######## block 1 ########
Block 1, track usage over the die:
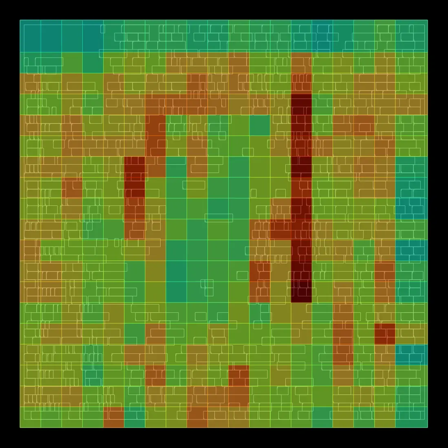

<file path="src/rtl/ifetch_pkg.sv">
// ifetch_pkg: definitions shared by the instruction fetch stage.
//   fetch_state_e : fetch FSM states (LOOKUP, MISS, FILL)
//   XLEN          : address / instruction width in bits
//   INST_BYTES    : bytes per instruction, which is the PC increment
package ifetch_pkg;

    localparam int XLEN       = 32;
    localparam int INST_BYTES = 4;

    typedef enum logic [1:0] {
        LOOKUP,
        MISS,
        FILL
    } fetch_state_e;

endpackage

</file>
<file path="src/rtl/ifetch.sv">
// ifetch: instruction fetch stage in front of a direct-mapped icache.
// The stage owns the PC and looks up each PC in the icache. On a miss it
// reads the word from the memory bus and writes it into the icache. The
// following lookup then hits. Instructions go to decode through a one-entry
// valid/ready output register. A redirect reloads the PC and flushes that
// register.
//
// Ports:
//   clock, reset           : system clock; asynchronous active-high reset
//   cache_addr             : lookup address (pc) or fill address (miss_addr)
//   cache_hit, cache_rdata : combinational icache lookup result
//   cache_wen, cache_wdata : one-cycle icache fill strobe and data
//   mem_req, mem_addr      : memory read request, held until mem_ack
//   mem_ack, mem_rdata     : one-cycle memory response
//   redirect, redirect_pc  : PC reload from execute; low two bits forced to 0
//   inst_valid, inst_ready : handshake with decode
//   inst, inst_pc          : instruction word and its PC
module ifetch
    import ifetch_pkg::*;
#(
    parameter logic [XLEN-1:0] RESET_PC = 32'h8000_0000
) (
    input  logic            clock,
    input  logic            reset,

    output logic [XLEN-1:0] cache_addr,
    input  logic            cache_hit,
    input  logic [XLEN-1:0] cache_rdata,
    output logic            cache_wen,
    output logic [XLEN-1:0] cache_wdata,

    output logic            mem_req,
    output logic [XLEN-1:0] mem_addr,
    input  logic            mem_ack,
    input  logic [XLEN-1:0] mem_rdata,

    input  logic            redirect,
    input  logic [XLEN-1:0] redirect_pc,

    output logic            inst_valid,
    input  logic            inst_ready,
    output logic [XLEN-1:0] inst,
    output logic [XLEN-1:0] inst_pc
);

    fetch_state_e    state;
    logic [XLEN-1:0] pc;
    logic [XLEN-1:0] miss_addr;
    logic [XLEN-1:0] fill_data;

    logic            slot_free;
    logic            transfer;
    logic            unused_redirect_bits;

    // The output register can take a new instruction when it is empty or
    // when decode drains it in this same cycle.
    assign slot_free = !inst_valid || inst_ready;
    assign transfer  = inst_valid && inst_ready;

    // In MISS the icache sees miss_addr with cache_wen low. The icache
    // ignores that lookup, and the address is already correct for FILL.
    assign cache_addr  = (state == LOOKUP) ? pc : miss_addr;
    assign cache_wdata = fill_data;
    assign mem_addr    = miss_addr;

    // Redirect targets are word aligned, so the low bits are dropped.
    assign unused_redirect_bits = ^redirect_pc[1:0];

    // NOTE: sequential state uses non-blocking assignments only. Every flop
    // then samples pre-edge values, and a later assignment in this block
    // overrides an earlier one. The redirect override at the bottom relies
    // on that ordering.
    always_ff @(posedge clock or posedge reset) begin
        if (reset) begin
            state      <= LOOKUP;
            pc         <= RESET_PC;
            inst_valid <= 1'b0;
            inst       <= '0;
            inst_pc    <= '0;
            mem_req    <= 1'b0;
            cache_wen  <= 1'b0;
            miss_addr  <= '0;
            fill_data  <= '0;
        end else begin
            // A drained slot empties unless a new hit refills it below.
            if (transfer) begin
                inst_valid <= 1'b0;
            end

            case (state)
                LOOKUP: begin
                    if (redirect) begin
                        // Redirect wins over both a hit and a miss.
                    end else if (cache_hit) begin
                        if (slot_free) begin
                            inst       <= cache_rdata;
                            inst_pc    <= pc;
                            inst_valid <= 1'b1;
                            pc         <= pc + XLEN'(INST_BYTES);
                        end
                    end else begin
                        miss_addr <= pc;
                        mem_req   <= 1'b1;
                        state     <= MISS;
                    end
                end

                MISS: begin
                    // The request is never abandoned, even after a redirect.
                    // The returning data is still correct for miss_addr.
                    if (mem_ack) begin
                        fill_data <= mem_rdata;
                        mem_req   <= 1'b0;
                        cache_wen <= 1'b1;
                        state     <= FILL;
                    end
                end

                FILL: begin
                    cache_wen <= 1'b0;
                    state     <= LOOKUP;
                end

                default: begin
                    mem_req   <= 1'b0;
                    cache_wen <= 1'b0;
                    state     <= LOOKUP;
                end
            endcase

            // A redirect in any state reloads pc and flushes the output slot.
            // A pending miss or fill still completes. The next LOOKUP then
            // uses the new pc.
            if (redirect) begin
                pc         <= {redirect_pc[XLEN-1:2], 2'b00};
                inst_valid <= 1'b0;
            end
        end
    end

endmodule

</file>
<file path="config.mk">
export PLATFORM = sky130hd
export DESIGN_NAME = ifetch
export DESIGN_NICKNAME = d
export VERILOG_FILES = /design/src/rtl/ifetch_pkg.sv /design/src/rtl/ifetch.sv
export SDC_FILE = /design/constraint.sdc
export NUM_CORES = 1
export LEC_CHECK = 0
export CORE_UTILIZATION = 40
export CTS_CLUSTER_DIAMETER = 120
export DETAILED_ROUTE_END_ITERATION = 6
export PLACE_DENSITY = 0.78
export SLEW_MARGIN = 20
export SYNTH_ARGS = -nofsm -noshare
export SYNTH_HDL_FRONTEND = slang
export SYNTH_SLANG_ARGS = --single-unit
</file>
<file path="constraint.sdc">
create_clock -name clock -period 5.5 [get_ports clock]
set_clock_uncertainty 0.2 [all_clocks]
set_input_delay 1.1 -clock clock [delete_from_list [all_inputs] [get_ports clock]]
set_output_delay 1.1 -clock clock [all_outputs]
set_load 0.05 [all_outputs]
</file>
######## block 2 ########
$ cat config.mk
export PLATFORM = sky130hd
export DESIGN_NAME = ex_muldiv_sequencer
export DESIGN_NICKNAME = d
export VERILOG_FILES = /design/src/rtl/muldiv_pkg.sv /design/src/rtl/radix2_divider.sv /design/src/rtl/ex_muldiv_sequencer.sv
export SDC_FILE = /design/constraint.sdc
export NUM_CORES = 1
export LEC_CHECK = 0
export ABC_AREA = 1
export CAP_MARGIN = 20
export CORE_ASPECT_RATIO = 1.5
export CORE_UTILIZATION = 40
export CTS_CLUSTER_SIZE = 24
export DETAILED_ROUTE_END_ITERATION = 10
export PLACE_DENSITY = 0.68
export SKIP_CTS_REPAIR_TIMING = 1
export SYNTH_ARGS = -nofsm -noshare
export SYNTH_HDL_FRONTEND = slang
export SYNTH_SLANG_ARGS = --single-unit
$ cat constraint.sdc
create_clock -name clk -period 10 [get_ports clk]
set_input_delay 3 -clock clk [delete_from_list [all_inputs] [get_ports clk]]
set_output_delay 3 -clock clk [all_outputs]
set_load 0.005 [all_outputs]
$ cat src/rtl/muldiv_pkg.sv
// Shared RV32M operator encodings and sequencer state type.
// Imported by the ID decoder and by the EX-stage mul/div sequencer.
package muldiv_pkg;

  localparam logic [4:0] OP_MUL    = 5'd16;
  localparam logic [4:0] OP_MULH   = 5'd17;
  localparam logic [4:0] OP_MULHSU = 5'd18;
  localparam logic [4:0] OP_MULHU  = 5'd19;
  localparam logic [4:0] OP_DIV    = 5'd20;
  localparam logic [4:0] OP_DIVU   = 5'd21;
  localparam logic [4:0] OP_REM    = 5'd22;
  localparam logic [4:0] OP_REMU   = 5'd23;

  typedef enum logic [1:0] {
    IDLE = 2'd0,
    RUN  = 2'd1,
    DONE = 2'd2
  } muldiv_state_t;

  function automatic logic is_m_op(input logic [4:0] op);
    return (op >= OP_MUL) && (op <= OP_REMU);
  endfunction

  function automatic logic is_div_op(input logic [4:0] op);
    return (op >= OP_DIV) && (op <= OP_REMU);
  endfunction

endpackage

$ cat src/rtl/radix2_divider.sv
// Unsigned restoring divider, one quotient bit per step.
// quotient/remainder show the post-step values so the caller can register the answer on the final edge.
module radix2_divider #(
  parameter int XLEN  = 32,
  parameter int ITERS = 32
) (
  input  logic            clk,
  input  logic            reset_n,
  input  logic            start,
  input  logic            step,
  input  logic [XLEN-1:0] dividend,
  input  logic [XLEN-1:0] divisor,
  output logic [XLEN-1:0] quotient,
  output logic [XLEN-1:0] remainder,
  output logic            done
);

  localparam int CW = $clog2(ITERS) + 1;

  logic [XLEN-1:0] rem_q, quo_q, dvsr_q;
  logic [CW-1:0]   cnt_q;
  logic [XLEN:0]   shifted, diff;
  logic            ge;

  assign shifted   = {rem_q, quo_q[XLEN-1]};
  assign diff      = shifted - {1'b0, dvsr_q};
  assign ge        = ~diff[XLEN];
  assign remainder = ge ? diff[XLEN-1:0] : shifted[XLEN-1:0];
  assign quotient  = {quo_q[XLEN-2:0], ge};
  assign done      = step && (cnt_q == CW'(ITERS - 1));

  always_ff @(posedge clk) begin
    if (!reset_n) begin
      rem_q  <= '0;
      quo_q  <= '0;
      dvsr_q <= '0;
      cnt_q  <= '0;
    end else if (start) begin
      rem_q  <= '0;
      quo_q  <= dividend;
      dvsr_q <= divisor;
      cnt_q  <= '0;
    end else if (step) begin
      rem_q  <= remainder;
      quo_q  <= quotient;
      cnt_q  <= cnt_q + CW'(1);
    end
  end

endmodule

$ cat src/rtl/ex_muldiv_sequencer.sv
// EX-stage iterative RV32M unit: stalls ID/EX while a mul/div runs on operand magnitudes,
// then presents a one-cycle result_valid with the sign-corrected result.
module ex_muldiv_sequencer
  import muldiv_pkg::*;
#(
  parameter int XLEN  = 32,
  parameter int ITERS = 32
) (
  input  logic            clk,
  input  logic            reset_n,
  input  logic [4:0]      alu_rd_operator,
  input  logic [XLEN-1:0] rs1_data,
  input  logic [XLEN-1:0] rs2_data,
  output logic            stall,
  output logic            result_valid,
  output logic [XLEN-1:0] result
);

  localparam int CW = $clog2(ITERS) + 1;

  muldiv_state_t     state_q, state_d;
  logic [4:0]        op_q, op_d;
  logic [CW-1:0]     cnt_q, cnt_d;
  logic [XLEN-1:0]   mcand_q, mcand_d;
  logic [2*XLEN-1:0] prod_q, prod_d;
  logic              neg_q, neg_d, negr_q, negr_d;
  logic [XLEN-1:0]   result_q, result_d;

  logic              is_m, rs1_signed, rs2_signed, s1, s2;
  logic [XLEN-1:0]   mag1, mag2, special_val;
  logic              div_zero, div_ovf, special;
  logic              div_start, div_step, div_done, last_step;
  logic [XLEN-1:0]   div_quo, div_rem, quo_fix, rem_fix, mul_res, div_res;
  logic [XLEN:0]     mul_sum;
  logic [2*XLEN-1:0] prod_n, prod_fix;

  assign is_m       = is_m_op(alu_rd_operator);
  assign rs1_signed = (alu_rd_operator == OP_MUL) || (alu_rd_operator == OP_MULH) ||
                      (alu_rd_operator == OP_MULHSU) || (alu_rd_operator == OP_DIV) ||
                      (alu_rd_operator == OP_REM);
  assign rs2_signed = (alu_rd_operator == OP_MUL) || (alu_rd_operator == OP_MULH) ||
                      (alu_rd_operator == OP_DIV) || (alu_rd_operator == OP_REM);
  assign s1   = rs1_signed & rs1_data[XLEN-1];
  assign s2   = rs2_signed & rs2_data[XLEN-1];
  assign mag1 = s1 ? -rs1_data : rs1_data;
  assign mag2 = s2 ? -rs2_data : rs2_data;

  // Divide-by-zero and INT_MIN/-1 bypass the iteration entirely.
  assign div_zero = (rs2_data == '0);
  assign div_ovf  = ((alu_rd_operator == OP_DIV) || (alu_rd_operator == OP_REM)) &&
                    (rs1_data == {1'b1, {(XLEN-1){1'b0}}}) && (rs2_data == '1);
  assign special  = is_div_op(alu_rd_operator) && (div_zero || div_ovf);
  always_comb begin
    special_val = '0;
    if (div_zero)
      special_val = ((alu_rd_operator == OP_DIV) || (alu_rd_operator == OP_DIVU)) ? '1 : rs1_data;
    else if (alu_rd_operator == OP_DIV)
      special_val = rs1_data;
  end

  assign div_start = (state_q == IDLE) && is_m && is_div_op(alu_rd_operator) && !special;
  assign div_step  = (state_q == RUN) && is_div_op(op_q);

  radix2_divider #(.XLEN(XLEN), .ITERS(ITERS)) u_div (
    .clk       (clk),
    .reset_n   (reset_n),
    .start     (div_start),
    .step      (div_step),
    .dividend  (mag1),
    .divisor   (mag2),
    .quotient  (div_quo),
    .remainder (div_rem),
    .done      (div_done)
  );

  // Right-shifting shift-add: multiplier starts in the low half and is consumed LSB first.
  assign mul_sum  = {1'b0, prod_q[2*XLEN-1:XLEN]} + {1'b0, (prod_q[0] ? mcand_q : '0)};
  assign prod_n   = {mul_sum, prod_q[XLEN-1:1]};
  assign prod_fix = neg_q ? -prod_n : prod_n;
  assign mul_res  = (op_q == OP_MUL) ? prod_fix[XLEN-1:0] : prod_fix[2*XLEN-1:XLEN];
  assign quo_fix  = neg_q ? -div_quo : div_quo;
  assign rem_fix  = negr_q ? -div_rem : div_rem;
  assign div_res  = ((op_q == OP_DIV) || (op_q == OP_DIVU)) ? quo_fix : rem_fix;

  assign last_step = is_div_op(op_q) ? div_done : (cnt_q == CW'(ITERS - 1));

  always_comb begin
    state_d  = state_q;
    op_d     = op_q;
    cnt_d    = cnt_q;
    mcand_d  = mcand_q;
    prod_d   = prod_q;
    neg_d    = neg_q;
    negr_d   = negr_q;
    result_d = result_q;
    case (state_q)
      IDLE: begin
        if (is_m) begin
          op_d    = alu_rd_operator;
          cnt_d   = '0;
          neg_d   = s1 ^ s2;
          negr_d  = s1;
          mcand_d = mag1;
          prod_d  = {{XLEN{1'b0}}, mag2};
          if (special) begin
            result_d = special_val;
            state_d  = DONE;
          end else begin
            state_d  = RUN;
          end
        end
      end
      RUN: begin
        cnt_d = cnt_q + CW'(1);
        if (!is_div_op(op_q)) prod_d = prod_n;
        if (last_step) begin
          result_d = is_div_op(op_q) ? div_res : mul_res;
          state_d  = DONE;
        end
      end
      DONE:    state_d = IDLE;
      default: state_d = IDLE;
    endcase
  end

  always_ff @(posedge clk) begin
    if (!reset_n) begin
      state_q  <= IDLE;
      op_q     <= '0;
      cnt_q    <= '0;
      mcand_q  <= '0;
      prod_q   <= '0;
      neg_q    <= 1'b0;
      negr_q   <= 1'b0;
      result_q <= '0;
    end else begin
      state_q  <= state_d;
      op_q     <= op_d;
      cnt_q    <= cnt_d;
      mcand_q  <= mcand_d;
      prod_q   <= prod_d;
      neg_q    <= neg_d;
      negr_q   <= negr_d;
      result_q <= result_d;
    end
  end

  assign stall        = is_m && (state_q != DONE);
  assign result_valid = (state_q == DONE);
  assign result       = result_q;

endmodule

######## block 3 ########
## src/rtl/alu_share_pkg.sv

```systemverilog
// Shared definitions for the two-requester ALU arbiter: op encodings,
// requester IDs and the S1 pipeline payload.
package alu_share_pkg;

  localparam logic [1:0] OP_SHL_SHR  = 2'd0;
  localparam logic [1:0] OP_ADD2B    = 2'd1;
  localparam logic [1:0] OP_NEG      = 2'd2;
  localparam logic [1:0] OP_ABSDIFF3 = 2'd3;

  localparam logic REQ_ID0 = 1'b0;
  localparam logic REQ_ID1 = 1'b1;

  typedef struct packed {
    logic [7:0] a;
    logic [7:0] b;
    logic [1:0] op;
    logic       id;
  } s1_t;

endpackage

```

## src/rtl/alu_share_arbiter_if.sv

```systemverilog
// Request/response bus between the two client engines, the result consumer
// and the shared-ALU arbiter.
interface alu_share_arbiter_if;

  logic       req0_valid;
  logic       req0_ready;
  logic [7:0] req0_a;
  logic [7:0] req0_b;
  logic [1:0] req0_op;

  logic       req1_valid;
  logic       req1_ready;
  logic [7:0] req1_a;
  logic [7:0] req1_b;
  logic [1:0] req1_op;

  logic       rsp_valid;
  logic       rsp_ready;
  logic [7:0] rsp_data;
  logic       rsp_id;

  modport master (
    output req0_valid, req0_a, req0_b, req0_op,
    output req1_valid, req1_a, req1_b, req1_op,
    output rsp_ready,
    input  req0_ready, req1_ready,
    input  rsp_valid, rsp_data, rsp_id
  );

  modport slave (
    input  req0_valid, req0_a, req0_b, req0_op,
    input  req1_valid, req1_a, req1_b, req1_op,
    input  rsp_ready,
    output req0_ready, req1_ready,
    output rsp_valid, rsp_data, rsp_id
  );

endinterface

```

## src/rtl/problem_three.sv

```systemverilog
// Four-function combinational 8-bit ALU; every result is truncated to 8 bits.
module problem_three
  import alu_share_pkg::*;
(
  input  logic [7:0] a,
  input  logic [7:0] b,
  input  logic [1:0] s,
  output logic [7:0] out
);

  logic [9:0] a3;
  logic [9:0] b_ext;
  logic [7:0] abs_diff;

  // 3a needs 10 bits so the magnitude compare sees the true value.
  always_comb begin
    a3       = {2'b00, a} + {1'b0, a, 1'b0};
    b_ext    = {2'b00, b};
    abs_diff = 8'((a3 >= b_ext) ? (a3 - b_ext) : (b_ext - a3));
  end

  always_comb begin
    out = 8'd0;
    case (s)
      OP_SHL_SHR:  out = {a[5:0], 2'b00} + {2'b00, b[7:2]};
      OP_ADD2B:    out = a + {b[6:0], 1'b0};
      OP_NEG:      out = 8'd0 - b;
      OP_ABSDIFF3: out = abs_diff;
      default:     out = 8'd0;
    endcase
  end

endmodule

```

## src/rtl/alu_share_arbiter.sv

```systemverilog
// Round-robin arbiter sharing one ALU between two requesters through a
// two-stage pipeline (operands in S1, result in S2) with response back-pressure.
module alu_share_arbiter
  import alu_share_pkg::*;
#(
  parameter int CNT_W = 8
) (
  input  logic             clk,
  input  logic             rst,
  alu_share_arbiter_if.slave bus,
  output logic             busy,
  output logic [CNT_W-1:0] cnt0,
  output logic [CNT_W-1:0] cnt1
);

  s1_t              s1_q, s1_d;
  logic             v1_q, v1_d;
  logic [7:0]       res_q, res_d;
  logic             id2_q, id2_d;
  logic             v2_q, v2_d;
  logic             last_grant_q, last_grant_d;
  logic [CNT_W-1:0] cnt0_q, cnt0_d;
  logic [CNT_W-1:0] cnt1_q, cnt1_d;

  logic             advance;
  logic             acc0;
  logic             acc1;
  logic [7:0]       alu_out;

  problem_three u_alu (
    .a   (s1_q.a),
    .b   (s1_q.b),
    .s   (s1_q.op),
    .out (alu_out)
  );

  // The whole pipeline moves only when S2 is empty or being drained.
  assign advance        = !v2_q || bus.rsp_ready;
  assign bus.req0_ready = advance && (last_grant_q == REQ_ID1 || !bus.req1_valid);
  assign bus.req1_ready = advance && (last_grant_q == REQ_ID0 || !bus.req0_valid);
  assign acc0           = bus.req0_valid && bus.req0_ready;
  assign acc1           = bus.req1_valid && bus.req1_ready;

  assign bus.rsp_valid = v2_q;
  assign bus.rsp_data  = res_q;
  assign bus.rsp_id    = id2_q;
  assign busy          = v1_q || v2_q;
  assign cnt0          = cnt0_q;
  assign cnt1          = cnt1_q;

  always_comb begin
    s1_d         = s1_q;
    v1_d         = v1_q;
    res_d        = res_q;
    id2_d        = id2_q;
    v2_d         = v2_q;
    last_grant_d = last_grant_q;
    cnt0_d       = cnt0_q;
    cnt1_d       = cnt1_q;

    if (advance) begin
      v2_d = v1_q;
      if (v1_q) begin
        res_d = alu_out;
        id2_d = s1_q.id;
      end
      v1_d = acc0 || acc1;
      if (acc0) begin
        s1_d = '{a: bus.req0_a, b: bus.req0_b, op: bus.req0_op, id: REQ_ID0};
      end else if (acc1) begin
        s1_d = '{a: bus.req1_a, b: bus.req1_b, op: bus.req1_op, id: REQ_ID1};
      end
    end

    // Both accepts are already qualified by advance through the ready terms.
    if (acc0) begin
      last_grant_d = REQ_ID0;
      if (cnt0_q != '1) cnt0_d = cnt0_q + CNT_W'(1);
    end
    if (acc1) begin
      last_grant_d = REQ_ID1;
      if (cnt1_q != '1) cnt1_d = cnt1_q + CNT_W'(1);
    end
  end

  always_ff @(posedge clk or posedge rst) begin
    if (rst) begin
      s1_q         <= '0;
      v1_q         <= 1'b0;
      res_q        <= 8'd0;
      id2_q        <= 1'b0;
      v2_q         <= 1'b0;
      last_grant_q <= REQ_ID1;
      cnt0_q       <= '0;
      cnt1_q       <= '0;
    end else begin
      s1_q         <= s1_d;
      v1_q         <= v1_d;
      res_q        <= res_d;
      id2_q        <= id2_d;
      v2_q         <= v2_d;
      last_grant_q <= last_grant_d;
      cnt0_q       <= cnt0_d;
      cnt1_q       <= cnt1_d;
    end
  end

endmodule

```

## src/flat_wrapper.sv

```systemverilog
// flat-port wrapper written by rule: the top's interface ports become plain ports
module alu_share_arbiter_flat import alu_share_pkg::*;
#(
  parameter int CNT_W = 8
)
  (clk, rst, busy, cnt0, cnt1, bus_req0_valid, bus_req0_a, bus_req0_b, bus_req0_op, bus_req1_valid, bus_req1_a, bus_req1_b, bus_req1_op, bus_rsp_ready, bus_req0_ready, bus_req1_ready, bus_rsp_valid, bus_rsp_data, bus_rsp_id);
  alu_share_arbiter_if bus_i ();
  input  logic clk;
  input  logic rst;
  output logic busy;
  output logic [CNT_W-1:0] cnt0;
  output logic [CNT_W-1:0] cnt1;
  input wire logic [$bits(bus_i.req0_valid)-1:0] bus_req0_valid;
  input wire logic [$bits(bus_i.req0_a)-1:0] bus_req0_a;
  input wire logic [$bits(bus_i.req0_b)-1:0] bus_req0_b;
  input wire logic [$bits(bus_i.req0_op)-1:0] bus_req0_op;
  input wire logic [$bits(bus_i.req1_valid)-1:0] bus_req1_valid;
  input wire logic [$bits(bus_i.req1_a)-1:0] bus_req1_a;
  input wire logic [$bits(bus_i.req1_b)-1:0] bus_req1_b;
  input wire logic [$bits(bus_i.req1_op)-1:0] bus_req1_op;
  input wire logic [$bits(bus_i.rsp_ready)-1:0] bus_rsp_ready;
  output wire logic [$bits(bus_i.req0_ready)-1:0] bus_req0_ready;
  output wire logic [$bits(bus_i.req1_ready)-1:0] bus_req1_ready;
  output wire logic [$bits(bus_i.rsp_valid)-1:0] bus_rsp_valid;
  output wire logic [$bits(bus_i.rsp_data)-1:0] bus_rsp_data;
  output wire logic [$bits(bus_i.rsp_id)-1:0] bus_rsp_id;
  assign bus_i.req0_valid = bus_req0_valid;
  assign bus_i.req0_a = bus_req0_a;
  assign bus_i.req0_b = bus_req0_b;
  assign bus_i.req0_op = bus_req0_op;
  assign bus_i.req1_valid = bus_req1_valid;
  assign bus_i.req1_a = bus_req1_a;
  assign bus_i.req1_b = bus_req1_b;
  assign bus_i.req1_op = bus_req1_op;
  assign bus_i.rsp_ready = bus_rsp_ready;
  assign bus_req0_ready = bus_i.req0_ready;
  assign bus_req1_ready = bus_i.req1_ready;
  assign bus_rsp_valid = bus_i.rsp_valid;
  assign bus_rsp_data = bus_i.rsp_data;
  assign bus_rsp_id = bus_i.rsp_id;
  alu_share_arbiter #(.CNT_W(CNT_W)) u_core (.clk(clk), .rst(rst), .bus(bus_i), .busy(busy), .cnt0(cnt0), .cnt1(cnt1));
endmodule
```

## config.mk

```make
export PLATFORM = sky130hd
export DESIGN_NAME = alu_share_arbiter_flat
export DESIGN_NICKNAME = d
export VERILOG_FILES = /design/src/rtl/alu_share_pkg.sv /design/src/rtl/alu_share_arbiter_if.sv /design/src/rtl/problem_three.sv /design/src/rtl/alu_share_arbiter.sv /design/src/flat_wrapper.sv
export SDC_FILE = /design/constraint.sdc
export NUM_CORES = 1
export LEC_CHECK = 0
export CAP_MARGIN = 20
export CORE_MARGIN = 5
export CORE_UTILIZATION = 57
export CTS_CLUSTER_DIAMETER = 200
export CTS_CLUSTER_SIZE = 10
export DETAILED_ROUTE_END_ITERATION = 10
export GPL_TIMING_DRIVEN = 1
export PLACE_DENSITY_LB_ADDON = 0.05
export SLEW_MARGIN = 20
export SYNTH_ARGS = -nofsm -noshare
export SYNTH_HDL_FRONTEND = slang
export SYNTH_SLANG_ARGS = --single-unit
```

## constraint.sdc

```tcl
create_clock -name clk -period 5.9 [get_ports clk]
set_input_delay 1.18 -clock clk [delete_from_list [all_inputs] [get_ports clk]]
set_output_delay 1.18 -clock clk [all_outputs]
set_load 0.1 [all_outputs]
```

######## block 4 ########
### config.mk
export PLATFORM = sky130hd
export DESIGN_NAME = arbitro_control
export DESIGN_NICKNAME = d
export VERILOG_FILES = /design/src/rtl/arbitro_control.sv
export SDC_FILE = /design/constraint.sdc
export NUM_CORES = 1
export LEC_CHECK = 0
export ABC_CLOCK_PERIOD_IN_PS = 1600
export CORE_MARGIN = 5
export CORE_UTILIZATION = 47
export CTS_BUF_LIST = sky130_fd_sc_hd__clkbuf_2
export CTS_CLUSTER_SIZE = 40
export DETAILED_ROUTE_END_ITERATION = 8
export DONT_BUFFER_PORTS = 1
export PLACE_DENSITY_LB_ADDON = 0.12
export SETUP_SLACK_MARGIN = 0.02
export SKIP_LAST_GASP = 1
export SLEW_MARGIN = 20
export SYNTH_ARGS = -nofsm -noshare
export SYNTH_HDL_FRONTEND = slang
export SYNTH_SLANG_ARGS = --single-unit
### constraint.sdc
create_clock -name clk -period 1.6 [get_ports clk]
set_input_delay 0.4 -clock clk [delete_from_list [all_inputs] [get_ports clk]]
set_output_delay 0.4 -clock clk [all_outputs]
set_load 0.01 [all_outputs]
### src/rtl/arbitro_control.sv
// arbitro_control: pops at most one word per cycle from 4 input FIFOs and forwards it to D0/D1 by its MSB, 2-cycle latency.
// Pops stall while either destination is almost full; define ARBITRO_ROUND_ROBIN_EN for round-robin instead of fixed priority.
module arbitro_control #(
  parameter int DATA_WIDTH = 6,
  parameter int NUM_IN     = 4
) (
  input  logic                         clk,
  input  logic                         reset,
  input  logic [NUM_IN-1:0]            fifo_empty,
  input  logic [NUM_IN*DATA_WIDTH-1:0] fifo_data,
  input  logic [1:0]                   out_almost_full,
  output logic [NUM_IN-1:0]            pop,
  output logic [DATA_WIDTH-1:0]        data_out,
  output logic                         destiny,
  output logic [1:0]                   push,
  output logic                         idle
);
  localparam int IDX_W = $clog2(NUM_IN);

  typedef enum logic [1:0] {
    INIT   = 2'd0,
    IDLE   = 2'd1,
    ACTIVE = 2'd2
  } state_t;

  state_t                state_q, state_d;
  logic                  rd_vld_q, rd_vld_d;
  logic [IDX_W-1:0]      rd_idx_q, rd_idx_d;
  logic [DATA_WIDTH-1:0] data_out_q, data_out_d;
  logic                  destiny_q, destiny_d;
  logic [1:0]            push_q, push_d;
  logic                  idle_q, idle_d;
`ifdef ARBITRO_ROUND_ROBIN_EN
  logic [IDX_W-1:0]      ptr_q, ptr_d;
  logic [IDX_W-1:0]      rr_idx;
`endif

  logic [IDX_W-1:0]      gnt_idx;
  logic                  gnt_vld;
  logic                  pop_en;
  logic [DATA_WIDTH-1:0] rd_word;

  // Scan from lowest to highest priority so the highest-priority requester wins last.
  always_comb begin
    gnt_idx = '0;
    gnt_vld = ~&fifo_empty;
`ifdef ARBITRO_ROUND_ROBIN_EN
    rr_idx  = '0;
    for (int k = NUM_IN - 1; k >= 0; k--) begin
      rr_idx = ptr_q + IDX_W'(k);
      if (!fifo_empty[rr_idx]) begin
        gnt_idx = rr_idx;
      end
    end
`else
    for (int k = NUM_IN - 1; k >= 0; k--) begin
      if (!fifo_empty[k]) begin
        gnt_idx = IDX_W'(k);
      end
    end
`endif
  end

  always_comb begin
    pop_en = (state_q == ACTIVE) && !reset && gnt_vld && (out_almost_full == 2'b00);
    pop    = '0;
    if (pop_en) begin
      pop[gnt_idx] = 1'b1;
    end
  end

  // FIFO read data is valid the cycle after its pop; select it by the remembered grant.
  always_comb begin
    rd_word = '0;
    for (int i = 0; i < NUM_IN; i++) begin
      if (rd_idx_q == IDX_W'(i)) begin
        rd_word = fifo_data[i*DATA_WIDTH +: DATA_WIDTH];
      end
    end
  end

  always_comb begin
    state_d = state_q;
    case (state_q)
      INIT:    state_d = IDLE;
      IDLE:    if (!(&fifo_empty)) state_d = ACTIVE;
      ACTIVE:  if ((&fifo_empty) && !rd_vld_q) state_d = IDLE;
      default: state_d = INIT;
    endcase

    rd_vld_d   = pop_en;
    rd_idx_d   = gnt_idx;
    push_d     = 2'b00;
    data_out_d = data_out_q;
    destiny_d  = destiny_q;
    if (rd_vld_q) begin
      data_out_d = rd_word;
      destiny_d  = rd_word[DATA_WIDTH-1];
      push_d     = rd_word[DATA_WIDTH-1] ? 2'b10 : 2'b01;
    end

    idle_d = (state_d != ACTIVE);

`ifdef ARBITRO_ROUND_ROBIN_EN
    ptr_d = ptr_q;
    if (pop_en) begin
      ptr_d = gnt_idx + IDX_W'(1);
    end
`endif
  end

  always_ff @(posedge clk) begin
    if (reset) begin
      state_q    <= INIT;
      rd_vld_q   <= 1'b0;
      rd_idx_q   <= '0;
      data_out_q <= '0;
      destiny_q  <= 1'b0;
      push_q     <= 2'b00;
      idle_q     <= 1'b1;
`ifdef ARBITRO_ROUND_ROBIN_EN
      ptr_q      <= '0;
`endif
    end else begin
      state_q    <= state_d;
      rd_vld_q   <= rd_vld_d;
      rd_idx_q   <= rd_idx_d;
      data_out_q <= data_out_d;
      destiny_q  <= destiny_d;
      push_q     <= push_d;
      idle_q     <= idle_d;
`ifdef ARBITRO_ROUND_ROBIN_EN
      ptr_q      <= ptr_d;
`endif
    end
  end

  assign data_out = data_out_q;
  assign destiny  = destiny_q;
  assign push     = push_q;
  assign idle     = idle_q;

endmodule
Block 1, supply network:
Pins as bars on the die edge. Tap cells in gray.
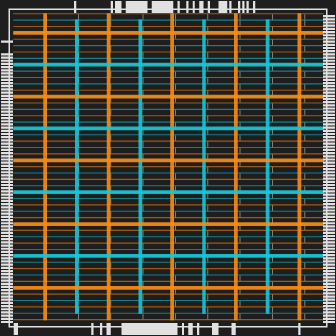
legend:
  VDD:
    color: cyan
  VSS:
    color: orange
met4 straps: 9
met1 rails: 49
Die Y: 134.9 µm

Block 1, cells colored by class:
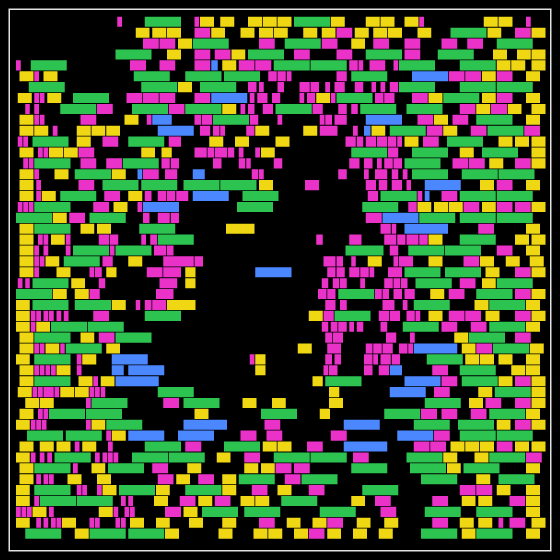
legend:
  flops:
    color: green
    cells: 159
  combinational and other logic:
    color: magenta
    cells: 410
  clock drivers and dummy loads:
    color: blue
    cells: 30
  other buffers and delay cells:
    color: yellow
    cells: 267

Notes on 'track usage over the die' of block 1 above:
global routing usage on met3: 0.08971
global-route track usage on met1: 0.2592
wire length per cell: 17.56 µm
global routing usage summed across all routing layers: 0.2190

==> summary.txt, block 1 <==
Implementation numbers.

- STA classifies the critical path startpoint as a flip-flop.
- According to the dpl log, the detail-placed design has an HPWL of around 13000 µm.
- Post-synth the commonest register cell is sky130_fd_sc_hd__dfrtp_1.
- The flow ran to the end, and the final reports show no timing, DRC or antenna violations.
- The CTS log lists the clock sinks for this run as around 160.
- The antenna diode count is 0.
- Of all cell types, the one taking the most synthesized area is sky130_fd_sc_hd__dfrtp_1.
- The sequential cell area fraction in the yosys report is 0.5636.
- The number of rows in the core area is 48.
- STA reports the tightest min-delay check as being of type flip-flop to flip-flop.
- Measured on the finished design, the core utilization comes to 0.6053.
- The via count of the first global-routing pass is between 5000 and 6000.
- The floorplan step defined a die boundary enclosing between 15000 and 20000 µm².
## block 1: cell type report
cell class	instances	area (µm²)	area share
timing repair buffer	267	2670	0.2550
tap	225	281.5	0.02689
multi-input combinational	406	2885	0.2756
sequential	159	3980	0.3802
clock inverter	10	186.4	0.01781
inverter	4	18.77	0.001793
clock buffer	20	446.7	0.04267
## block 1: state kept, by name, indices dropped and copies added (netlist names)
signal and flops:
cache_wdata 32, cache_wen 1, pc 30, inst_valid 1, state 2, inst_pc 30
inst 32, mem_req 1, mem_addr 30
## block 1: per-stage QoR
| stage | hold WS [ps] | setup slack (ps) |
|---|---|---|
| 3_5_place_dp | 262.3 | 1460 |
| 5_1_grt | 300.4 | 1354 |
| 4_1_cts | 276.6 | 1110 |
| 6_report | 269.8 | 1479 |
| 3_3_place_gp | 256.6 | 1466 |
| 2_1_floorplan | 315.4 | 2186 |
## block 1: metal layers
metal	vias up	global-route usage
li1	2635	-
met1	2725	0.2592
met2	224	0.3677
met3	15	0.08971
met4	0	0.05680
met5	-	0
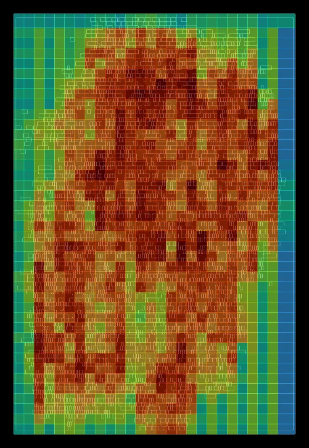
Block 2: track usage over the die
post-route core utilization: 0.4545
wire length per cell: 19.57 µm
highest-utilization routing layer at the global route stage: met2
met2 demand-to-capacity share in global routing: 0.5324

==> summary.txt, block 2 <==
Implementation numbers.

- The net count of the mapped netlist is roughly 3900.
- Buffers inserted during clock tree synthesis total 28.
- The worst hold path startpoint is op_q[3].
- The endpoint type of the worst setup path is an output port.
- Max-cap violations in this run came to 0.
- The first global-routing pass estimated 132200 µm of wire.
- The classification of the worst setup path is input pin to output port.
- Derived from the worst setup path, the maximum achievable clock frequency is between 0.1 and 0.15 GHz.
- The tool warning count for the run is 27.
- The flow ran to the end, and the final reports show no timing, DRC or antenna violations.
- Setup repair after global routing left no endpoint under its margin.
- The yosys warning tally is 0.
- The number of I/O pins is between 100 and 150.
- The detailed-route vias per instance is around 5.5.
- The final non-filler cell total is around 4400.
- The final-report setup violation count is 0.
- Tracing the worst setup path back leads to its startpoint at alu_rd_operator[4].
- Of the total synthesized cell area, the portion taken by XOR and XNOR cells is 0.04741.
- The number of different library cells used by synthesis comes to approximately 61.
- The maximum single-stage delay on the critical path is a little over 500 ps.
- At the end of routability-driven placement, the weighted congestion stood at about 1.1.
[block 2: cell type report]
| type | instances | area share |
|---|---|---|
| multi-input cells | 2797 | 0.5813 |
| clock buffers | 31 | 0.03006 |
| repair buffers | 132 | 0.05190 |
| clock inverters | 21 | 0.01422 |
| diodes | 1 | 0.0001042 |
| inverters | 528 | 0.08253 |
| flip-flops and latches | 245 | 0.2043 |
| well taps | 682 | 0.03554 |
[block 2: cell usage after synthesis (all sizes together) (5+ instances only)]
library cell  instances
nand2              1092
inv                 521
nor2                382
o21ai               307
a21oi               297
dfxtp               245
nand3               243
clkbuf              112
xor2                 96
ha                   72
nor3                 59
nand4                43
o211ai               34
buf                  32
a31oi                25
o22ai                24
xnor2                20
nor4                 15
nand3b               14
a221oi                8
o21bai                8
clkinv                7
o221ai                7
or2                   7
a22oi                 6
and2                  6
o31ai                 6
o21a                  5
[block 2: path summary, 6_finish.rpt]
kind / to / cells past startpoint
worst min register to register: op_q[3] / 2
worst min-delay path: op_q[3] / 2
worst max-delay path: stall / 6
worst max register to register: result[30] / 36
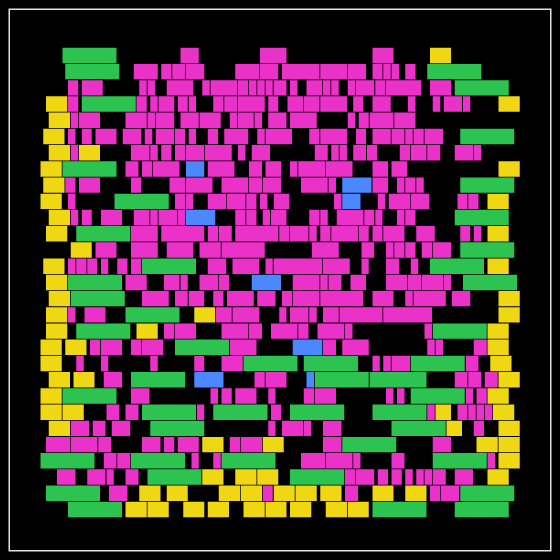
Block 3: cells colored by class
legend:
  other buffers and delay cells:
    color: yellow
    cells: 71
  flops:
    color: green
    cells: 47
  combinational and other logic:
    color: magenta
    cells: 345
  clock drivers and dummy loads:
    color: blue
    cells: 8

==> summary.txt, block 3 <==
Implementation numbers.

- The critical path buffer and inverter count is 2.
- Of the post-synthesis cell area, the dominant cell type holds 0.3110.
- For this run, the total global-route usage over all layers was measured as 0.2163.
- By area, combinational gates come first.
- Leaving out the clock tree, the finished layout contains an inverter count of 29.
- The register with the most flip-flops in the layout has 19 of them.
- The run finished with clean final reports.
- The number of multi-input combinational cells is 316.
- The count of cells in the finished layout, fillers not included, comes to ~550.
- The worst hold path startpoint is u_core.last_grant_q.
- After routing the design area is approximately 4500 µm².
- The report shows a maximum critical-path fanout of 7.
- In the finished layout, the clock tree contains a buffer count of 6.
- The path class of the tightest hold or removal check is flip-flop to flip-flop.
- The cell area after placement is 4454 µm².
- Per the synth stats, the proportion of register bits with asynchronous set or reset is 1.000.
- The number of warnings in the stage logs is 35.
- The final hold slack is ~480 ps.
- The reg-to-reg setup timing slack is between 1500 and 2000 ps.
- The number of clock buffers added by TritonCTS is 5.
- The global-route wire length before repair is roughly 15000 µm.
- The number of buffer cells added on primary ports is 69.
- For this design, the CTS-stage hold fixing added 0 buffers.
- The area taken by flip-flops and latches is about 1200 µm².
- The script parses the final routing iteration and logs DRC violations as 0.
- The overall die width is between 90 and 100 µm.
- The most area-hungry cell type in the Yosys netlist is sky130_fd_sc_hd__dfrtp_1.
## block 3: kinds of logic after synthesis
| logic type | synth area share |
|---|---|
| mux | 0.09871 |
| simple gates | 0.1396 |
| buf+inv | 0.04259 |
| xor+xnor | 0.08993 |
| flops | 0.3181 |
| fa+ha+maj | 0.1521 |
| compound gates | 0.1589 |
## block 3: worst register-to-register path: stages (launching register included)
cell and delay (ps):
sky130_fd_sc_hd__dfrtp_1 490, sky130_fd_sc_hd__ha_1 270, sky130_fd_sc_hd__fa_1 410, sky130_fd_sc_hd__a21oi_1 210
sky130_fd_sc_hd__o21bai_1 110, sky130_fd_sc_hd__a21oi_1 180, sky130_fd_sc_hd__xnor2_1 140, sky130_fd_sc_hd__ha_1 300
sky130_fd_sc_hd__nand2_1 210, sky130_fd_sc_hd__nor3_1 80, sky130_fd_sc_hd__a211oi_1 340, sky130_fd_sc_hd__o211a_4 260
sky130_fd_sc_hd__o21ai_4 100, sky130_fd_sc_hd__mux2i_1 140, sky130_fd_sc_hd__mux4_2 470, sky130_fd_sc_hd__mux2_4 260
## block 3: routing by layer
layer  vias to the layer above  GRT usage
met3                        13    0.03583
met4                         0    0.05087
li1                       1534          -
met2                        95     0.3814
met1                      1497     0.2749
met5                         -          0
Block 4, supply network:
Pins as bars on the die edge. Tap cells in gray.
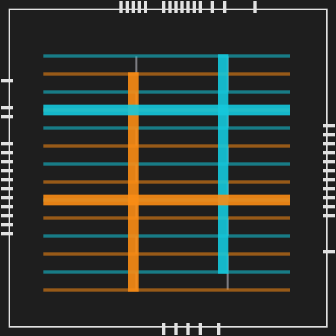
legend:
  VSS:
    color: orange
  VDD:
    color: cyan
signal pins: 46
met4 straps: 2
met5 straps: 2
met1 rails: 14
rows: 13

==> summary.txt, block 4 <==
Implementation numbers.

- The flow ran to the end, and the final reports show no timing, DRC or antenna violations.
- After detailed routing, the wire length on met1 is roughly 490 µm.
- Per Yosys stat, the portion of area used by sequential elements is 0.4187.
- The top logic cell family in the synthesized netlist is multiplexers.
- Ranked by total area, the top cell class in this layout is combinational gates.
- Entering global routing, the biggest net connects 15 pins.
- The detailed-route vias per instance is between 6 and 7.
- The final layout net count is around 95.
- The synth_stat.txt file lists the number of cells as 60.
- The post-synth design cell area is 669.4 µm².
- Of the total synthesized cell area, the portion taken by AND, OR, NAND and NOR gates is 0.1888.
- The most used flip-flop cell after synthesis is sky130_fd_sc_hd__dfxtp_1.
- Across all register-to-register paths, the minimum setup slack is between 200 and 250 ps.
- The total via count after detailed routing is about 470.
- Measured on the final layout, buffering overhead outside the clock network stands at 0.02091.
- The estimated wirelength of the detail-placed design is between 1000 and 1500 µm.
- The synthesized netlist handed to floorplanning was reported with a cell count of 60.
- The maximum frequency from static timing analysis is between 0.6 and 0.7 GHz.
- Clock latency on the worst-skew pair, taken at its later pin, is around 270 ps.
-- block 4: sequential cells by signal (all words and copies together) (netlist names) --
register / count
data_out: 6
push: 2
idle: 1
rd_vld_q: 1
state_q: 2
rd_idx_q: 2
-- block 4: worst max-delay path, stage by stage, from the launching register on --
cell	delay [ps]
sky130_fd_sc_hd__dfxtp_2	350
sky130_fd_sc_hd__nor2_4	110
sky130_fd_sc_hd__nand4_1	140
sky130_fd_sc_hd__nor3b_2	180
sky130_fd_sc_hd__buf_4	140
-- block 4: metrics by stage --
| step | std cells | instance area (µm²) |
|---|---|---|
| after CTS | 76 | 709.4 |
| final | 76 | 718.2 |
| after global routing | 76 | 718.2 |
| after detailed placement | 73 | 675.6 |
| after global placement | 73 | 675.6 |
| after floorplan | 60 | 669.4 |

==> notes/layouts.md <==
Pictures saved along the way, in no particular order.

Metal layers overlaid.
image #1
Scale bar: 10 µm.
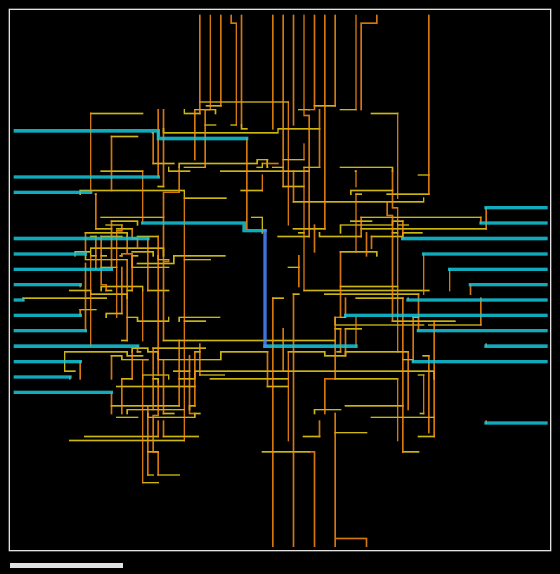
image #2
Scale bar: 50 µm.
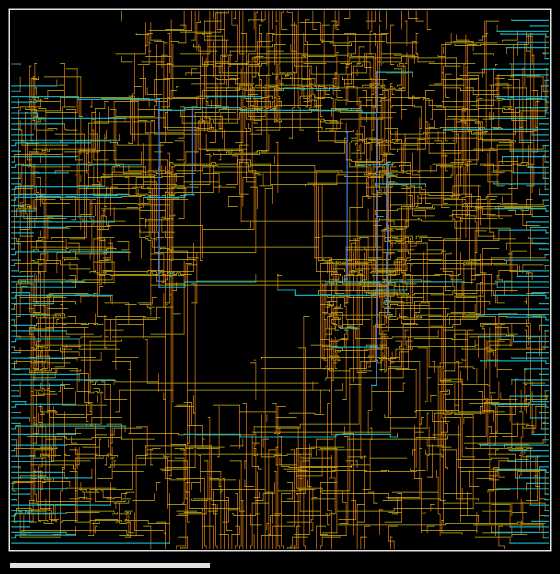
image #3
Scale bar: 20 µm.
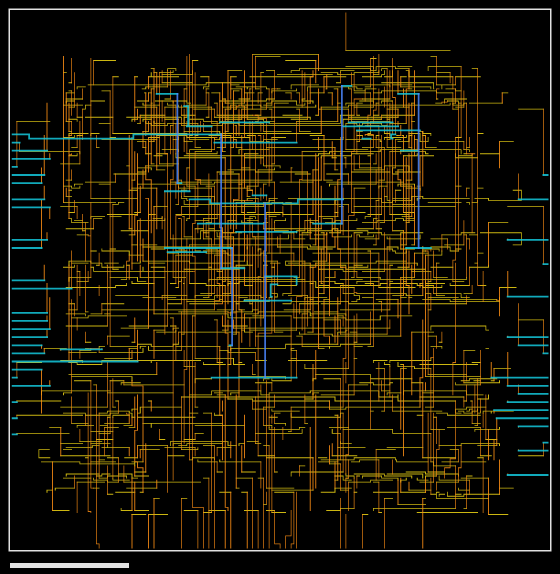
image #4
Scale bar: 50 µm.
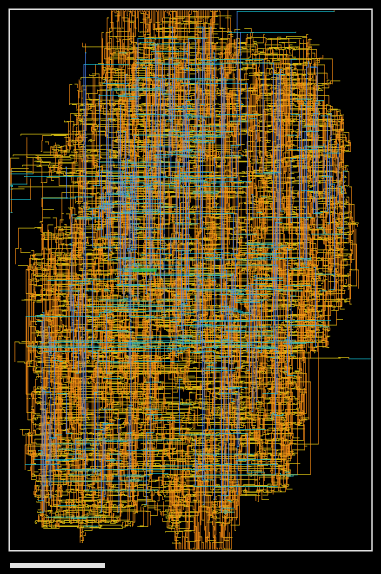
| picture | from |
|---|---|
| image #3 | block 3 |
| image #1 | block 4 |
| image #2 | block 1 |
| image #4 | block 2 |
The one with the largest die is image #4.
The one with the most wire is image #4.

Key to image #2:
legend:
  metal 1:
    color: yellow
    wire_length: 7830 µm
  metal 2:
    color: orange
    wire_length: 9210 µm
  metal 4:
    color: blue
    wire_length: 222 µm
  metal 3:
    color: cyan
    wire_length: 1900 µm


######## block 5 ########
Block 5, cells colored by class:
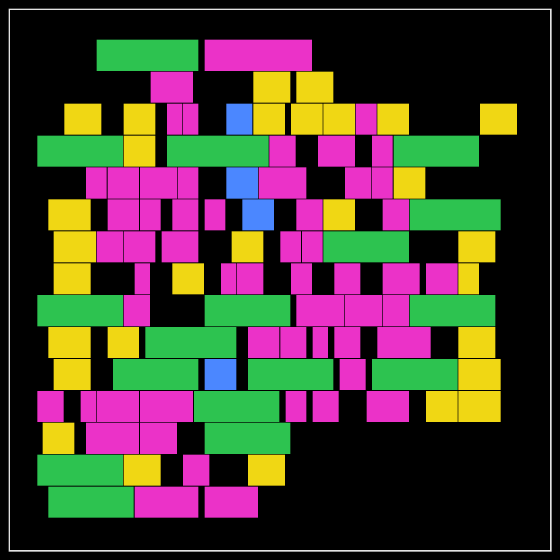

<file path="config.mk">
export PLATFORM = sky130hd
export DESIGN_NAME = async_event_capture
export DESIGN_NICKNAME = d
export VERILOG_FILES = /design/src/rtl/async_event_capture_pkg.sv /design/src/rtl/async_event_capture_sync_filter.sv /design/src/rtl/async_event_capture.sv
export SDC_FILE = /design/constraint.sdc
export NUM_CORES = 1
export LEC_CHECK = 0
export CAP_MARGIN = 10
export CORE_MARGIN = 2
export CORE_UTILIZATION = 43
export DETAILED_ROUTE_END_ITERATION = 10
export PLACE_DENSITY = 0.77
export SKIP_LAST_GASP = 1
export SYNTH_ARGS = -nofsm -noshare
export SYNTH_HDL_FRONTEND = slang
export SYNTH_HIERARCHICAL = 1
export SYNTH_SLANG_ARGS = --single-unit
</file>
<file path="constraint.sdc">
create_clock -name CLK -period 1.35 [get_ports CLK]
set_clock_uncertainty 0.15 [all_clocks]
set_input_delay 0.135 -clock CLK [delete_from_list [all_inputs] [get_ports CLK]]
set_output_delay 0.135 -clock CLK [all_outputs]
set_load 0.02 [all_outputs]
</file>
<file path="src/rtl/async_event_capture_pkg.sv">
// async_event_capture_pkg: FSM encodings and default parameters shared by the capture path
package async_event_capture_pkg;
  typedef enum logic {ST_IDLE = 1'b0, ST_PEND = 1'b1} state_e;
  localparam int DEF_SYNC_STAGES = 2;
  localparam int DEF_FILT_LEN = 4;
  localparam int DEF_CNT_W = 8;
endpackage

</file>
<file path="src/rtl/async_event_capture_sync_filter.sv">
// async_event_capture_sync_filter: synchronizer chain, persistence filter and edge pulses
module async_event_capture_sync_filter
  import async_event_capture_pkg::*;
#(
  parameter int SYNC_STAGES = DEF_SYNC_STAGES,
  parameter int FILT_LEN = DEF_FILT_LEN
) (
  input  logic CLK,
  input  logic RST,
  input  logic DIN,
  output logic DOUT,
  output logic RISE,
  output logic FALL
);
  localparam int FW = FILT_LEN > 1 ? $clog2(FILT_LEN) : 1;
  localparam logic [FW-1:0] FMAX = FW'(FILT_LEN - 1);
  logic [SYNC_STAGES-1:0] sync_q;
  logic [FW-1:0] fcnt_q, fcnt_d;
  logic dout_q, dout_d, rise_q, fall_q, sync, flip;
  // the level is accepted only after differing from DOUT for FILT_LEN consecutive edges
  always_comb begin
    sync = sync_q[SYNC_STAGES-1];
    flip = sync != dout_q && fcnt_q == FMAX;
    fcnt_d = (sync == dout_q || flip) ? '0 : fcnt_q + FW'(1);
    dout_d = flip ? sync : dout_q;
  end
  always_ff @(posedge CLK) begin
    if (RST) begin
      sync_q <= '0;
      fcnt_q <= '0;
      dout_q <= 1'b0;
      rise_q <= 1'b0;
      fall_q <= 1'b0;
    end else begin
      sync_q <= {sync_q[SYNC_STAGES-2:0], DIN};
      fcnt_q <= fcnt_d;
      dout_q <= dout_d;
      rise_q <= flip && sync;
      fall_q <= flip && !sync;
    end
  end
  assign DOUT = dout_q;
  assign RISE = rise_q;
  assign FALL = fall_q;
endmodule

</file>
<file path="src/rtl/async_event_capture.sv">
// async_event_capture: brings an async level into CLK, counts rising events, VALID/ACK handoff
module async_event_capture
  import async_event_capture_pkg::*;
#(
  parameter int SYNC_STAGES = DEF_SYNC_STAGES,
  parameter int FILT_LEN = DEF_FILT_LEN,
  parameter int CNT_W = DEF_CNT_W
) (
  input  logic             CLK,
  input  logic             RST,
  input  logic             DIN,
  input  logic             ACK,
  output logic             DOUT,
  output logic             RISE,
  output logic             FALL,
  output logic             VALID,
  output logic [CNT_W-1:0] EVT_CNT,
  output logic             OVF
);
  localparam logic [CNT_W-1:0] CNT_MAX = '1;
  state_e state_q, state_d;
  logic [CNT_W-1:0] cnt_q, cnt_d;
  logic ovf_q, ovf_d, acc;
  async_event_capture_sync_filter #(
    .SYNC_STAGES(SYNC_STAGES),
    .FILT_LEN(FILT_LEN)
  ) u_sync_filter (
    .CLK(CLK),
    .RST(RST),
    .DIN(DIN),
    .DOUT(DOUT),
    .RISE(RISE),
    .FALL(FALL)
  );
  // an accepted ACK hands the current count to the consumer; a coincident rise starts the next batch
  always_comb begin
    acc = ACK && state_q == ST_PEND;
    state_d = RISE ? ST_PEND : acc ? ST_IDLE : state_q;
    cnt_d = acc ? CNT_W'(RISE) : (RISE && cnt_q != CNT_MAX) ? cnt_q + CNT_W'(1) : cnt_q;
    ovf_d = acc ? 1'b0 : ovf_q | (RISE && cnt_q == CNT_MAX);
  end
  always_ff @(posedge CLK) begin
    if (RST) begin
      state_q <= ST_IDLE;
      cnt_q <= '0;
      ovf_q <= 1'b0;
    end else begin
      state_q <= state_d;
      cnt_q <= cnt_d;
      ovf_q <= ovf_d;
    end
  end
  assign VALID = state_q == ST_PEND;
  assign EVT_CNT = cnt_q;
  assign OVF = ovf_q;
endmodule

</file>
######## block 6 ########
`src/rtl/if_fetch_stage_if.sv`:
```
// rtl/if_fetch_stage_if.sv - fetch-stage bus: memory-stage redirect, instruction port and IF/ID outputs
interface if_fetch_stage_if;
  logic        i_stall;
  logic        i_PCSrc;
  logic [31:0] i_branchTarget;
  logic [31:0] o_if_instrAddr;
  logic [31:0] i_if_instr;
  logic [31:0] o_id_pc;
  logic [31:0] o_id_pcPlus4;
  logic [31:0] o_id_instr;
  logic        o_id_valid;
  logic        o_fault;
  logic [31:0] o_faultAddr;
  logic [15:0] o_redirectCount;

  modport master (
    input  i_stall, i_PCSrc, i_branchTarget, i_if_instr,
    output o_if_instrAddr, o_id_pc, o_id_pcPlus4, o_id_instr, o_id_valid,
           o_fault, o_faultAddr, o_redirectCount
  );

  modport slave (
    output i_stall, i_PCSrc, i_branchTarget, i_if_instr,
    input  o_if_instrAddr, o_id_pc, o_id_pcPlus4, o_id_instr, o_id_valid,
           o_fault, o_faultAddr, o_redirectCount
  );
endinterface

```
`src/rtl/if_fetch_stage.sv`:
```
// rtl/if_fetch_stage.sv - instruction fetch: PC register, IF/ID register, redirect/stall/fault handling
module if_fetch_stage #(
  parameter logic [31:0] RESET_PC  = 32'h0000_0000,
  parameter logic [31:0] NOP_INSTR = 32'h0000_0013
) (
  input logic              i_clk,
  input logic              i_reset,
  if_fetch_stage_if.master bus
);

  typedef enum logic [1:0] {BOOT, RUN, HALT} state_t;

  state_t      state;
  logic [31:0] pc_q;
  logic [31:0] id_pc;
  logic [31:0] id_pc_plus4;
  logic [31:0] id_instr;
  logic        id_valid;
  logic        fault;
  logic [31:0] fault_addr;
  logic [15:0] redirect_count;

  always_ff @(posedge i_clk or posedge i_reset) begin
    if (i_reset) begin
      state          <= BOOT;
      pc_q           <= RESET_PC;
      id_pc          <= 32'd0;
      id_pc_plus4    <= 32'd0;
      id_instr       <= NOP_INSTR;
      id_valid       <= 1'b0;
      fault          <= 1'b0;
      fault_addr     <= 32'd0;
      redirect_count <= 16'd0;
    end else begin
      case (state)
        // BOOT only gives the instruction memory one cycle to read RESET_PC
        BOOT: state <= RUN;
        RUN: begin
          if (bus.i_PCSrc && (bus.i_branchTarget[1:0] != 2'b00)) begin
            state       <= HALT;
            fault       <= 1'b1;
            fault_addr  <= bus.i_branchTarget;
            id_pc       <= 32'd0;
            id_pc_plus4 <= 32'd0;
            id_instr    <= NOP_INSTR;
            id_valid    <= 1'b0;
          end else if (bus.i_PCSrc) begin
            pc_q        <= bus.i_branchTarget;
            id_pc       <= 32'd0;
            id_pc_plus4 <= 32'd0;
            id_instr    <= NOP_INSTR;
            id_valid    <= 1'b0;
            if (redirect_count != 16'hFFFF) begin
              redirect_count <= redirect_count + 16'd1;
            end
          end else if (!bus.i_stall) begin
            id_pc       <= pc_q;
            id_pc_plus4 <= pc_q + 32'd4;
            id_instr    <= bus.i_if_instr;
            id_valid    <= 1'b1;
            pc_q        <= pc_q + 32'd4;
          end
        end
        // HALT is left only through reset; IF/ID already holds the bubble
        HALT: state <= HALT;
        default: state <= HALT;
      endcase
    end
  end

  assign bus.o_if_instrAddr  = pc_q;
  assign bus.o_id_pc         = id_pc;
  assign bus.o_id_pcPlus4    = id_pc_plus4;
  assign bus.o_id_instr      = id_instr;
  assign bus.o_id_valid      = id_valid;
  assign bus.o_fault         = fault;
  assign bus.o_faultAddr     = fault_addr;
  assign bus.o_redirectCount = redirect_count;

endmodule
```
`src/flat_wrapper.sv`:
```
// flat-port wrapper written by rule: the top's interface ports become plain ports
module if_fetch_stage_flat 
#(
  parameter logic [31:0] RESET_PC  = 32'h0000_0000,
  parameter logic [31:0] NOP_INSTR = 32'h0000_0013
)
  (i_clk, i_reset, bus_i_stall, bus_i_PCSrc, bus_i_branchTarget, bus_i_if_instr, bus_o_if_instrAddr, bus_o_id_pc, bus_o_id_pcPlus4, bus_o_id_instr, bus_o_id_valid, bus_o_fault, bus_o_faultAddr, bus_o_redirectCount);
  if_fetch_stage_if bus_i ();
  input logic i_clk;
  input logic i_reset;
  input wire logic [$bits(bus_i.i_stall)-1:0] bus_i_stall;
  input wire logic [$bits(bus_i.i_PCSrc)-1:0] bus_i_PCSrc;
  input wire logic [$bits(bus_i.i_branchTarget)-1:0] bus_i_branchTarget;
  input wire logic [$bits(bus_i.i_if_instr)-1:0] bus_i_if_instr;
  output wire logic [$bits(bus_i.o_if_instrAddr)-1:0] bus_o_if_instrAddr;
  output wire logic [$bits(bus_i.o_id_pc)-1:0] bus_o_id_pc;
  output wire logic [$bits(bus_i.o_id_pcPlus4)-1:0] bus_o_id_pcPlus4;
  output wire logic [$bits(bus_i.o_id_instr)-1:0] bus_o_id_instr;
  output wire logic [$bits(bus_i.o_id_valid)-1:0] bus_o_id_valid;
  output wire logic [$bits(bus_i.o_fault)-1:0] bus_o_fault;
  output wire logic [$bits(bus_i.o_faultAddr)-1:0] bus_o_faultAddr;
  output wire logic [$bits(bus_i.o_redirectCount)-1:0] bus_o_redirectCount;
  assign bus_i.i_stall = bus_i_stall;
  assign bus_i.i_PCSrc = bus_i_PCSrc;
  assign bus_i.i_branchTarget = bus_i_branchTarget;
  assign bus_i.i_if_instr = bus_i_if_instr;
  assign bus_o_if_instrAddr = bus_i.o_if_instrAddr;
  assign bus_o_id_pc = bus_i.o_id_pc;
  assign bus_o_id_pcPlus4 = bus_i.o_id_pcPlus4;
  assign bus_o_id_instr = bus_i.o_id_instr;
  assign bus_o_id_valid = bus_i.o_id_valid;
  assign bus_o_fault = bus_i.o_fault;
  assign bus_o_faultAddr = bus_i.o_faultAddr;
  assign bus_o_redirectCount = bus_i.o_redirectCount;
  if_fetch_stage #(.RESET_PC(RESET_PC), .NOP_INSTR(NOP_INSTR)) u_core (.i_clk(i_clk), .i_reset(i_reset), .bus(bus_i));
endmodule
```
`config.mk`:
```
export PLATFORM = sky130hd
export DESIGN_NAME = if_fetch_stage_flat
export DESIGN_NICKNAME = d
export VERILOG_FILES = /design/src/rtl/if_fetch_stage_if.sv /design/src/rtl/if_fetch_stage.sv /design/src/flat_wrapper.sv
export SDC_FILE = /design/constraint.sdc
export NUM_CORES = 1
export LEC_CHECK = 0
export ABC_AREA = 0
export CAP_MARGIN = 0
export CELL_PAD_IN_SITES_DETAIL_PLACEMENT = 0
export CELL_PAD_IN_SITES_GLOBAL_PLACEMENT = 1
export CORE_AREA = 2 2 149 151
export CTS_CLUSTER_SIZE = 28
export DETAILED_ROUTE_END_ITERATION = 8
export DIE_AREA = 0 0 151 153
export GPL_ROUTABILITY_DRIVEN = 0
export HOLD_SLACK_MARGIN = 0.06
export PLACE_DENSITY_LB_ADDON = 0.1
export SETUP_SLACK_MARGIN = 0.05
export SLEW_MARGIN = 0
export SYNTH_ARGS = -nofsm -noshare
export SYNTH_HDL_FRONTEND = slang
export SYNTH_SLANG_ARGS = --single-unit
export TNS_END_PERCENT = 5
```
`constraint.sdc`:
```
create_clock -name i_clk -period 6.7 [get_ports i_clk]
set_clock_uncertainty 0.2 [all_clocks]
set_input_delay 1.005 -clock i_clk [delete_from_list [all_inputs] [get_ports i_clk]]
set_output_delay 1.005 -clock i_clk [all_outputs]
set_load 0.02 [all_outputs]
```
######## block 7 ########
### src/rtl/seg_pkg.sv
// Shared types and constants for the scanned 4-digit 7-segment display.
// Glyphs are active-low {g,f,e,d,c,b,a}.
package seg_pkg;

    typedef enum logic [1:0] {
        IDLE,
        BLANK,
        DRIVE
    } scan_state_t;

    localparam logic [6:0] SEG_BLANK  = 7'b1111111;
    localparam logic [6:0] SEG_DASH   = 7'b0111111;
    localparam int         NUM_DIGITS = 4;

    // Leading-zero test: digit k is blank when it and every higher nibble are zero.
    function automatic logic lz_blank(input logic [15:0] v, input logic [1:0] k);
        logic res;
        res = 1'b0;
        case (k)
            2'd3:    res = (v[15:12] == 4'h0);
            2'd2:    res = (v[15:8]  == 8'h00);
            2'd1:    res = (v[15:4]  == 12'h000);
            default: res = 1'b0;
        endcase
        return res;
    endfunction

endpackage

### src/rtl/bcd_to_7seg.sv
// Combinational nibble to active-low 7-segment glyph; A-F render as a dash.
module bcd_to_7seg
    import seg_pkg::*;
(
    input  logic [3:0] nibble,
    output logic [6:0] glyph
);

    always_comb begin
        glyph = SEG_DASH;
        case (nibble)
            4'h0:    glyph = 7'b1000000;
            4'h1:    glyph = 7'b1111001;
            4'h2:    glyph = 7'b0100100;
            4'h3:    glyph = 7'b0110000;
            4'h4:    glyph = 7'b0011001;
            4'h5:    glyph = 7'b0010010;
            4'h6:    glyph = 7'b0000010;
            4'h7:    glyph = 7'b1111000;
            4'h8:    glyph = 7'b0000000;
            4'h9:    glyph = 7'b0010000;
            default: glyph = SEG_DASH;
        endcase
    end

endmodule

### src/rtl/seg_scan_controller.sv
// Round-robin scan of four BCD digits onto one shared seg bus, with per-slot
// anti-ghost blanking and a pending buffer that only swaps in at frame start.
module seg_scan_controller
    import seg_pkg::*;
#(
    parameter int TICKS_PER_DIGIT = 100000,
    parameter int BLANK_TICKS     = 1000,
    parameter int LZ_SUPPRESS     = 1
) (
    input  logic        clk,
    input  logic        reset,
    input  logic        enable,
    input  logic [15:0] digits_in,
    input  logic        load_valid,
    output logic        load_ready,
    output logic [6:0]  seg,
    output logic [3:0]  LED_Select,
    output logic        frame_done
);

    localparam int              CW         = $clog2(TICKS_PER_DIGIT);
    localparam int              DW         = $clog2(NUM_DIGITS);
    localparam logic [CW-1:0]   BLANK_LAST = CW'(BLANK_TICKS - 1);
    localparam logic [CW-1:0]   SLOT_LAST  = CW'(TICKS_PER_DIGIT - 1);
    localparam logic [DW-1:0]   LAST_DIG   = DW'(NUM_DIGITS - 1);

    scan_state_t   state, state_nxt;
    logic [CW-1:0] cnt, cnt_nxt;
    logic [DW-1:0] dig, dig_nxt;
    logic          boundary;
    logic          frame_end;

    logic [15:0]   pending, shown;
    logic          full;

    logic [3:0]    nibble;
    logic [6:0]    glyph;
    logic          suppress;
    logic [6:0]    seg_nxt;
    logic [3:0]    sel_nxt;

    // Next-state logic; boundary marks the edge that enters BLANK of digit 0.
    always_comb begin
        state_nxt = state;
        cnt_nxt   = cnt;
        dig_nxt   = dig;
        boundary  = 1'b0;
        frame_end = 1'b0;
        if (!enable) begin
            state_nxt = IDLE;
            cnt_nxt   = '0;
            dig_nxt   = '0;
        end else begin
            case (state)
                IDLE: begin
                    state_nxt = BLANK;
                    cnt_nxt   = '0;
                    dig_nxt   = '0;
                    boundary  = 1'b1;
                end
                BLANK: begin
                    cnt_nxt = cnt + 1'b1;
                    if (cnt == BLANK_LAST)
                        state_nxt = DRIVE;
                end
                DRIVE: begin
                    if (cnt == SLOT_LAST) begin
                        state_nxt = BLANK;
                        cnt_nxt   = '0;
                        dig_nxt   = dig + 1'b1;
                        if (dig == LAST_DIG) begin
                            boundary  = 1'b1;
                            frame_end = 1'b1;
                        end
                    end else begin
                        cnt_nxt = cnt + 1'b1;
                    end
                end
                default: state_nxt = IDLE;
            endcase
        end
    end

    always_ff @(posedge clk or negedge reset) begin
        if (!reset) begin
            state <= IDLE;
            cnt   <= '0;
            dig   <= '0;
        end else begin
            state <= state_nxt;
            cnt   <= cnt_nxt;
            dig   <= dig_nxt;
        end
    end

    // full blocks new loads, so a swap and a handshake never hit the same edge.
    always_ff @(posedge clk or negedge reset) begin
        if (!reset) begin
            pending <= '0;
            full    <= 1'b0;
            shown   <= '0;
        end else begin
            if (boundary && full) begin
                shown <= pending;
                full  <= 1'b0;
            end
            if (load_valid && !full) begin
                pending <= digits_in;
                full    <= 1'b1;
            end
        end
    end

    assign load_ready = !full;

    assign nibble   = shown[{dig, 2'b00} +: 4];
    assign suppress = (LZ_SUPPRESS != 0) && lz_blank(shown, dig);

    bcd_to_7seg u_dec (
        .nibble (nibble),
        .glyph  (glyph)
    );

    always_comb begin
        seg_nxt = SEG_BLANK;
        sel_nxt = 4'hF;
        if (enable && state == DRIVE && !suppress) begin
            seg_nxt = glyph;
            sel_nxt = ~(4'b0001 << dig);
        end
    end

    always_ff @(posedge clk or negedge reset) begin
        if (!reset) begin
            seg        <= SEG_BLANK;
            LED_Select <= 4'hF;
            frame_done <= 1'b0;
        end else begin
            seg        <= seg_nxt;
            LED_Select <= sel_nxt;
            frame_done <= frame_end;
        end
    end

endmodule

### config.mk
export PLATFORM = sky130hd
export DESIGN_NAME = seg_scan_controller
export DESIGN_NICKNAME = d
export VERILOG_FILES = /design/src/rtl/seg_pkg.sv /design/src/rtl/bcd_to_7seg.sv /design/src/rtl/seg_scan_controller.sv
export SDC_FILE = /design/constraint.sdc
export NUM_CORES = 1
export LEC_CHECK = 0
export CORE_ASPECT_RATIO = 0.6
export CORE_UTILIZATION = 57
export DETAILED_ROUTE_END_ITERATION = 8
export PLACE_DENSITY = 0.87
export SYNTH_ARGS = -nofsm -noshare
export SYNTH_HDL_FRONTEND = slang
export SYNTH_SLANG_ARGS = --single-unit
### constraint.sdc
create_clock -name clk -period 2.71 [get_ports clk]
set_input_delay 0.542 -clock clk [delete_from_list [all_inputs] [get_ports clk]]
set_output_delay 0.542 -clock clk [all_outputs]
set_load 0.01 [all_outputs]

==> screenshots <==
Clock network drawn from the DEF.
picture 1
Scale bar: 50 µm.
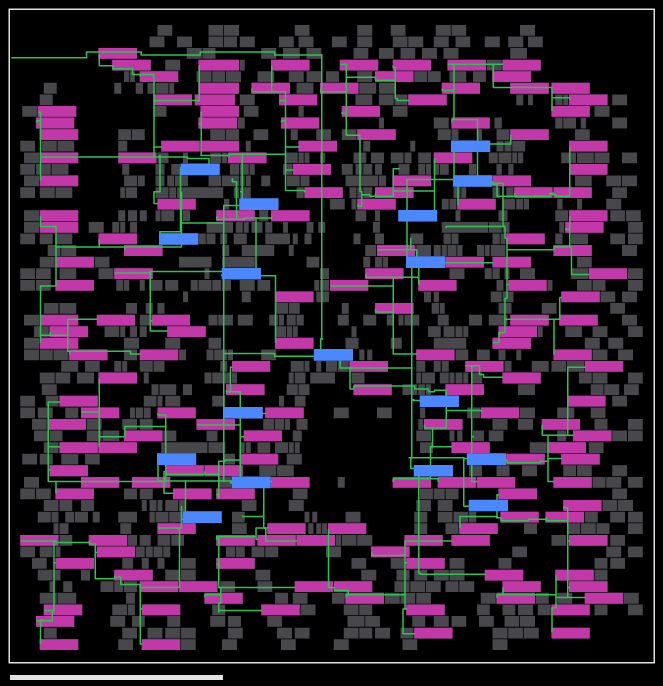
picture 2
Scale bar: 20 µm.
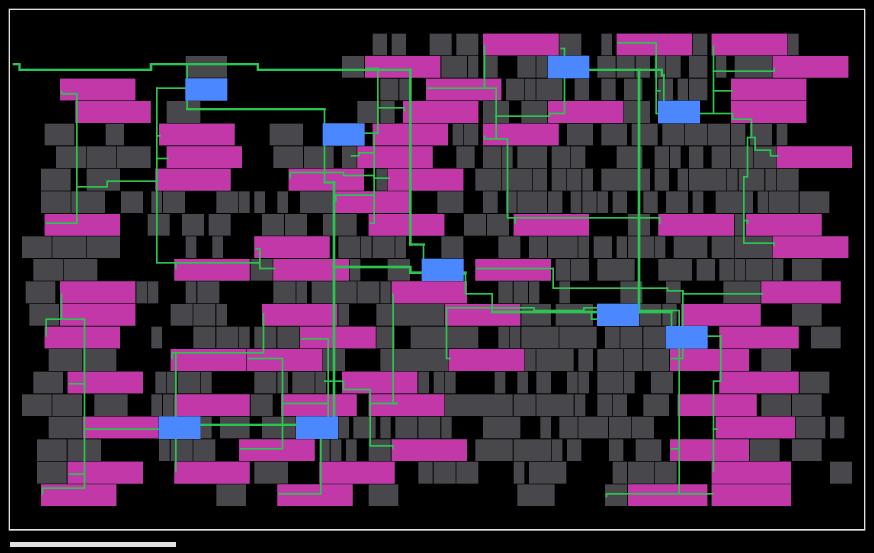
picture 3
Scale bar: 10 µm.
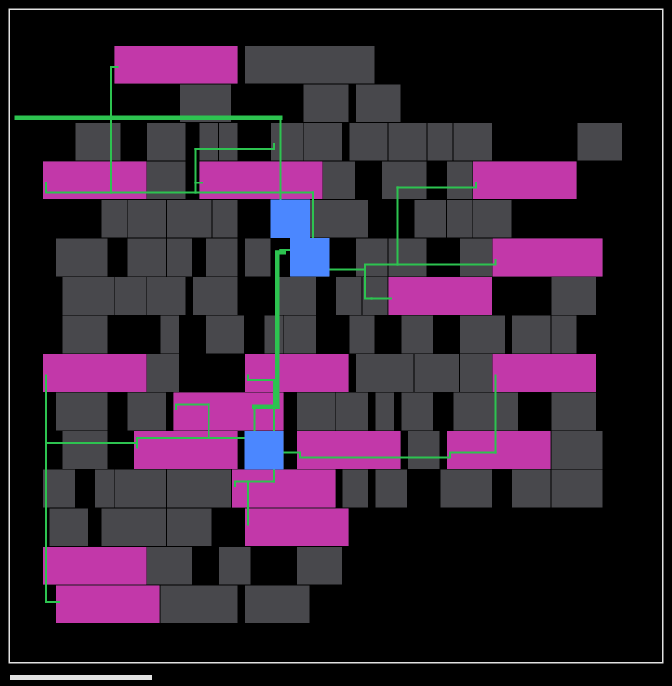
- largest die: picture 1
| from | picture |
|---|---|
| block 6 | picture 1 |
| block 7 | picture 2 |
| block 5 | picture 3 |

Key to picture 2:
legend:
  clock drivers:
    color: blue
    count: 9
  flip-flops:
    color: magenta
    count: 66
  clock wires:
    color: green
    length: 838 µm
routed clock nets: 10
flops lie: all over the die

Block 5, track usage over the die:
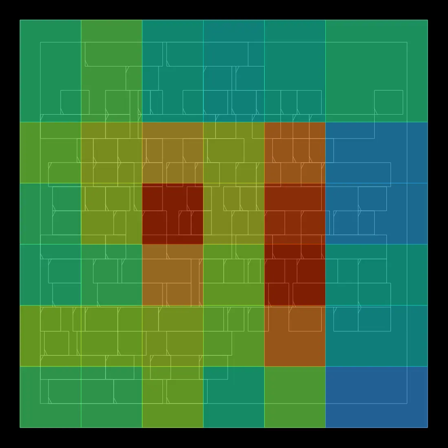
highest-utilization routing layer at the global route stage: met2
post-route core utilization: 0.6222

About 'cells colored by class' of block 5:
legend:
  combinational and other logic:
    color: magenta
    cells: 55
  other buffers and delay cells:
    color: yellow
    cells: 29
  flops:
    color: green
    cells: 17
  clock drivers and dummy loads:
    color: blue
    cells: 4

==> summary.txt, block 5 <==
Implementation numbers.

- Setup repair after global routing could not meet its margin everywhere.
- The number of rows in the core area is 15.
- The destination of the critical timing path is EVT_CNT[0].
- The overall die width is 46.03 µm.
- Sorting the synthesized cells by how often they occur yields sky130_fd_sc_hd__dfxtp_1 (17), sky130_fd_sc_hd__a21oi_1 (6), sky130_fd_sc_hd__a31oi_1 (6), sky130_fd_sc_hd__and4_1 (4), sky130_fd_sc_hd__nor2b_1 (4).
- Per the synth stats, the proportion of register bits with asynchronous set or reset is 0.
- The final-report setup violation count is 1.
- The master of the slowest instance on the critical path is sky130_fd_sc_hd__dfxtp_4.
- The remaining max-slew budget at the tightest pin is 0.8363.
- Per the detail_route log, the uppermost layer with routed signals is met4.
- Per the OpenROAD power report, switching power amounts to between 150 and 200 µW.
- The switching portion of total power comes to 0.2285.
- The final reports fail on negative setup slack.
- The number of multi-input combinational cells is ~53.
- The run finished, with violations left.
- Together, buffers and inverters on the worst path number 0.
- For this run, global-route usage on met1 was measured as 0.2101.
- The most common logic cells in the final layout are sky130_fd_sc_hd__dfxtp_1 (13), sky130_fd_sc_hd__buf_4 (13), sky130_fd_sc_hd__dlygate4sd2_1 (10).
- After layout, the worst setup slack is -8.062 ps.
## block 5: cell families after synthesis
group,after synthesis,synth area share
muxes,2,0.02636
DFF,17,0.4481
buffers and inverters,5,0.05437
AOI/OAI and AO/OA,19,0.1565
and+or+nand+nor,29,0.2702
adders and majority gates,2,0.03294
xor gates and xnor gates,1,0.01153
## block 5: how the worst min path moves through the flow
stage	slack, ps	end	startpoint	cells after the start
detailed placement	280	u_sync_filter/sync_q[1]	u_sync_filter/sync_q[0]	1
finish	250	u_sync_filter/sync_q[0]	DIN	2
floorplan	40	EVT_CNT[0]	RST	1
CTS	250	u_sync_filter/sync_q[0]	DIN	2
global route	250	u_sync_filter/sync_q[0]	DIN	2
global placement	260	u_sync_filter/fcnt_q[0]	u_sync_filter/fcnt_q[0]	1
## block 5: metrics by stage
step | utilization | setup TNS, ps | area (µm²) | cells
2_1_floorplan | - | 0 | 779.5 | 75
4_1_cts | 0.6104 | -39.67 | 1031 | 121
5_1_grt | 0.6222 | -106.3 | 1051 | 122
6_report | 0.6222 | -8.062 | 1051 | 122
3_5_place_dp | 0.6022 | -108.2 | 1017 | 117
3_3_place_gp | 0.6022 | -134.7 | 1017 | 117
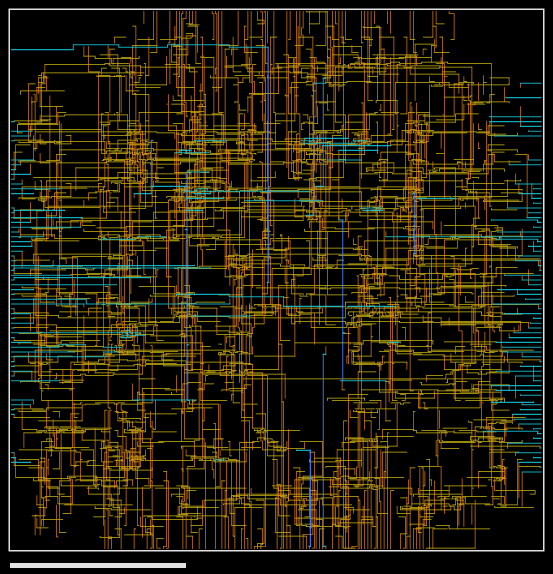
Block 6: metal layers overlaid
Scale bar: 50 µm.
legend:
  metal 4:
    color: blue
    wire_length: 358 µm
  metal 2:
    color: orange
    wire_length: 10900 µm
  metal 1:
    color: yellow
    wire_length: 10100 µm
  metal 3:
    color: cyan
    wire_length: 1560 µm

==> summary.txt, block 6 <==
Implementation numbers.

- In this run, the synthesized area fraction spent on xor and xnor cells is recorded as 0.03768.
- The global-route usage over all layers is 0.2017.
- The detailed-route vias per instance is between 5 and 6.
- The flow reports power dissipated in combinational cells as ~1500 µW.
- The clock latency of the later-clocked register in the worst-skew pair is ~420 ps.
- The number of multi-input combinational cells is approximately 430.
- Among all flip-flop cells after synthesis, the most frequent one is sky130_fd_sc_hd__dfrtp_1.
- The first detailed-routing pass ran for 5 iterations.
- STA shows the worst reg2reg path with a cell count of 6.
- The number of I/O pins is 246.
- The share of final-layout standard cells stronger than drive strength 1 is 0.1047.
- The yosys warning tally is 0.
- The cell-mix breakdown from Yosys lists the adder-cell area share as 0.003262.
- The dominant logic cell type in the layout is sky130_fd_sc_hd__clkdlybuf4s50_1.
- Counting the inverters off the clock network in the layout gives 12.
- Yosys reports a chip area of between 7000 and 8000 µm².
- Among all stages on the critical path, the largest delay is contributed by sky130_fd_sc_hd__a21boi_1.
- The area taken by multi-input logic gates is between 3000 and 4000 µm².
- The flow ran to the end, and the final reports show no timing, DRC or antenna violations.
- The number of fillers in the final layout is around 1900.
-- block 6: kinds of logic (layout without fill, tap and decap cells) --
| logic type | after synthesis | in the layout |
|---|---|---|
| simple gates | 201 | 201 |
| flops | 178 | 178 |
| compound gates | 166 | 166 |
| buf+inv | 56 | 295 |
| xor+xnor | 33 | 33 |
| mux | 32 | 32 |
| fa+ha+maj | 2 | 2 |
-- block 6: layer usage --
metal / GRT usage / up-vias / share of wire
li1: - / 2900 / -
met1: 0.2744 / 3179 / 0.44
met2: 0.3219 / 218 / 0.48
met3: 0.04537 / 25 / 0.068
met4: 0.06142 / 0 / 0.016
met5: 0 / - / 0
-- block 6: how the worst max path moves through the flow --
stage | start | end | slack, ps | cells after the start
2_1_floorplan | i_reset | u_core.bus.o_fault | 670 | 1
5_1_grt | bus_i_PCSrc | u_core.bus.o_if_instrAddr[16] | 3000 | 5
3_3_place_gp | bus_i_PCSrc | u_core.bus.o_if_instrAddr[31] | 2890 | 6
4_1_cts | bus_i_PCSrc | u_core.bus.o_if_instrAddr[16] | 3240 | 5
6_report | bus_i_PCSrc | u_core.bus.o_if_instrAddr[16] | 3210 | 5
3_5_place_dp | bus_i_PCSrc | u_core.bus.o_if_instrAddr[31] | 2800 | 6
Block 7, supply network:
Pins as bars on the die edge. Tap cells in gray.
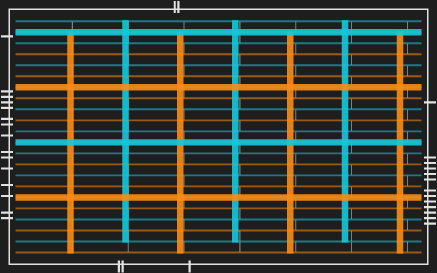
legend:
  VDD:
    color: cyan
  VSS:
    color: orange
met5 straps: 4
signal pins: 33
tap cells: 80
rows: 21
met4 straps: 7
highest ir drop seen on vdd: 0.5140 mV
Core ar.: 5728 µm²

==> summary.txt, block 7 <==
Implementation numbers.

- The via count of the first global-routing pass came to roughly 2600.
- The required time at the endpoint of the critical path is around 2900 ps.
- Per the OpenROAD floorplan log, the height of the die is 62.63 µm.
- The aggregate routed wire length is between 7000 and 8000 µm.
- The top cell types in the final layout, fill and taps aside, are sky130_fd_sc_hd__dfrtp_1 (55), sky130_fd_sc_hd__nand2_1 (48), sky130_fd_sc_hd__o211ai_1 (40).
- The initial core utilization is 0.6097.
- The number of gates on the worst path with buffers counted is 4.
- The H-tree depth reported by CTS is 3.
- The estimated wirelength of the detail-placed design is about 5600 µm.
- The switching share of power is 0.3432.
- The leakage power summed over all cells is about 0.0016 µW.
- The flip-flop and latch count after synthesis is approximately 66.
- The critical path ends at cnt[6].
- The remaining max-slew budget at the tightest pin is 0.3566.
- Once layout is complete, the cells apart from fillers number roughly 460.
- The fraction of registers with async set or reset after synthesis is 1.000.
- The master of the slowest instance on the critical path is sky130_fd_sc_hd__a21oi_1.
- The final timing summary puts the cycle share of the worst path at 0.8910.
- The final hold slack is roughly 380 ps.
- Per the post-route antenna check, the number of violating nets is 0.
- The setup total negative slack is 0 ps.
- Measured in cells, the most critical reg-to-reg path has a length of 4.
- Per Yosys stat, the portion of area used by sequential elements is 0.4769.
- The gate-level netlist out of Yosys references around 50 unique cell types.
- The number of CTS-inserted buffers is 9.
- The maximum single-stage delay on the critical path is between 800 and 900 ps.
- The simple-gate share of the synthesized area is 0.1566.
- The maximum net fanout on the critical path is 11.
- The min-delay analysis places its worst path in the category input pin to async pin.
- The flow ran to the end, and the final reports show no timing, DRC or antenna violations.
- The clock reaches the later pin of the worst-skew pair after 340 ps.
- The total overflow left after global routing is 0.
-- block 7: flip-flops by register name, indices dropped and copies added, names as in the netlist --
| register | flops |
|---|---|
| cnt | 17 |
| pending | 16 |
| shown | 16 |
| seg | 7 |
| LED_Select | 4 |
| dig | 2 |
| state | 2 |
| frame_done | 1 |
| full | 1 |
-- block 7: layer usage --
| layer | global-route usage | vias to the layer above |
|---|---|---|
| li1 | - | 1328 |
| met1 | 0.4240 | 1368 |
| met2 | 0.3758 | 139 |
| met3 | 0.07494 | 11 |
| met4 | 0.08803 | 0 |
| met5 | 0 | - |
-- block 7: layout make-up --
type | count | area (µm²) | area share
repair buffers | 43 | 397.9 | 0.09725
well taps | 80 | 100.1 | 0.02446
inverters | 18 | 67.56 | 0.01651
multi-input cells | 239 | 1689 | 0.4128
flip-flops and latches | 66 | 1665 | 0.4070
clock buffers | 11 | 141.4 | 0.03456
clock inverters | 5 | 30.03 | 0.007339

######## block 8 ########
<file path="src/rtl/dwtlb_ctrl.sv">
// Lookup sequencer for the 4-way data write TLB: round-robin read-port arbitration,
// miss handling through the page walker, victim fill, replay and whole-TLB flush.
module dwtlb_ctrl #(
   parameter int IP_WIDTH   = 50,
   parameter int DATA_WIDTH = 64,   // matches dtlbData_width in the core build
   parameter int SETS       = 32
) (
   input  logic                  clk,
   input  logic                  rst,
   input  logic                  req0_en,
   input  logic                  req1_en,
   input  logic [IP_WIDTH-1:0]   req0_addr,
   input  logic [IP_WIDTH-1:0]   req1_addr,
   output logic                  req0_gnt,
   output logic                  req1_gnt,
   output logic                  tlb_read_clkEn,
   output logic [IP_WIDTH-1:0]   tlb_addr,
   input  logic [3:0]            tlb_hit,
   input  logic [7:0]            tlb_lru,
   output logic                  tlb_write_wen,
   output logic [1:0]            tlb_write_way,
   output logic [DATA_WIDTH-1:0] tlb_write_data0,
   output logic [DATA_WIDTH-1:0] tlb_write_data1,
   output logic                  tlb_inval_en,
   output logic [$clog2(SETS)-1:0] tlb_inval_set,
   output logic                  walk_req,
   output logic [IP_WIDTH-1:0]   walk_addr,
   input  logic                  walk_ack,
   input  logic                  walk_rsp_valid,
   input  logic [DATA_WIDTH-1:0] walk_rsp_data0,
   input  logic [DATA_WIDTH-1:0] walk_rsp_data1,
   input  logic                  walk_rsp_fault,
   input  logic                  flush,
   output logic                  flush_done,
   output logic                  rsp_valid,
   output logic                  rsp_port,
   output logic                  rsp_fault,
   output logic                  busy
);

   localparam int SET_W = $clog2(SETS);

   typedef enum logic [2:0] {IDLE, WALK_REQ, WALK_WAIT, FILL, REPLAY, FLUSH} state_t;

   state_t                state_q, state_d;
   logic                  rr_q;
   logic                  s2_valid_q, s2_port_q;
   logic [IP_WIDTH-1:0]   s2_addr_q;
   logic [IP_WIDTH-1:0]   miss_addr_q;
   logic                  miss_port_q;
   logic [7:0]            lru_q;
   logic [DATA_WIDTH-1:0] data0_q, data1_q;
   logic                  flush_pend_q, flush_done_q;
   logic [SET_W-1:0]      flush_cnt_q;

   logic       s2_hit, s2_miss, flush_req;
   logic       grant, gnt_port, take_rsp;
   logic [1:0] victim;

   assign s2_hit    = s2_valid_q & (|tlb_hit);
   assign s2_miss   = s2_valid_q & ~(|tlb_hit);
   assign flush_req = flush | flush_pend_q;

   // Victim is the lowest-index way whose LRU field is zero, scanning from the top so the lowest wins.
   always_comb begin
      victim = 2'd0;
      for (int w = 3; w >= 0; w--)
         if (lru_q[2*w +: 2] == 2'b00) victim = w[1:0];
   end

   // NOTE: every output gets a default before the case so no path leaves a latch behind.
   always_comb begin
      state_d         = state_q;
      grant           = 1'b0;
      gnt_port        = 1'b0;
      take_rsp        = 1'b0;
      tlb_read_clkEn  = 1'b0;
      tlb_addr        = '0;
      tlb_write_wen   = 1'b0;
      tlb_write_way   = 2'd0;
      tlb_write_data0 = '0;
      tlb_write_data1 = '0;
      tlb_inval_en    = 1'b0;
      tlb_inval_set   = '0;
      walk_req        = 1'b0;
      walk_addr       = '0;
      rsp_valid       = s2_hit;
      rsp_port        = s2_port_q;
      rsp_fault       = 1'b0;

      case (state_q)
         IDLE: begin
            if (s2_miss) begin
               state_d = WALK_REQ;
            end else if (flush_req) begin
               state_d = FLUSH;
            end else if (req0_en || req1_en) begin
               grant    = 1'b1;
               gnt_port = (req0_en && req1_en) ? ~rr_q : req1_en;
            end
         end
         WALK_REQ: begin
            walk_req  = 1'b1;
            walk_addr = miss_addr_q;
            if (walk_ack) begin
               if (walk_rsp_valid) take_rsp = 1'b1;
               else                state_d  = WALK_WAIT;
            end
         end
         WALK_WAIT: take_rsp = walk_rsp_valid;
         FILL: begin
            tlb_write_wen   = 1'b1;
            tlb_write_way   = victim;
            tlb_write_data0 = data0_q;
            tlb_write_data1 = data1_q;
            tlb_addr        = miss_addr_q;
            state_d         = REPLAY;
         end
         REPLAY: begin
            tlb_read_clkEn = 1'b1;
            tlb_addr       = miss_addr_q;
            state_d        = IDLE;
         end
         FLUSH: begin
            tlb_inval_en  = 1'b1;
            tlb_inval_set = flush_cnt_q;
            if (flush_cnt_q == SET_W'(SETS - 1)) state_d = IDLE;
         end
         default: state_d = IDLE;
      endcase

      if (take_rsp) begin
         if (walk_rsp_fault) begin
            rsp_valid = 1'b1;
            rsp_fault = 1'b1;
            rsp_port  = miss_port_q;
            state_d   = IDLE;
         end else begin
            state_d = FILL;
         end
      end

      if (grant) begin
         tlb_read_clkEn = 1'b1;
         tlb_addr       = gnt_port ? req1_addr : req0_addr;
      end
   end

   assign req0_gnt   = grant & ~gnt_port;
   assign req1_gnt   = grant & gnt_port;
   assign flush_done = flush_done_q;
   assign busy       = (state_q != IDLE);

   // NOTE: state registers use non-blocking assignments so every flop samples pre-edge values.
   always_ff @(posedge clk or negedge rst) begin
      if (!rst) begin
         state_q      <= IDLE;
         rr_q         <= 1'b0;
         s2_valid_q   <= 1'b0;
         s2_port_q    <= 1'b0;
         s2_addr_q    <= '0;
         miss_addr_q  <= '0;
         miss_port_q  <= 1'b0;
         lru_q        <= '0;
         data0_q      <= '0;
         data1_q      <= '0;
         flush_pend_q <= 1'b0;
         flush_done_q <= 1'b0;
         flush_cnt_q  <= '0;
      end else begin
         state_q    <= state_d;
         s2_valid_q <= grant | (state_q == REPLAY);
         s2_port_q  <= grant ? gnt_port : miss_port_q;
         s2_addr_q  <= tlb_addr;
         if (grant) rr_q <= gnt_port;
         // LRU is snapshotted at the miss; later lookups may move it before the fill.
         if (state_q == IDLE && s2_miss) begin
            miss_addr_q <= s2_addr_q;
            miss_port_q <= s2_port_q;
            lru_q       <= tlb_lru;
         end
         if (take_rsp && !walk_rsp_fault) begin
            data0_q <= walk_rsp_data0;
            data1_q <= walk_rsp_data1;
         end
         if (state_q == IDLE && state_d == FLUSH) flush_pend_q <= 1'b0;
         else if (flush)                          flush_pend_q <= 1'b1;
         if (state_q == FLUSH) flush_cnt_q <= flush_cnt_q + SET_W'(1);
         flush_done_q <= (state_q == FLUSH) && (flush_cnt_q == SET_W'(SETS - 1));
      end
   end

endmodule

</file>
<file path="config.mk">
export PLATFORM = sky130hd
export DESIGN_NAME = dwtlb_ctrl
export DESIGN_NICKNAME = d
export VERILOG_FILES = /design/src/rtl/dwtlb_ctrl.sv
export SDC_FILE = /design/constraint.sdc
export NUM_CORES = 1
export LEC_CHECK = 0
export ABC_AREA = 1
export CAP_MARGIN = 20
export CELL_PAD_IN_SITES_DETAIL_PLACEMENT = 1
export CELL_PAD_IN_SITES_GLOBAL_PLACEMENT = 1
export CORE_MARGIN = 2
export CORE_UTILIZATION = 33
export DETAILED_ROUTE_END_ITERATION = 10
export GPL_ROUTABILITY_DRIVEN = 0
export GPL_TIMING_DRIVEN = 0
export PLACE_DENSITY_LB_ADDON = 0.1
export SLEW_MARGIN = 20
export SYNTH_ARGS = -nofsm -noshare
export SYNTH_HDL_FRONTEND = slang
export SYNTH_SLANG_ARGS = --single-unit
</file>
<file path="constraint.sdc">
create_clock -name clk -period 5.2 [get_ports clk]
set_input_delay 1.3 -clock clk [delete_from_list [all_inputs] [get_ports clk]]
set_output_delay 1.3 -clock clk [all_outputs]
set_load 0.02 [all_outputs]
</file>
######## block 9 ########
`config.mk`:
```
export PLATFORM = sky130hd
export DESIGN_NAME = top_alu_seq
export DESIGN_NICKNAME = d
export VERILOG_FILES = /design/src/rtl/top_alu_seq.sv
export SDC_FILE = /design/constraint.sdc
export NUM_CORES = 1
export LEC_CHECK = 0
export CORE_AREA = 2 2 70 105
export CTS_CLUSTER_SIZE = 16
export DETAILED_ROUTE_END_ITERATION = 6
export DIE_AREA = 0 0 72 107
export PLACE_DENSITY = 0.81
export SETUP_SLACK_MARGIN = 0.1
export SYNTH_ARGS = -nofsm -noshare
export SYNTH_HDL_FRONTEND = slang
export SYNTH_SLANG_ARGS = --single-unit
```
`constraint.sdc`:
```
create_clock -name clock -period 3.3 [get_ports clock]
set_input_delay 0.495 -clock clock [delete_from_list [all_inputs] [get_ports clock]]
set_output_delay 0.495 -clock clock [all_outputs]
set_load 0.02 [all_outputs]
```
`src/rtl/top_alu_seq.sv`:
```
// Board ALU top: debounced push-buttons load A, B and OP in order, then one EXEC
// cycle registers the ALU result and flags onto the LEDs with a one-cycle valid strobe.
module top_alu_seq #(
    parameter int unsigned N_BITS     = 8,
    parameter int unsigned N_OP       = 6,
    parameter int unsigned DEB_CYCLES = 4
) (
    input  logic              clock,
    input  logic              reset,
    input  logic [N_BITS-1:0] i_SWs,
    input  logic [2:0]        i_buttons,
    output logic [N_BITS-1:0] o_led,
    output logic [3:0]        o_flags,
    output logic              o_valid,
    output logic [1:0]        o_state
);

    localparam int unsigned CNT_W = $clog2(DEB_CYCLES);
    localparam int unsigned N_BTN = 3;
    localparam int unsigned MSB   = N_BITS - 1;

    localparam logic [N_OP-1:0] OP_ADD = N_OP'(6'b100000);
    localparam logic [N_OP-1:0] OP_SUB = N_OP'(6'b100010);
    localparam logic [N_OP-1:0] OP_AND = N_OP'(6'b100100);
    localparam logic [N_OP-1:0] OP_OR  = N_OP'(6'b100101);
    localparam logic [N_OP-1:0] OP_XOR = N_OP'(6'b100110);
    localparam logic [N_OP-1:0] OP_NOR = N_OP'(6'b100111);
    localparam logic [N_OP-1:0] OP_SRA = N_OP'(6'b000011);
    localparam logic [N_OP-1:0] OP_SRL = N_OP'(6'b000010);

    typedef enum logic [1:0] {
        WAIT_A  = 2'b00,
        WAIT_B  = 2'b01,
        WAIT_OP = 2'b10,
        EXEC    = 2'b11
    } state_t;

    state_t            state_q;
    logic [N_BITS-1:0] reg_a_q;
    logic [N_BITS-1:0] reg_b_q;
    logic [N_OP-1:0]   reg_op_q;

    logic [N_BTN-1:0]  sync1_q;
    logic [N_BTN-1:0]  sync2_q;
    logic [N_BTN-1:0]  deb_q;
    logic [N_BTN-1:0]  deb_d_q;
    logic [N_BTN-1:0]  press_q;
    logic [CNT_W-1:0]  cnt_q [N_BTN];

    logic              single_press_c;
    logic [N_BITS:0]   wide_c;
    logic [N_BITS-1:0] alu_res_c;
    logic              alu_err_c;
    logic              alu_ovf_c;
    logic              alu_carry_c;

    // Synchronise, debounce and edge-detect each button; press_q is a registered 1-cycle pulse.
    always_ff @(posedge clock or negedge reset) begin
        if (!reset) begin
            sync1_q <= '0;
            sync2_q <= '0;
            deb_q   <= '0;
            deb_d_q <= '0;
            press_q <= '0;
            for (int unsigned i = 0; i < N_BTN; i++) begin
                cnt_q[i] <= '0;
            end
        end else begin
            sync1_q <= i_buttons;
            sync2_q <= sync1_q;
            deb_d_q <= deb_q;
            press_q <= deb_q & ~deb_d_q;
            for (int unsigned i = 0; i < N_BTN; i++) begin
                if (sync2_q[i] == deb_q[i]) begin
                    cnt_q[i] <= '0;
                end else if (cnt_q[i] == CNT_W'(DEB_CYCLES - 1)) begin
                    deb_q[i] <= sync2_q[i];
                    cnt_q[i] <= '0;
                end else begin
                    cnt_q[i] <= cnt_q[i] + CNT_W'(1);
                end
            end
        end
    end

    // Simultaneous presses are discarded as a whole.
    assign single_press_c = (press_q != '0) && ((press_q & (press_q - 3'd1)) == '0);

    // ALU stage; shift amount is the full unsigned B.
    always_comb begin
        wide_c      = '0;
        alu_res_c   = '0;
        alu_err_c   = 1'b0;
        alu_ovf_c   = 1'b0;
        alu_carry_c = 1'b0;
        case (reg_op_q)
            OP_ADD: begin
                wide_c      = {1'b0, reg_a_q} + {1'b0, reg_b_q};
                alu_res_c   = wide_c[N_BITS-1:0];
                alu_carry_c = wide_c[N_BITS];
                alu_ovf_c   = (reg_a_q[MSB] == reg_b_q[MSB]) && (alu_res_c[MSB] != reg_a_q[MSB]);
            end
            OP_SUB: begin
                wide_c      = {1'b0, reg_a_q} - {1'b0, reg_b_q};
                alu_res_c   = wide_c[N_BITS-1:0];
                alu_carry_c = wide_c[N_BITS];
                alu_ovf_c   = (reg_a_q[MSB] != reg_b_q[MSB]) && (alu_res_c[MSB] != reg_a_q[MSB]);
            end
            OP_AND: alu_res_c = reg_a_q & reg_b_q;
            OP_OR:  alu_res_c = reg_a_q | reg_b_q;
            OP_XOR: alu_res_c = reg_a_q ^ reg_b_q;
            OP_NOR: alu_res_c = ~(reg_a_q | reg_b_q);
            OP_SRA: begin
                if (reg_b_q >= N_BITS'(N_BITS)) begin
                    alu_res_c = {N_BITS{reg_a_q[MSB]}};
                end else begin
                    alu_res_c = N_BITS'($signed(reg_a_q) >>> reg_b_q);
                end
            end
            OP_SRL: begin
                if (reg_b_q >= N_BITS'(N_BITS)) begin
                    alu_res_c = '0;
                end else begin
                    alu_res_c = reg_a_q >> reg_b_q;
                end
            end
            default: alu_err_c = 1'b1;
        endcase
    end

    // Load sequencer with registered result, flags and valid strobe.
    always_ff @(posedge clock or negedge reset) begin
        if (!reset) begin
            state_q  <= WAIT_A;
            reg_a_q  <= '0;
            reg_b_q  <= '0;
            reg_op_q <= '0;
            o_led    <= '0;
            o_flags  <= '0;
            o_valid  <= 1'b0;
        end else begin
            o_valid <= 1'b0;
            case (state_q)
                WAIT_A: begin
                    if (single_press_c && press_q[2]) begin
                        reg_a_q <= i_SWs;
                        state_q <= WAIT_B;
                    end
                end
                WAIT_B: begin
                    if (single_press_c && press_q[1]) begin
                        reg_b_q <= i_SWs;
                        state_q <= WAIT_OP;
                    end
                end
                WAIT_OP: begin
                    if (single_press_c && press_q[0]) begin
                        reg_op_q <= i_SWs[N_OP-1:0];
                        state_q  <= EXEC;
                    end
                end
                EXEC: begin
                    o_led   <= alu_res_c;
                    o_flags <= {alu_err_c, alu_ovf_c, alu_carry_c, (alu_res_c == '0)};
                    o_valid <= 1'b1;
                    state_q <= WAIT_A;
                end
                default: state_q <= WAIT_A;
            endcase
        end
    end

    assign o_state = state_q;

endmodule

```
######## block 10 ########
==> src/rtl/ks_adder_pipe_if.sv <==
// Valid/ready operand and result bundle for the Kogge-Stone adder pipe.
// Master is the operand source / result sink, slave is the adder.
interface ks_adder_pipe_if #(
  parameter int WIDTH = 32,
  parameter int TAG_W = 4
);
  logic             in_valid;
  logic             in_ready;
  logic [WIDTH-1:0] in_a;
  logic [WIDTH-1:0] in_b;
  logic             in_cin;
  logic             in_sub;
  logic [TAG_W-1:0] in_tag;
  logic             out_valid;
  logic             out_ready;
  logic [WIDTH-1:0] out_sum;
  logic             out_cout;
  logic             out_ovf;
  logic [TAG_W-1:0] out_tag;

  modport master (
    output in_valid, in_a, in_b, in_cin,
    output in_sub, in_tag, out_ready,
    input  in_ready, out_valid, out_sum,
    input  out_cout, out_ovf, out_tag
  );

  modport slave (
    input  in_valid, in_a, in_b, in_cin,
    input  in_sub, in_tag, out_ready,
    output in_ready, out_valid, out_sum,
    output out_cout, out_ovf, out_tag
  );
endinterface

==> src/rtl/ks_adder_pipe.sv <==
// Pipelined Kogge-Stone adder/subtractor, register every REG_EVERY
// prefix levels, global stall on output backpressure.
module ks_adder_pipe #(
  parameter int WIDTH     = 32,
  parameter int REG_EVERY = 1,
  parameter int TAG_W     = 4
) (
  input  logic          clk,
  input  logic          rst_n,
  ks_adder_pipe_if.slave bus
);
  localparam int LEVELS = $clog2(WIDTH);
  localparam int NS =
    (LEVELS + REG_EVERY - 1) / REG_EVERY;

  logic stall;

  assign stall = bus.out_valid & ~bus.out_ready;
  assign bus.in_ready = rst_n & ~stall;

  // Register j holds the result of every level up to K(j).
  for (genvar j = 0; j <= NS; j++) begin : g_stg
    logic [WIDTH-1:0] gq, pq, hq;
    logic [WIDTH-1:0] gd, pd, hd;
    logic             cq, cd;
    logic             vq, vd;
    logic [TAG_W-1:0] tq, td;

    if (j == 0) begin : g_in
      logic [WIDTH-1:0] bx;
      assign bx = bus.in_sub ? ~bus.in_b : bus.in_b;
      assign cd = bus.in_sub | bus.in_cin;
      assign hd = bus.in_a ^ bx;
      assign pd = hd;
      assign gd = (bus.in_a & bx) |
        {{(WIDTH-1){1'b0}}, hd[0] & cd};
      assign vd = bus.in_valid;
      assign td = bus.in_tag;
    end else begin : g_mid
      localparam int K =
        (j * REG_EVERY < LEVELS) ?
        j * REG_EVERY : LEVELS;
      assign gd = g_lvl[K].go;
      assign pd = g_lvl[K].po;
      assign hd = g_stg[j-1].hq;
      assign cd = g_stg[j-1].cq;
      assign vd = g_stg[j-1].vq;
      assign td = g_stg[j-1].tq;
    end

    always_ff @(posedge clk or negedge rst_n) begin
      if (!rst_n) begin
        vq <= 1'b0;
        gq <= '0;
        pq <= '0;
        hq <= '0;
        cq <= 1'b0;
        tq <= '0;
      end else if (!stall) begin
        vq <= vd;
        gq <= gd;
        pq <= pd;
        hq <= hd;
        cq <= cd;
        tq <= td;
      end
    end
  end

  // Level k combines each bit with the one 2^(k-1) below it.
  for (genvar k = 1; k <= LEVELS; k++) begin : g_lvl
    localparam int S  = 1 << (k - 1);
    localparam int SI = (k - 1) / REG_EVERY;
    logic [WIDTH-1:0] gi, pi, go, po;

    if ((k - 1) % REG_EVERY == 0) begin : g_reg
      assign gi = g_stg[SI].gq;
      assign pi = g_stg[SI].pq;
    end else begin : g_chain
      assign gi = g_lvl[k-1].go;
      assign pi = g_lvl[k-1].po;
    end

    always_comb begin
      go = gi;
      po = pi;
      for (int i = S; i < WIDTH; i++) begin
        go[i] = gi[i] | (pi[i] & gi[i-S]);
        po[i] = pi[i] & pi[i-S];
      end
    end
  end

  assign bus.out_valid = g_stg[NS].vq;
  assign bus.out_tag   = g_stg[NS].tq;
  assign bus.out_sum   = {
    g_stg[NS].hq[WIDTH-1:1] ^
    g_stg[NS].gq[WIDTH-2:0],
    g_stg[NS].hq[0] ^ g_stg[NS].cq
  };
  assign bus.out_cout = g_stg[NS].gq[WIDTH-1];
  assign bus.out_ovf  = g_stg[NS].gq[WIDTH-2] ^
                        g_stg[NS].gq[WIDTH-1];
endmodule

==> src/flat_wrapper.sv <==
// flat-port wrapper written by rule: the top's interface ports become plain ports
module ks_adder_pipe_flat 
#(
  parameter int WIDTH     = 32,
  parameter int REG_EVERY = 1,
  parameter int TAG_W     = 4
)
  (clk, rst_n, bus_in_valid, bus_in_a, bus_in_b, bus_in_cin, bus_in_sub, bus_in_tag, bus_out_ready, bus_in_ready, bus_out_valid, bus_out_sum, bus_out_cout, bus_out_ovf, bus_out_tag);
  ks_adder_pipe_if #(.WIDTH(WIDTH), .TAG_W(TAG_W)) bus_i ();
  input  logic clk;
  input  logic rst_n;
  input wire logic [$bits(bus_i.in_valid)-1:0] bus_in_valid;
  input wire logic [$bits(bus_i.in_a)-1:0] bus_in_a;
  input wire logic [$bits(bus_i.in_b)-1:0] bus_in_b;
  input wire logic [$bits(bus_i.in_cin)-1:0] bus_in_cin;
  input wire logic [$bits(bus_i.in_sub)-1:0] bus_in_sub;
  input wire logic [$bits(bus_i.in_tag)-1:0] bus_in_tag;
  input wire logic [$bits(bus_i.out_ready)-1:0] bus_out_ready;
  output wire logic [$bits(bus_i.in_ready)-1:0] bus_in_ready;
  output wire logic [$bits(bus_i.out_valid)-1:0] bus_out_valid;
  output wire logic [$bits(bus_i.out_sum)-1:0] bus_out_sum;
  output wire logic [$bits(bus_i.out_cout)-1:0] bus_out_cout;
  output wire logic [$bits(bus_i.out_ovf)-1:0] bus_out_ovf;
  output wire logic [$bits(bus_i.out_tag)-1:0] bus_out_tag;
  assign bus_i.in_valid = bus_in_valid;
  assign bus_i.in_a = bus_in_a;
  assign bus_i.in_b = bus_in_b;
  assign bus_i.in_cin = bus_in_cin;
  assign bus_i.in_sub = bus_in_sub;
  assign bus_i.in_tag = bus_in_tag;
  assign bus_i.out_ready = bus_out_ready;
  assign bus_in_ready = bus_i.in_ready;
  assign bus_out_valid = bus_i.out_valid;
  assign bus_out_sum = bus_i.out_sum;
  assign bus_out_cout = bus_i.out_cout;
  assign bus_out_ovf = bus_i.out_ovf;
  assign bus_out_tag = bus_i.out_tag;
  ks_adder_pipe #(.WIDTH(WIDTH), .REG_EVERY(REG_EVERY), .TAG_W(TAG_W)) u_core (.clk(clk), .rst_n(rst_n), .bus(bus_i));
endmodule
==> config.mk <==
export PLATFORM = sky130hd
export DESIGN_NAME = ks_adder_pipe_flat
export DESIGN_NICKNAME = d
export VERILOG_FILES = /design/src/rtl/ks_adder_pipe_if.sv /design/src/rtl/ks_adder_pipe.sv /design/src/flat_wrapper.sv
export SDC_FILE = /design/constraint.sdc
export NUM_CORES = 1
export LEC_CHECK = 0
export CAP_MARGIN = 20
export CORE_ASPECT_RATIO = 1.5
export CORE_MARGIN = 2
export CORE_UTILIZATION = 45
export CTS_BUF_LIST = sky130_fd_sc_hd__clkbuf_8
export DETAILED_ROUTE_END_ITERATION = 6
export GPL_TIMING_DRIVEN = 1
export PLACE_DENSITY_LB_ADDON = 0.15
export SLEW_MARGIN = 20
export SYNTH_ARGS = -nofsm -noshare
export SYNTH_HDL_FRONTEND = slang
export SYNTH_SLANG_ARGS = --single-unit
==> constraint.sdc <==
create_clock -name clk -period 1.4 [get_ports clk]
set_input_delay 0.28 -clock clk [delete_from_list [all_inputs] [get_ports clk]]
set_output_delay 0.28 -clock clk [all_outputs]
set_load 0.02 [all_outputs]

==> screenshots <==
Metal layers overlaid.
shot_01.png
Scale bar: 50 µm.
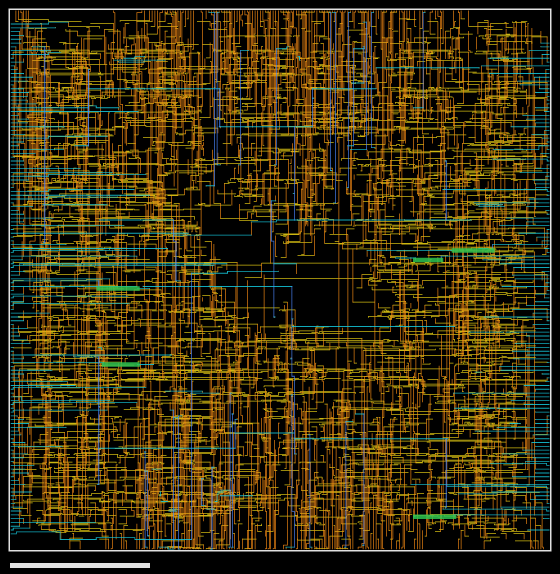
shot_02.png
Scale bar: 50 µm.
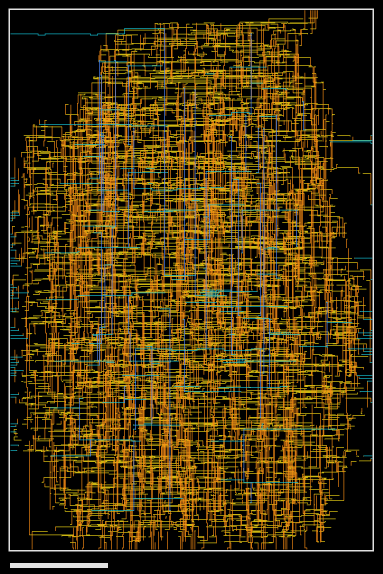
shot_03.png
Scale bar: 20 µm.
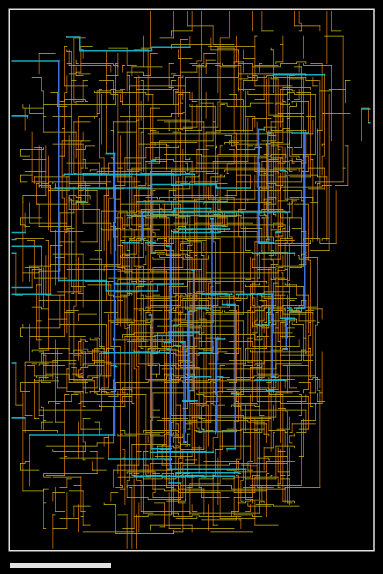
- block 10 = shot_02.png
- block 8 = shot_01.png
- block 9 = shot_03.png
- least wire: shot_03.png
- most wire: shot_02.png

Block 10, clock network drawn from the DEF:
Scale bar: 50 µm.
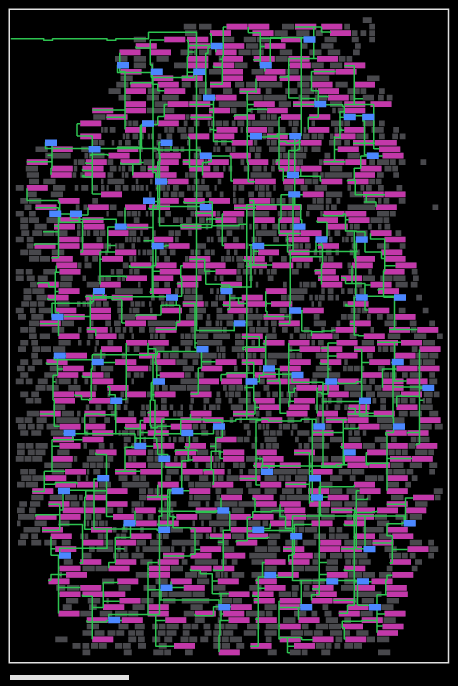
legend:
  clock wires:
    color: green
    length: 6510 µm
  flip-flops:
    color: magenta
    count: 518
  clock drivers:
    color: blue
    count: 81
routed clock nets: 82

Block 10, cells colored by class:
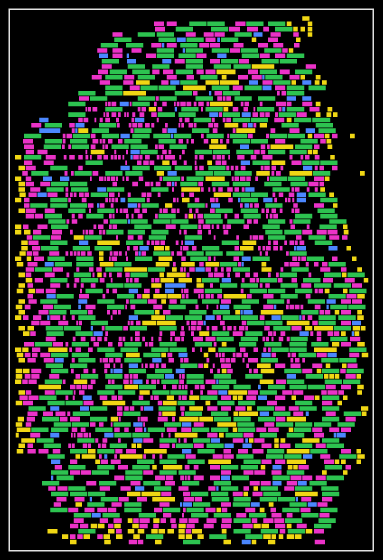
legend:
  clock drivers and dummy loads:
    color: blue
    cells: 144
  other buffers and delay cells:
    color: yellow
    cells: 302
  flops:
    color: green
    cells: 518
  combinational and other logic:
    color: magenta
    cells: 1077
post-route core utilization: 0.5934
cell row count: 99
Seq area share: 0.4500
cell area after layout: 28810 µm²
Core ar.: 48560 µm²

==> summary.txt, block 10 <==
Implementation numbers.

- The root buffer cell is sky130_fd_sc_hd__clkbuf_8.
- The final antenna-violating net count is 0.
- Per the synth log, the flip-flop and latch total comes to 518.
- The final reports fail on negative setup slack.
- The skew report gives the latency at the later pin of the worst-skew pair as between 600 and 700 ps.
- The minimum setup slack in the final design is -407.4 ps.
- STA lists the maximum fanout along the critical path as 9.
- The proportion of netlist area held by the largest area contributor is 0.5886.
- According to the CTS report, the clock sink count is approximately 520.
- The number of library cell types mapped by synthesis is 22.
- The most common cell type on the critical path is sky130_fd_sc_hd__bufbuf_16.
- Per the synth stats, the proportion of register bits with asynchronous set or reset is 1.000.
- From the final report, the count of setup violators was given as 551.
- The flow ran to the end, but the final reports show violations.
- On the critical path, the stage with the largest delay is an instance of sky130_fd_sc_hd__dfrtp_4.
- For this run, global-route usage on met3 was measured as 0.03177.
- The worst-case max-slew headroom was logged as 0.6329.
- The post-synthesis cell type with the largest instance count is sky130_fd_sc_hd__dfrtp_1.
- The buffer count from post-CTS setup fixing is 38.
- The estimated wirelength of the detail-placed design is about 37000 µm.
- The number of gates resized after CTS is just under 400.
- The most area-hungry cell type in the Yosys netlist is sky130_fd_sc_hd__dfrtp_1.
block 10: final cells by class:
class | count | area [µm²] | area share
repair buffers | 302 | 3954 | 0.1372
multi-input cells | 1076 | 9462 | 0.3284
clock inverters | 45 | 241.5 | 0.008381
inverters | 1 | 3.754 | 0.0001303
diodes | 1 | 2.502 | 0.00008685
well taps | 656 | 820.8 | 0.02849
flip-flops and latches | 518 | 12970 | 0.4500
clock buffers | 99 | 1363 | 0.04729
block 10: worst min path at each step:
stage	start	to	slack, ps	depth (start not counted)
after floorplan	rst_n	u_core.bus.out_tag[0]	-20	0
final	bus_out_ready	u_core.g_lvl[3].pi[6]	140	4
after global routing	bus_out_ready	u_core.g_lvl[3].pi[6]	140	4
after detailed placement	rst_n	u_core.g_lvl[4].gi[12]	420	3
after global placement	rst_n	u_core.g_lvl[3].gi[3]	420	3
after CTS	bus_out_ready	u_core.g_lvl[3].pi[6]	100	4
block 10: power by group through the flow:
stage	logic (µW)	registers [µW]	clock network, µW
2_1_floorplan	14300	24600	0
3_3_place_gp	19300	27200	0
3_5_place_dp	19700	27400	0
4_1_cts	23500	27200	12800
5_1_grt	25700	27900	13500
6_report	23900	27300	12500
Block 9, cells colored by class:
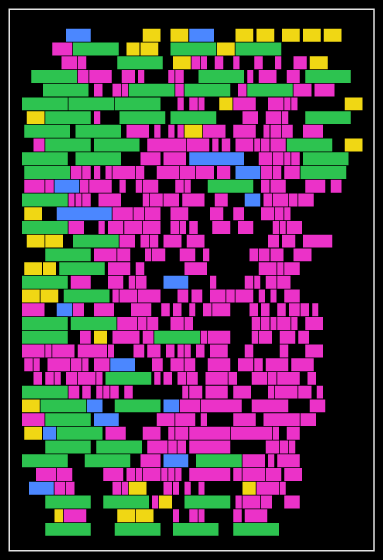
legend:
  other buffers and delay cells:
    color: yellow
    cells: 33
  combinational and other logic:
    color: magenta
    cells: 326
  clock drivers and dummy loads:
    color: blue
    cells: 16
  flops:
    color: green
    cells: 58
cell area after layout: 4511 µm²
Seq area share: 0.3218
Core ar.: 6805 µm²

==> summary.txt, block 9 <==
Implementation numbers.

- The flow ran to the end, and the final reports show no timing, DRC or antenna violations.
- For the worst flop-to-flop path, the logic depth is 9.
- The pre-CTS setup check shows a worst slack of about 330 ps.
- The clock H-tree reported by CTS has 3 levels.
- The floorplan step records an initial core utilization of 0.5808.
- The design draws about 5200 µW.
- The areal power density over the cells is around 1200 nW/µm².
- The run reported a max-capacitance violation count of 0.
- The share of synthesized area in the top cell type comes to 0.3672.
- The number of iterations in the first detailed-routing pass is 5.
- The flip-flop and latch count after synthesis is between 50 and 60.
- After synthesis, the largest family of logic cells by area is AND-OR/OR-AND gates.
- The floorplan report gives the top-level pin count as 28.
- Post-route period utilization is reported as 0.9125.
- The repair_antennas step left the layout with diodes totalling 0.
- The largest buffer count on any clock path is 2.
- The part of the power in the clock network is 0.142.
- For the worst setup path, the data required time is 3550 ps.
block 9: final cells by class:
type	count	share of cell area
multi-input cells	299	0.5151
flip-flops and latches	58	0.3218
repair buffers	33	0.06879
clock buffers	9	0.02746
clock inverters	7	0.02275
inverters	27	0.02247
well taps	78	0.02164
block 9: power groups by stage:
stage          combinational (µW)  sequential [µW]  clock, µW
3_5_place_dp                 2950             1490          0
5_1_grt                      3320             1530        796
4_1_cts                      2980             1470        760
6_report                     3020             1480        745
2_1_floorplan                2190             1380          0
3_3_place_gp                 2890             1460          0
block 9: routing by layer:
layer  vias to the layer above  share of wire  wire (µm)  GRT usage
li1                       1496              -          -          -
met1                      1570           0.39       3988     0.3514
met2                       129           0.52       5335     0.4894
met3                        40          0.048        496    0.06485
met4                         0          0.042        427     0.1658
met5                         -              0          0          0
block 9: registers in the layout, indices dropped and copies added, names as in the netlist:
signal,cells
reg_a_q,8
o_flags,4
o_state,2
cnt_q,6
o_valid,1
reg_b_q,8
sync2_q,3
reg_op_q,6
deb_q,3
deb_d_q,3
press_q,3
o_led,8
sync1_q,3
Block 8, track usage over the die:
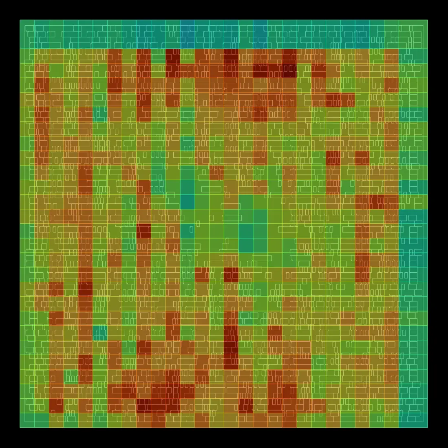
highest-utilization routing layer at the global route stage: met2
global routing usage summed across all routing layers: 0.2584
global routing usage on met3: 0.07529

==> summary.txt, block 8 <==
Implementation numbers.

- The CTS tree is yes.
- The critical path launch point is flush.
- The critical path goes through clkdlybuf4s50_1 -> inv_1 -> nand2_1 -> nor2_2 -> clkbuf_1 -> nand4_1 -> nand3_1 -> clkdlybuf4s50_1.
- The share of total power dissipated in sequential elements is 0.329.
- The area taken by flip-flops and latches is 6256 µm².
- Yosys mapped the design onto 24 distinct sky130hd cell types.
- The die covers roughly 37000 µm².
- After legalization and detailed placement, the total HPWL measured 37410 µm.
- The wire length per cell is ~19 µm.
- The number of gates resized after CTS is 5.
- Looking at the max-slew report, the worst-margin pin has a slew of about 730 ps.
- The leakage power summed over all cells is about 0.009 µW.
- The worst setup slack before clock tree synthesis is -137.3 ps.
- The yosys warning tally is 0.
- The most area-hungry cell type in the Yosys netlist is sky130_fd_sc_hd__dfrtp_1.
- The main area contributors are sky130_fd_sc_hd__dfrtp_1 (53%), sky130_fd_sc_hd__nand2_1 (13%), sky130_fd_sc_hd__nand3_1 (7.8%), sky130_fd_sc_hd__inv_1 (6.4%), sky130_fd_sc_hd__nor2_1 (6.3%).
- Once routing completed, OpenROAD measured the worst setup slack at between 100 and 150 ps.
- The worst setup path is captured at an output port.
- The area taken by multi-input logic gates is 4270 µm².
- The layout report gives the register share of total cell area as 0.3416.
- The finished cells cover 18320 µm².
- The reported combinational group power is 4540 µW.
- The timing report gives the biggest stage delay along the critical path as just over 600 ps.
- The combinational fraction of design power is 0.466.
- The flow ran to the end, and the final reports show no timing, DRC or antenna violations.
- The portion of the layout cell area used by non-clock buffers is 0.3008.
- Looking at the VDD voltage map, the peak drop is around 0.28 mV.
- The script computed a power per unit cell area of 531.8 nW/µm².
- The family with the most delay on the worst path is buffers and inverters.
-- block 8: per-layer routing --
| layer | vias to the layer above | track usage | share of wire |
|---|---|---|---|
| li1 | 5867 | - | - |
| met5 | - | 0 | 0.0013 |
| met1 | 6005 | 0.3000 | 0.39 |
| met2 | 407 | 0.4551 | 0.50 |
| met4 | 10 | 0.08945 | 0.031 |
| met3 | 96 | 0.07529 | 0.081 |
-- block 8: worst paths after layout --
kind / to / slack [ps] / depth (start not counted)
worst max-delay path: tlb_addr[17] / 120 / 8
min in group asynchronous: data1_q[20] / 770 / 1
worst min-delay path: miss_addr_q[31] / 450 / 2
worst max register to register: s2_addr_q[22] / 2990 / 6
max in group asynchronous: s2_addr_q[28] / 3500 / 2
worst min register to register: miss_addr_q[31] / 450 / 2
-- block 8: placed cells by master (no fill, tap or decap), drive strengths merged --
master	count
clkinv	2
nand4	100
clkbuf	105
xor2	3
ha	2
dfrtp	250
buf	54
a31oi	1
nand2	400
a21oi	5
o22ai	2
bufinv	2
diode	9
nor2	201
inv	204
clkdlybuf4s50	492
o211ai	1
nand3	184
nor3	3
o21ai	65


==> screenshots <==
Supply network.
Pins as bars on the die edge. Tap cells in gray.
Plate I
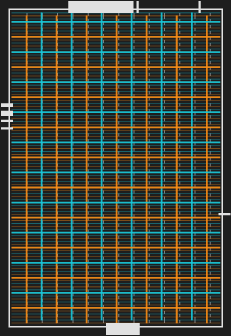
Plate II
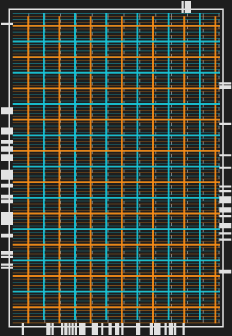
Plate III
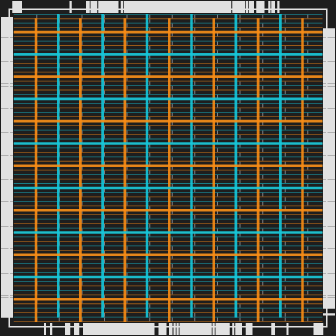
Plate IV
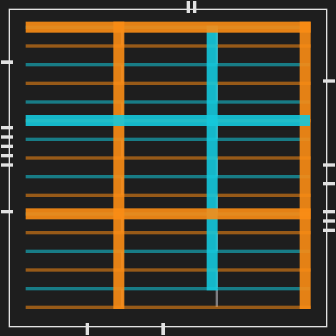
Plate V
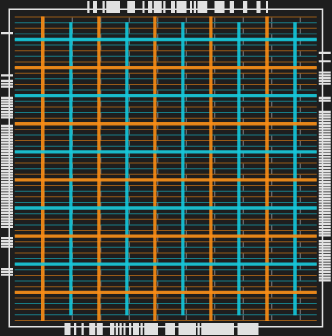
Plate VI
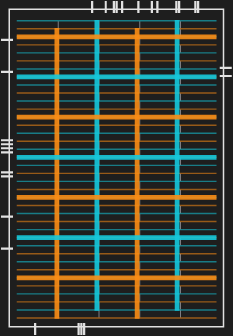
- block 8 = Plate III
- block 9 = Plate VI
- block 5 = Plate IV
- block 2 = Plate I
- block 10 = Plate II
- block 6 = Plate V

Key to Plate IV:
legend:
  VDD:
    color: cyan
  VSS:
    color: orange
tap cells: 17
signal pins: 17
met1 rails: 16
met5 straps: 3
met4 straps: 3


==> layout pictures side by side <==
Clock network drawn from the DEF.
panel A
Scale bar: 20 µm.
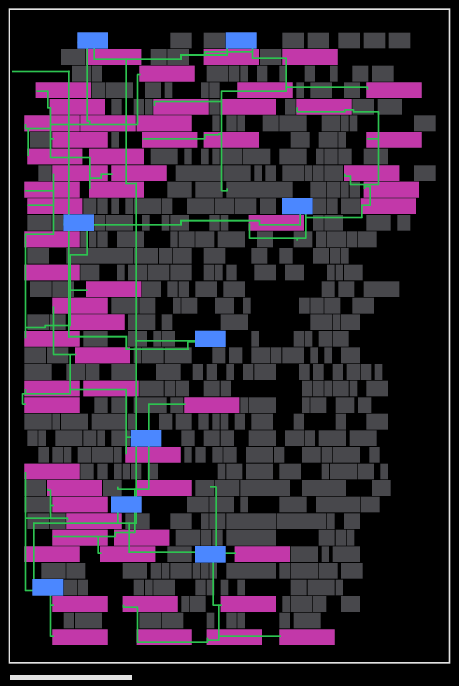
panel B
Scale bar: 50 µm.
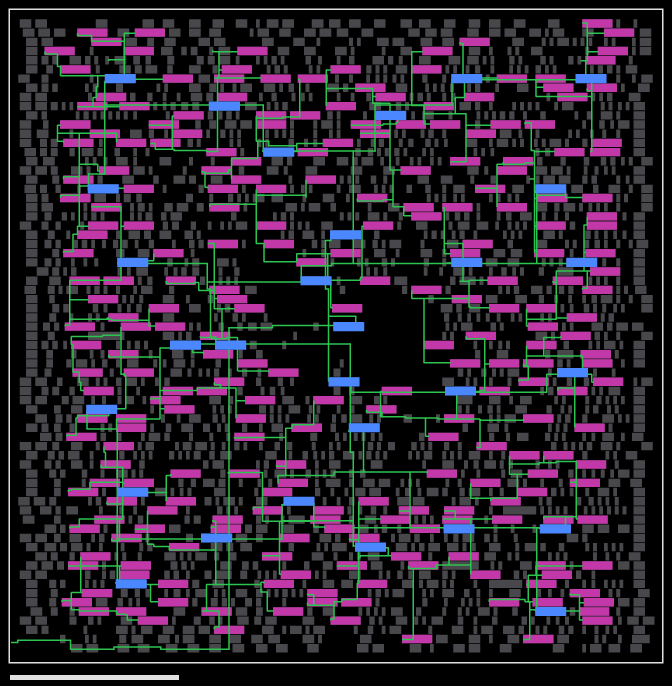
panel C
Scale bar: 50 µm.
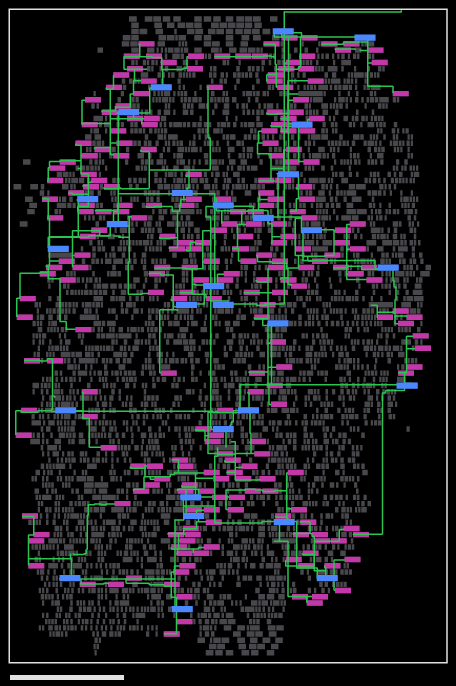
panel D
Scale bar: 20 µm.
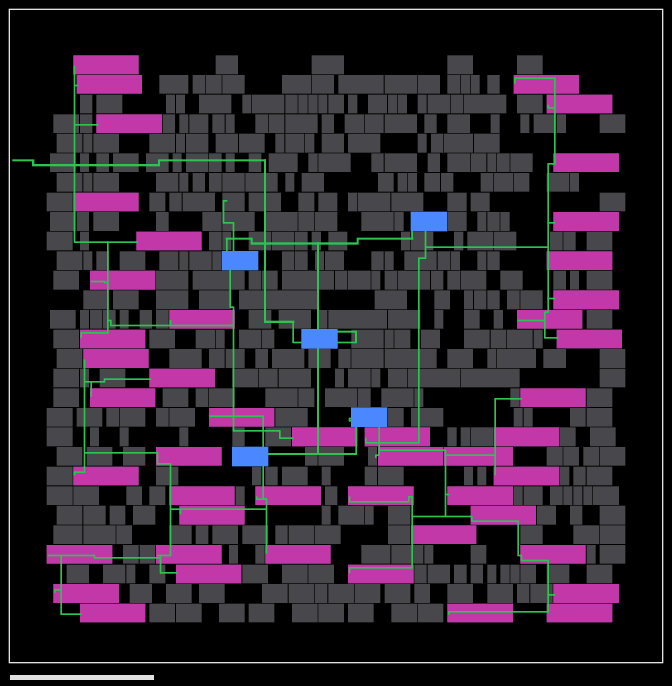
panel E
Scale bar: 10 µm.
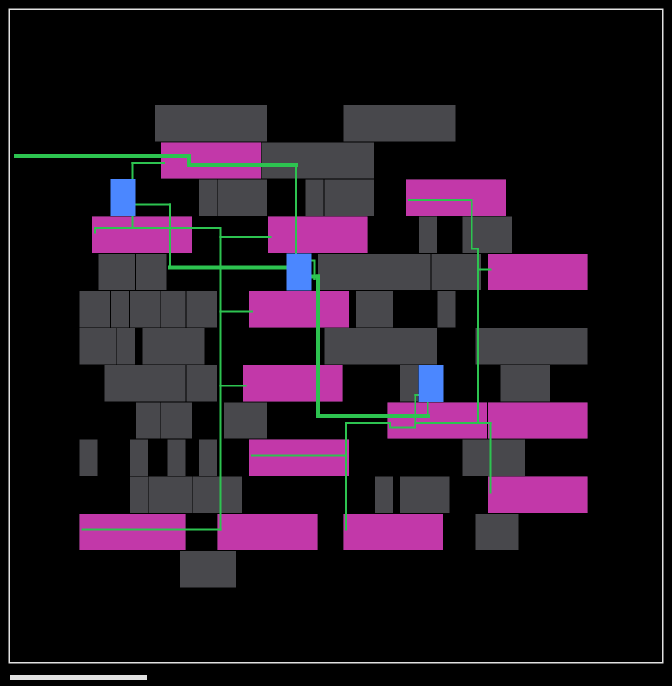
panel F
Scale bar: 50 µm.
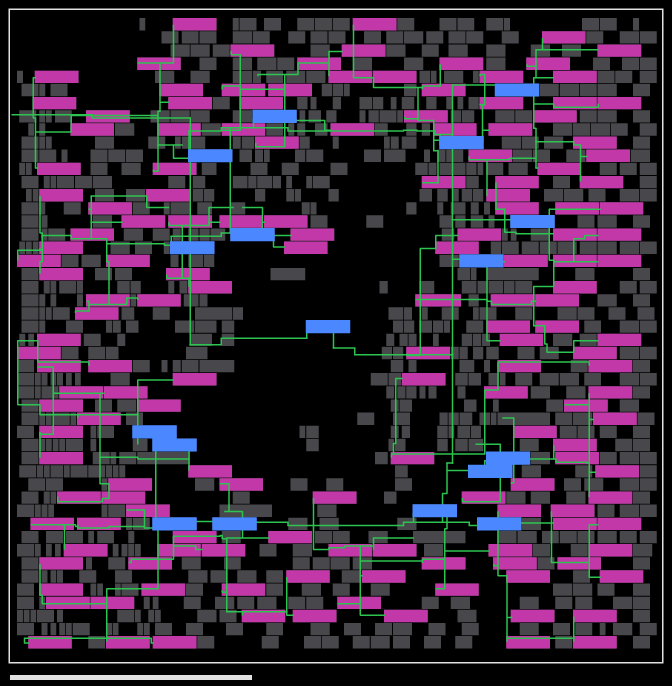
Of these, smallest die: panel E
panel B: block 8
panel A: block 9
panel C: block 2
panel E: block 4
panel D: block 3
panel F: block 1

Power figures rest on the tool's default switching activity, not on a simulated workload.
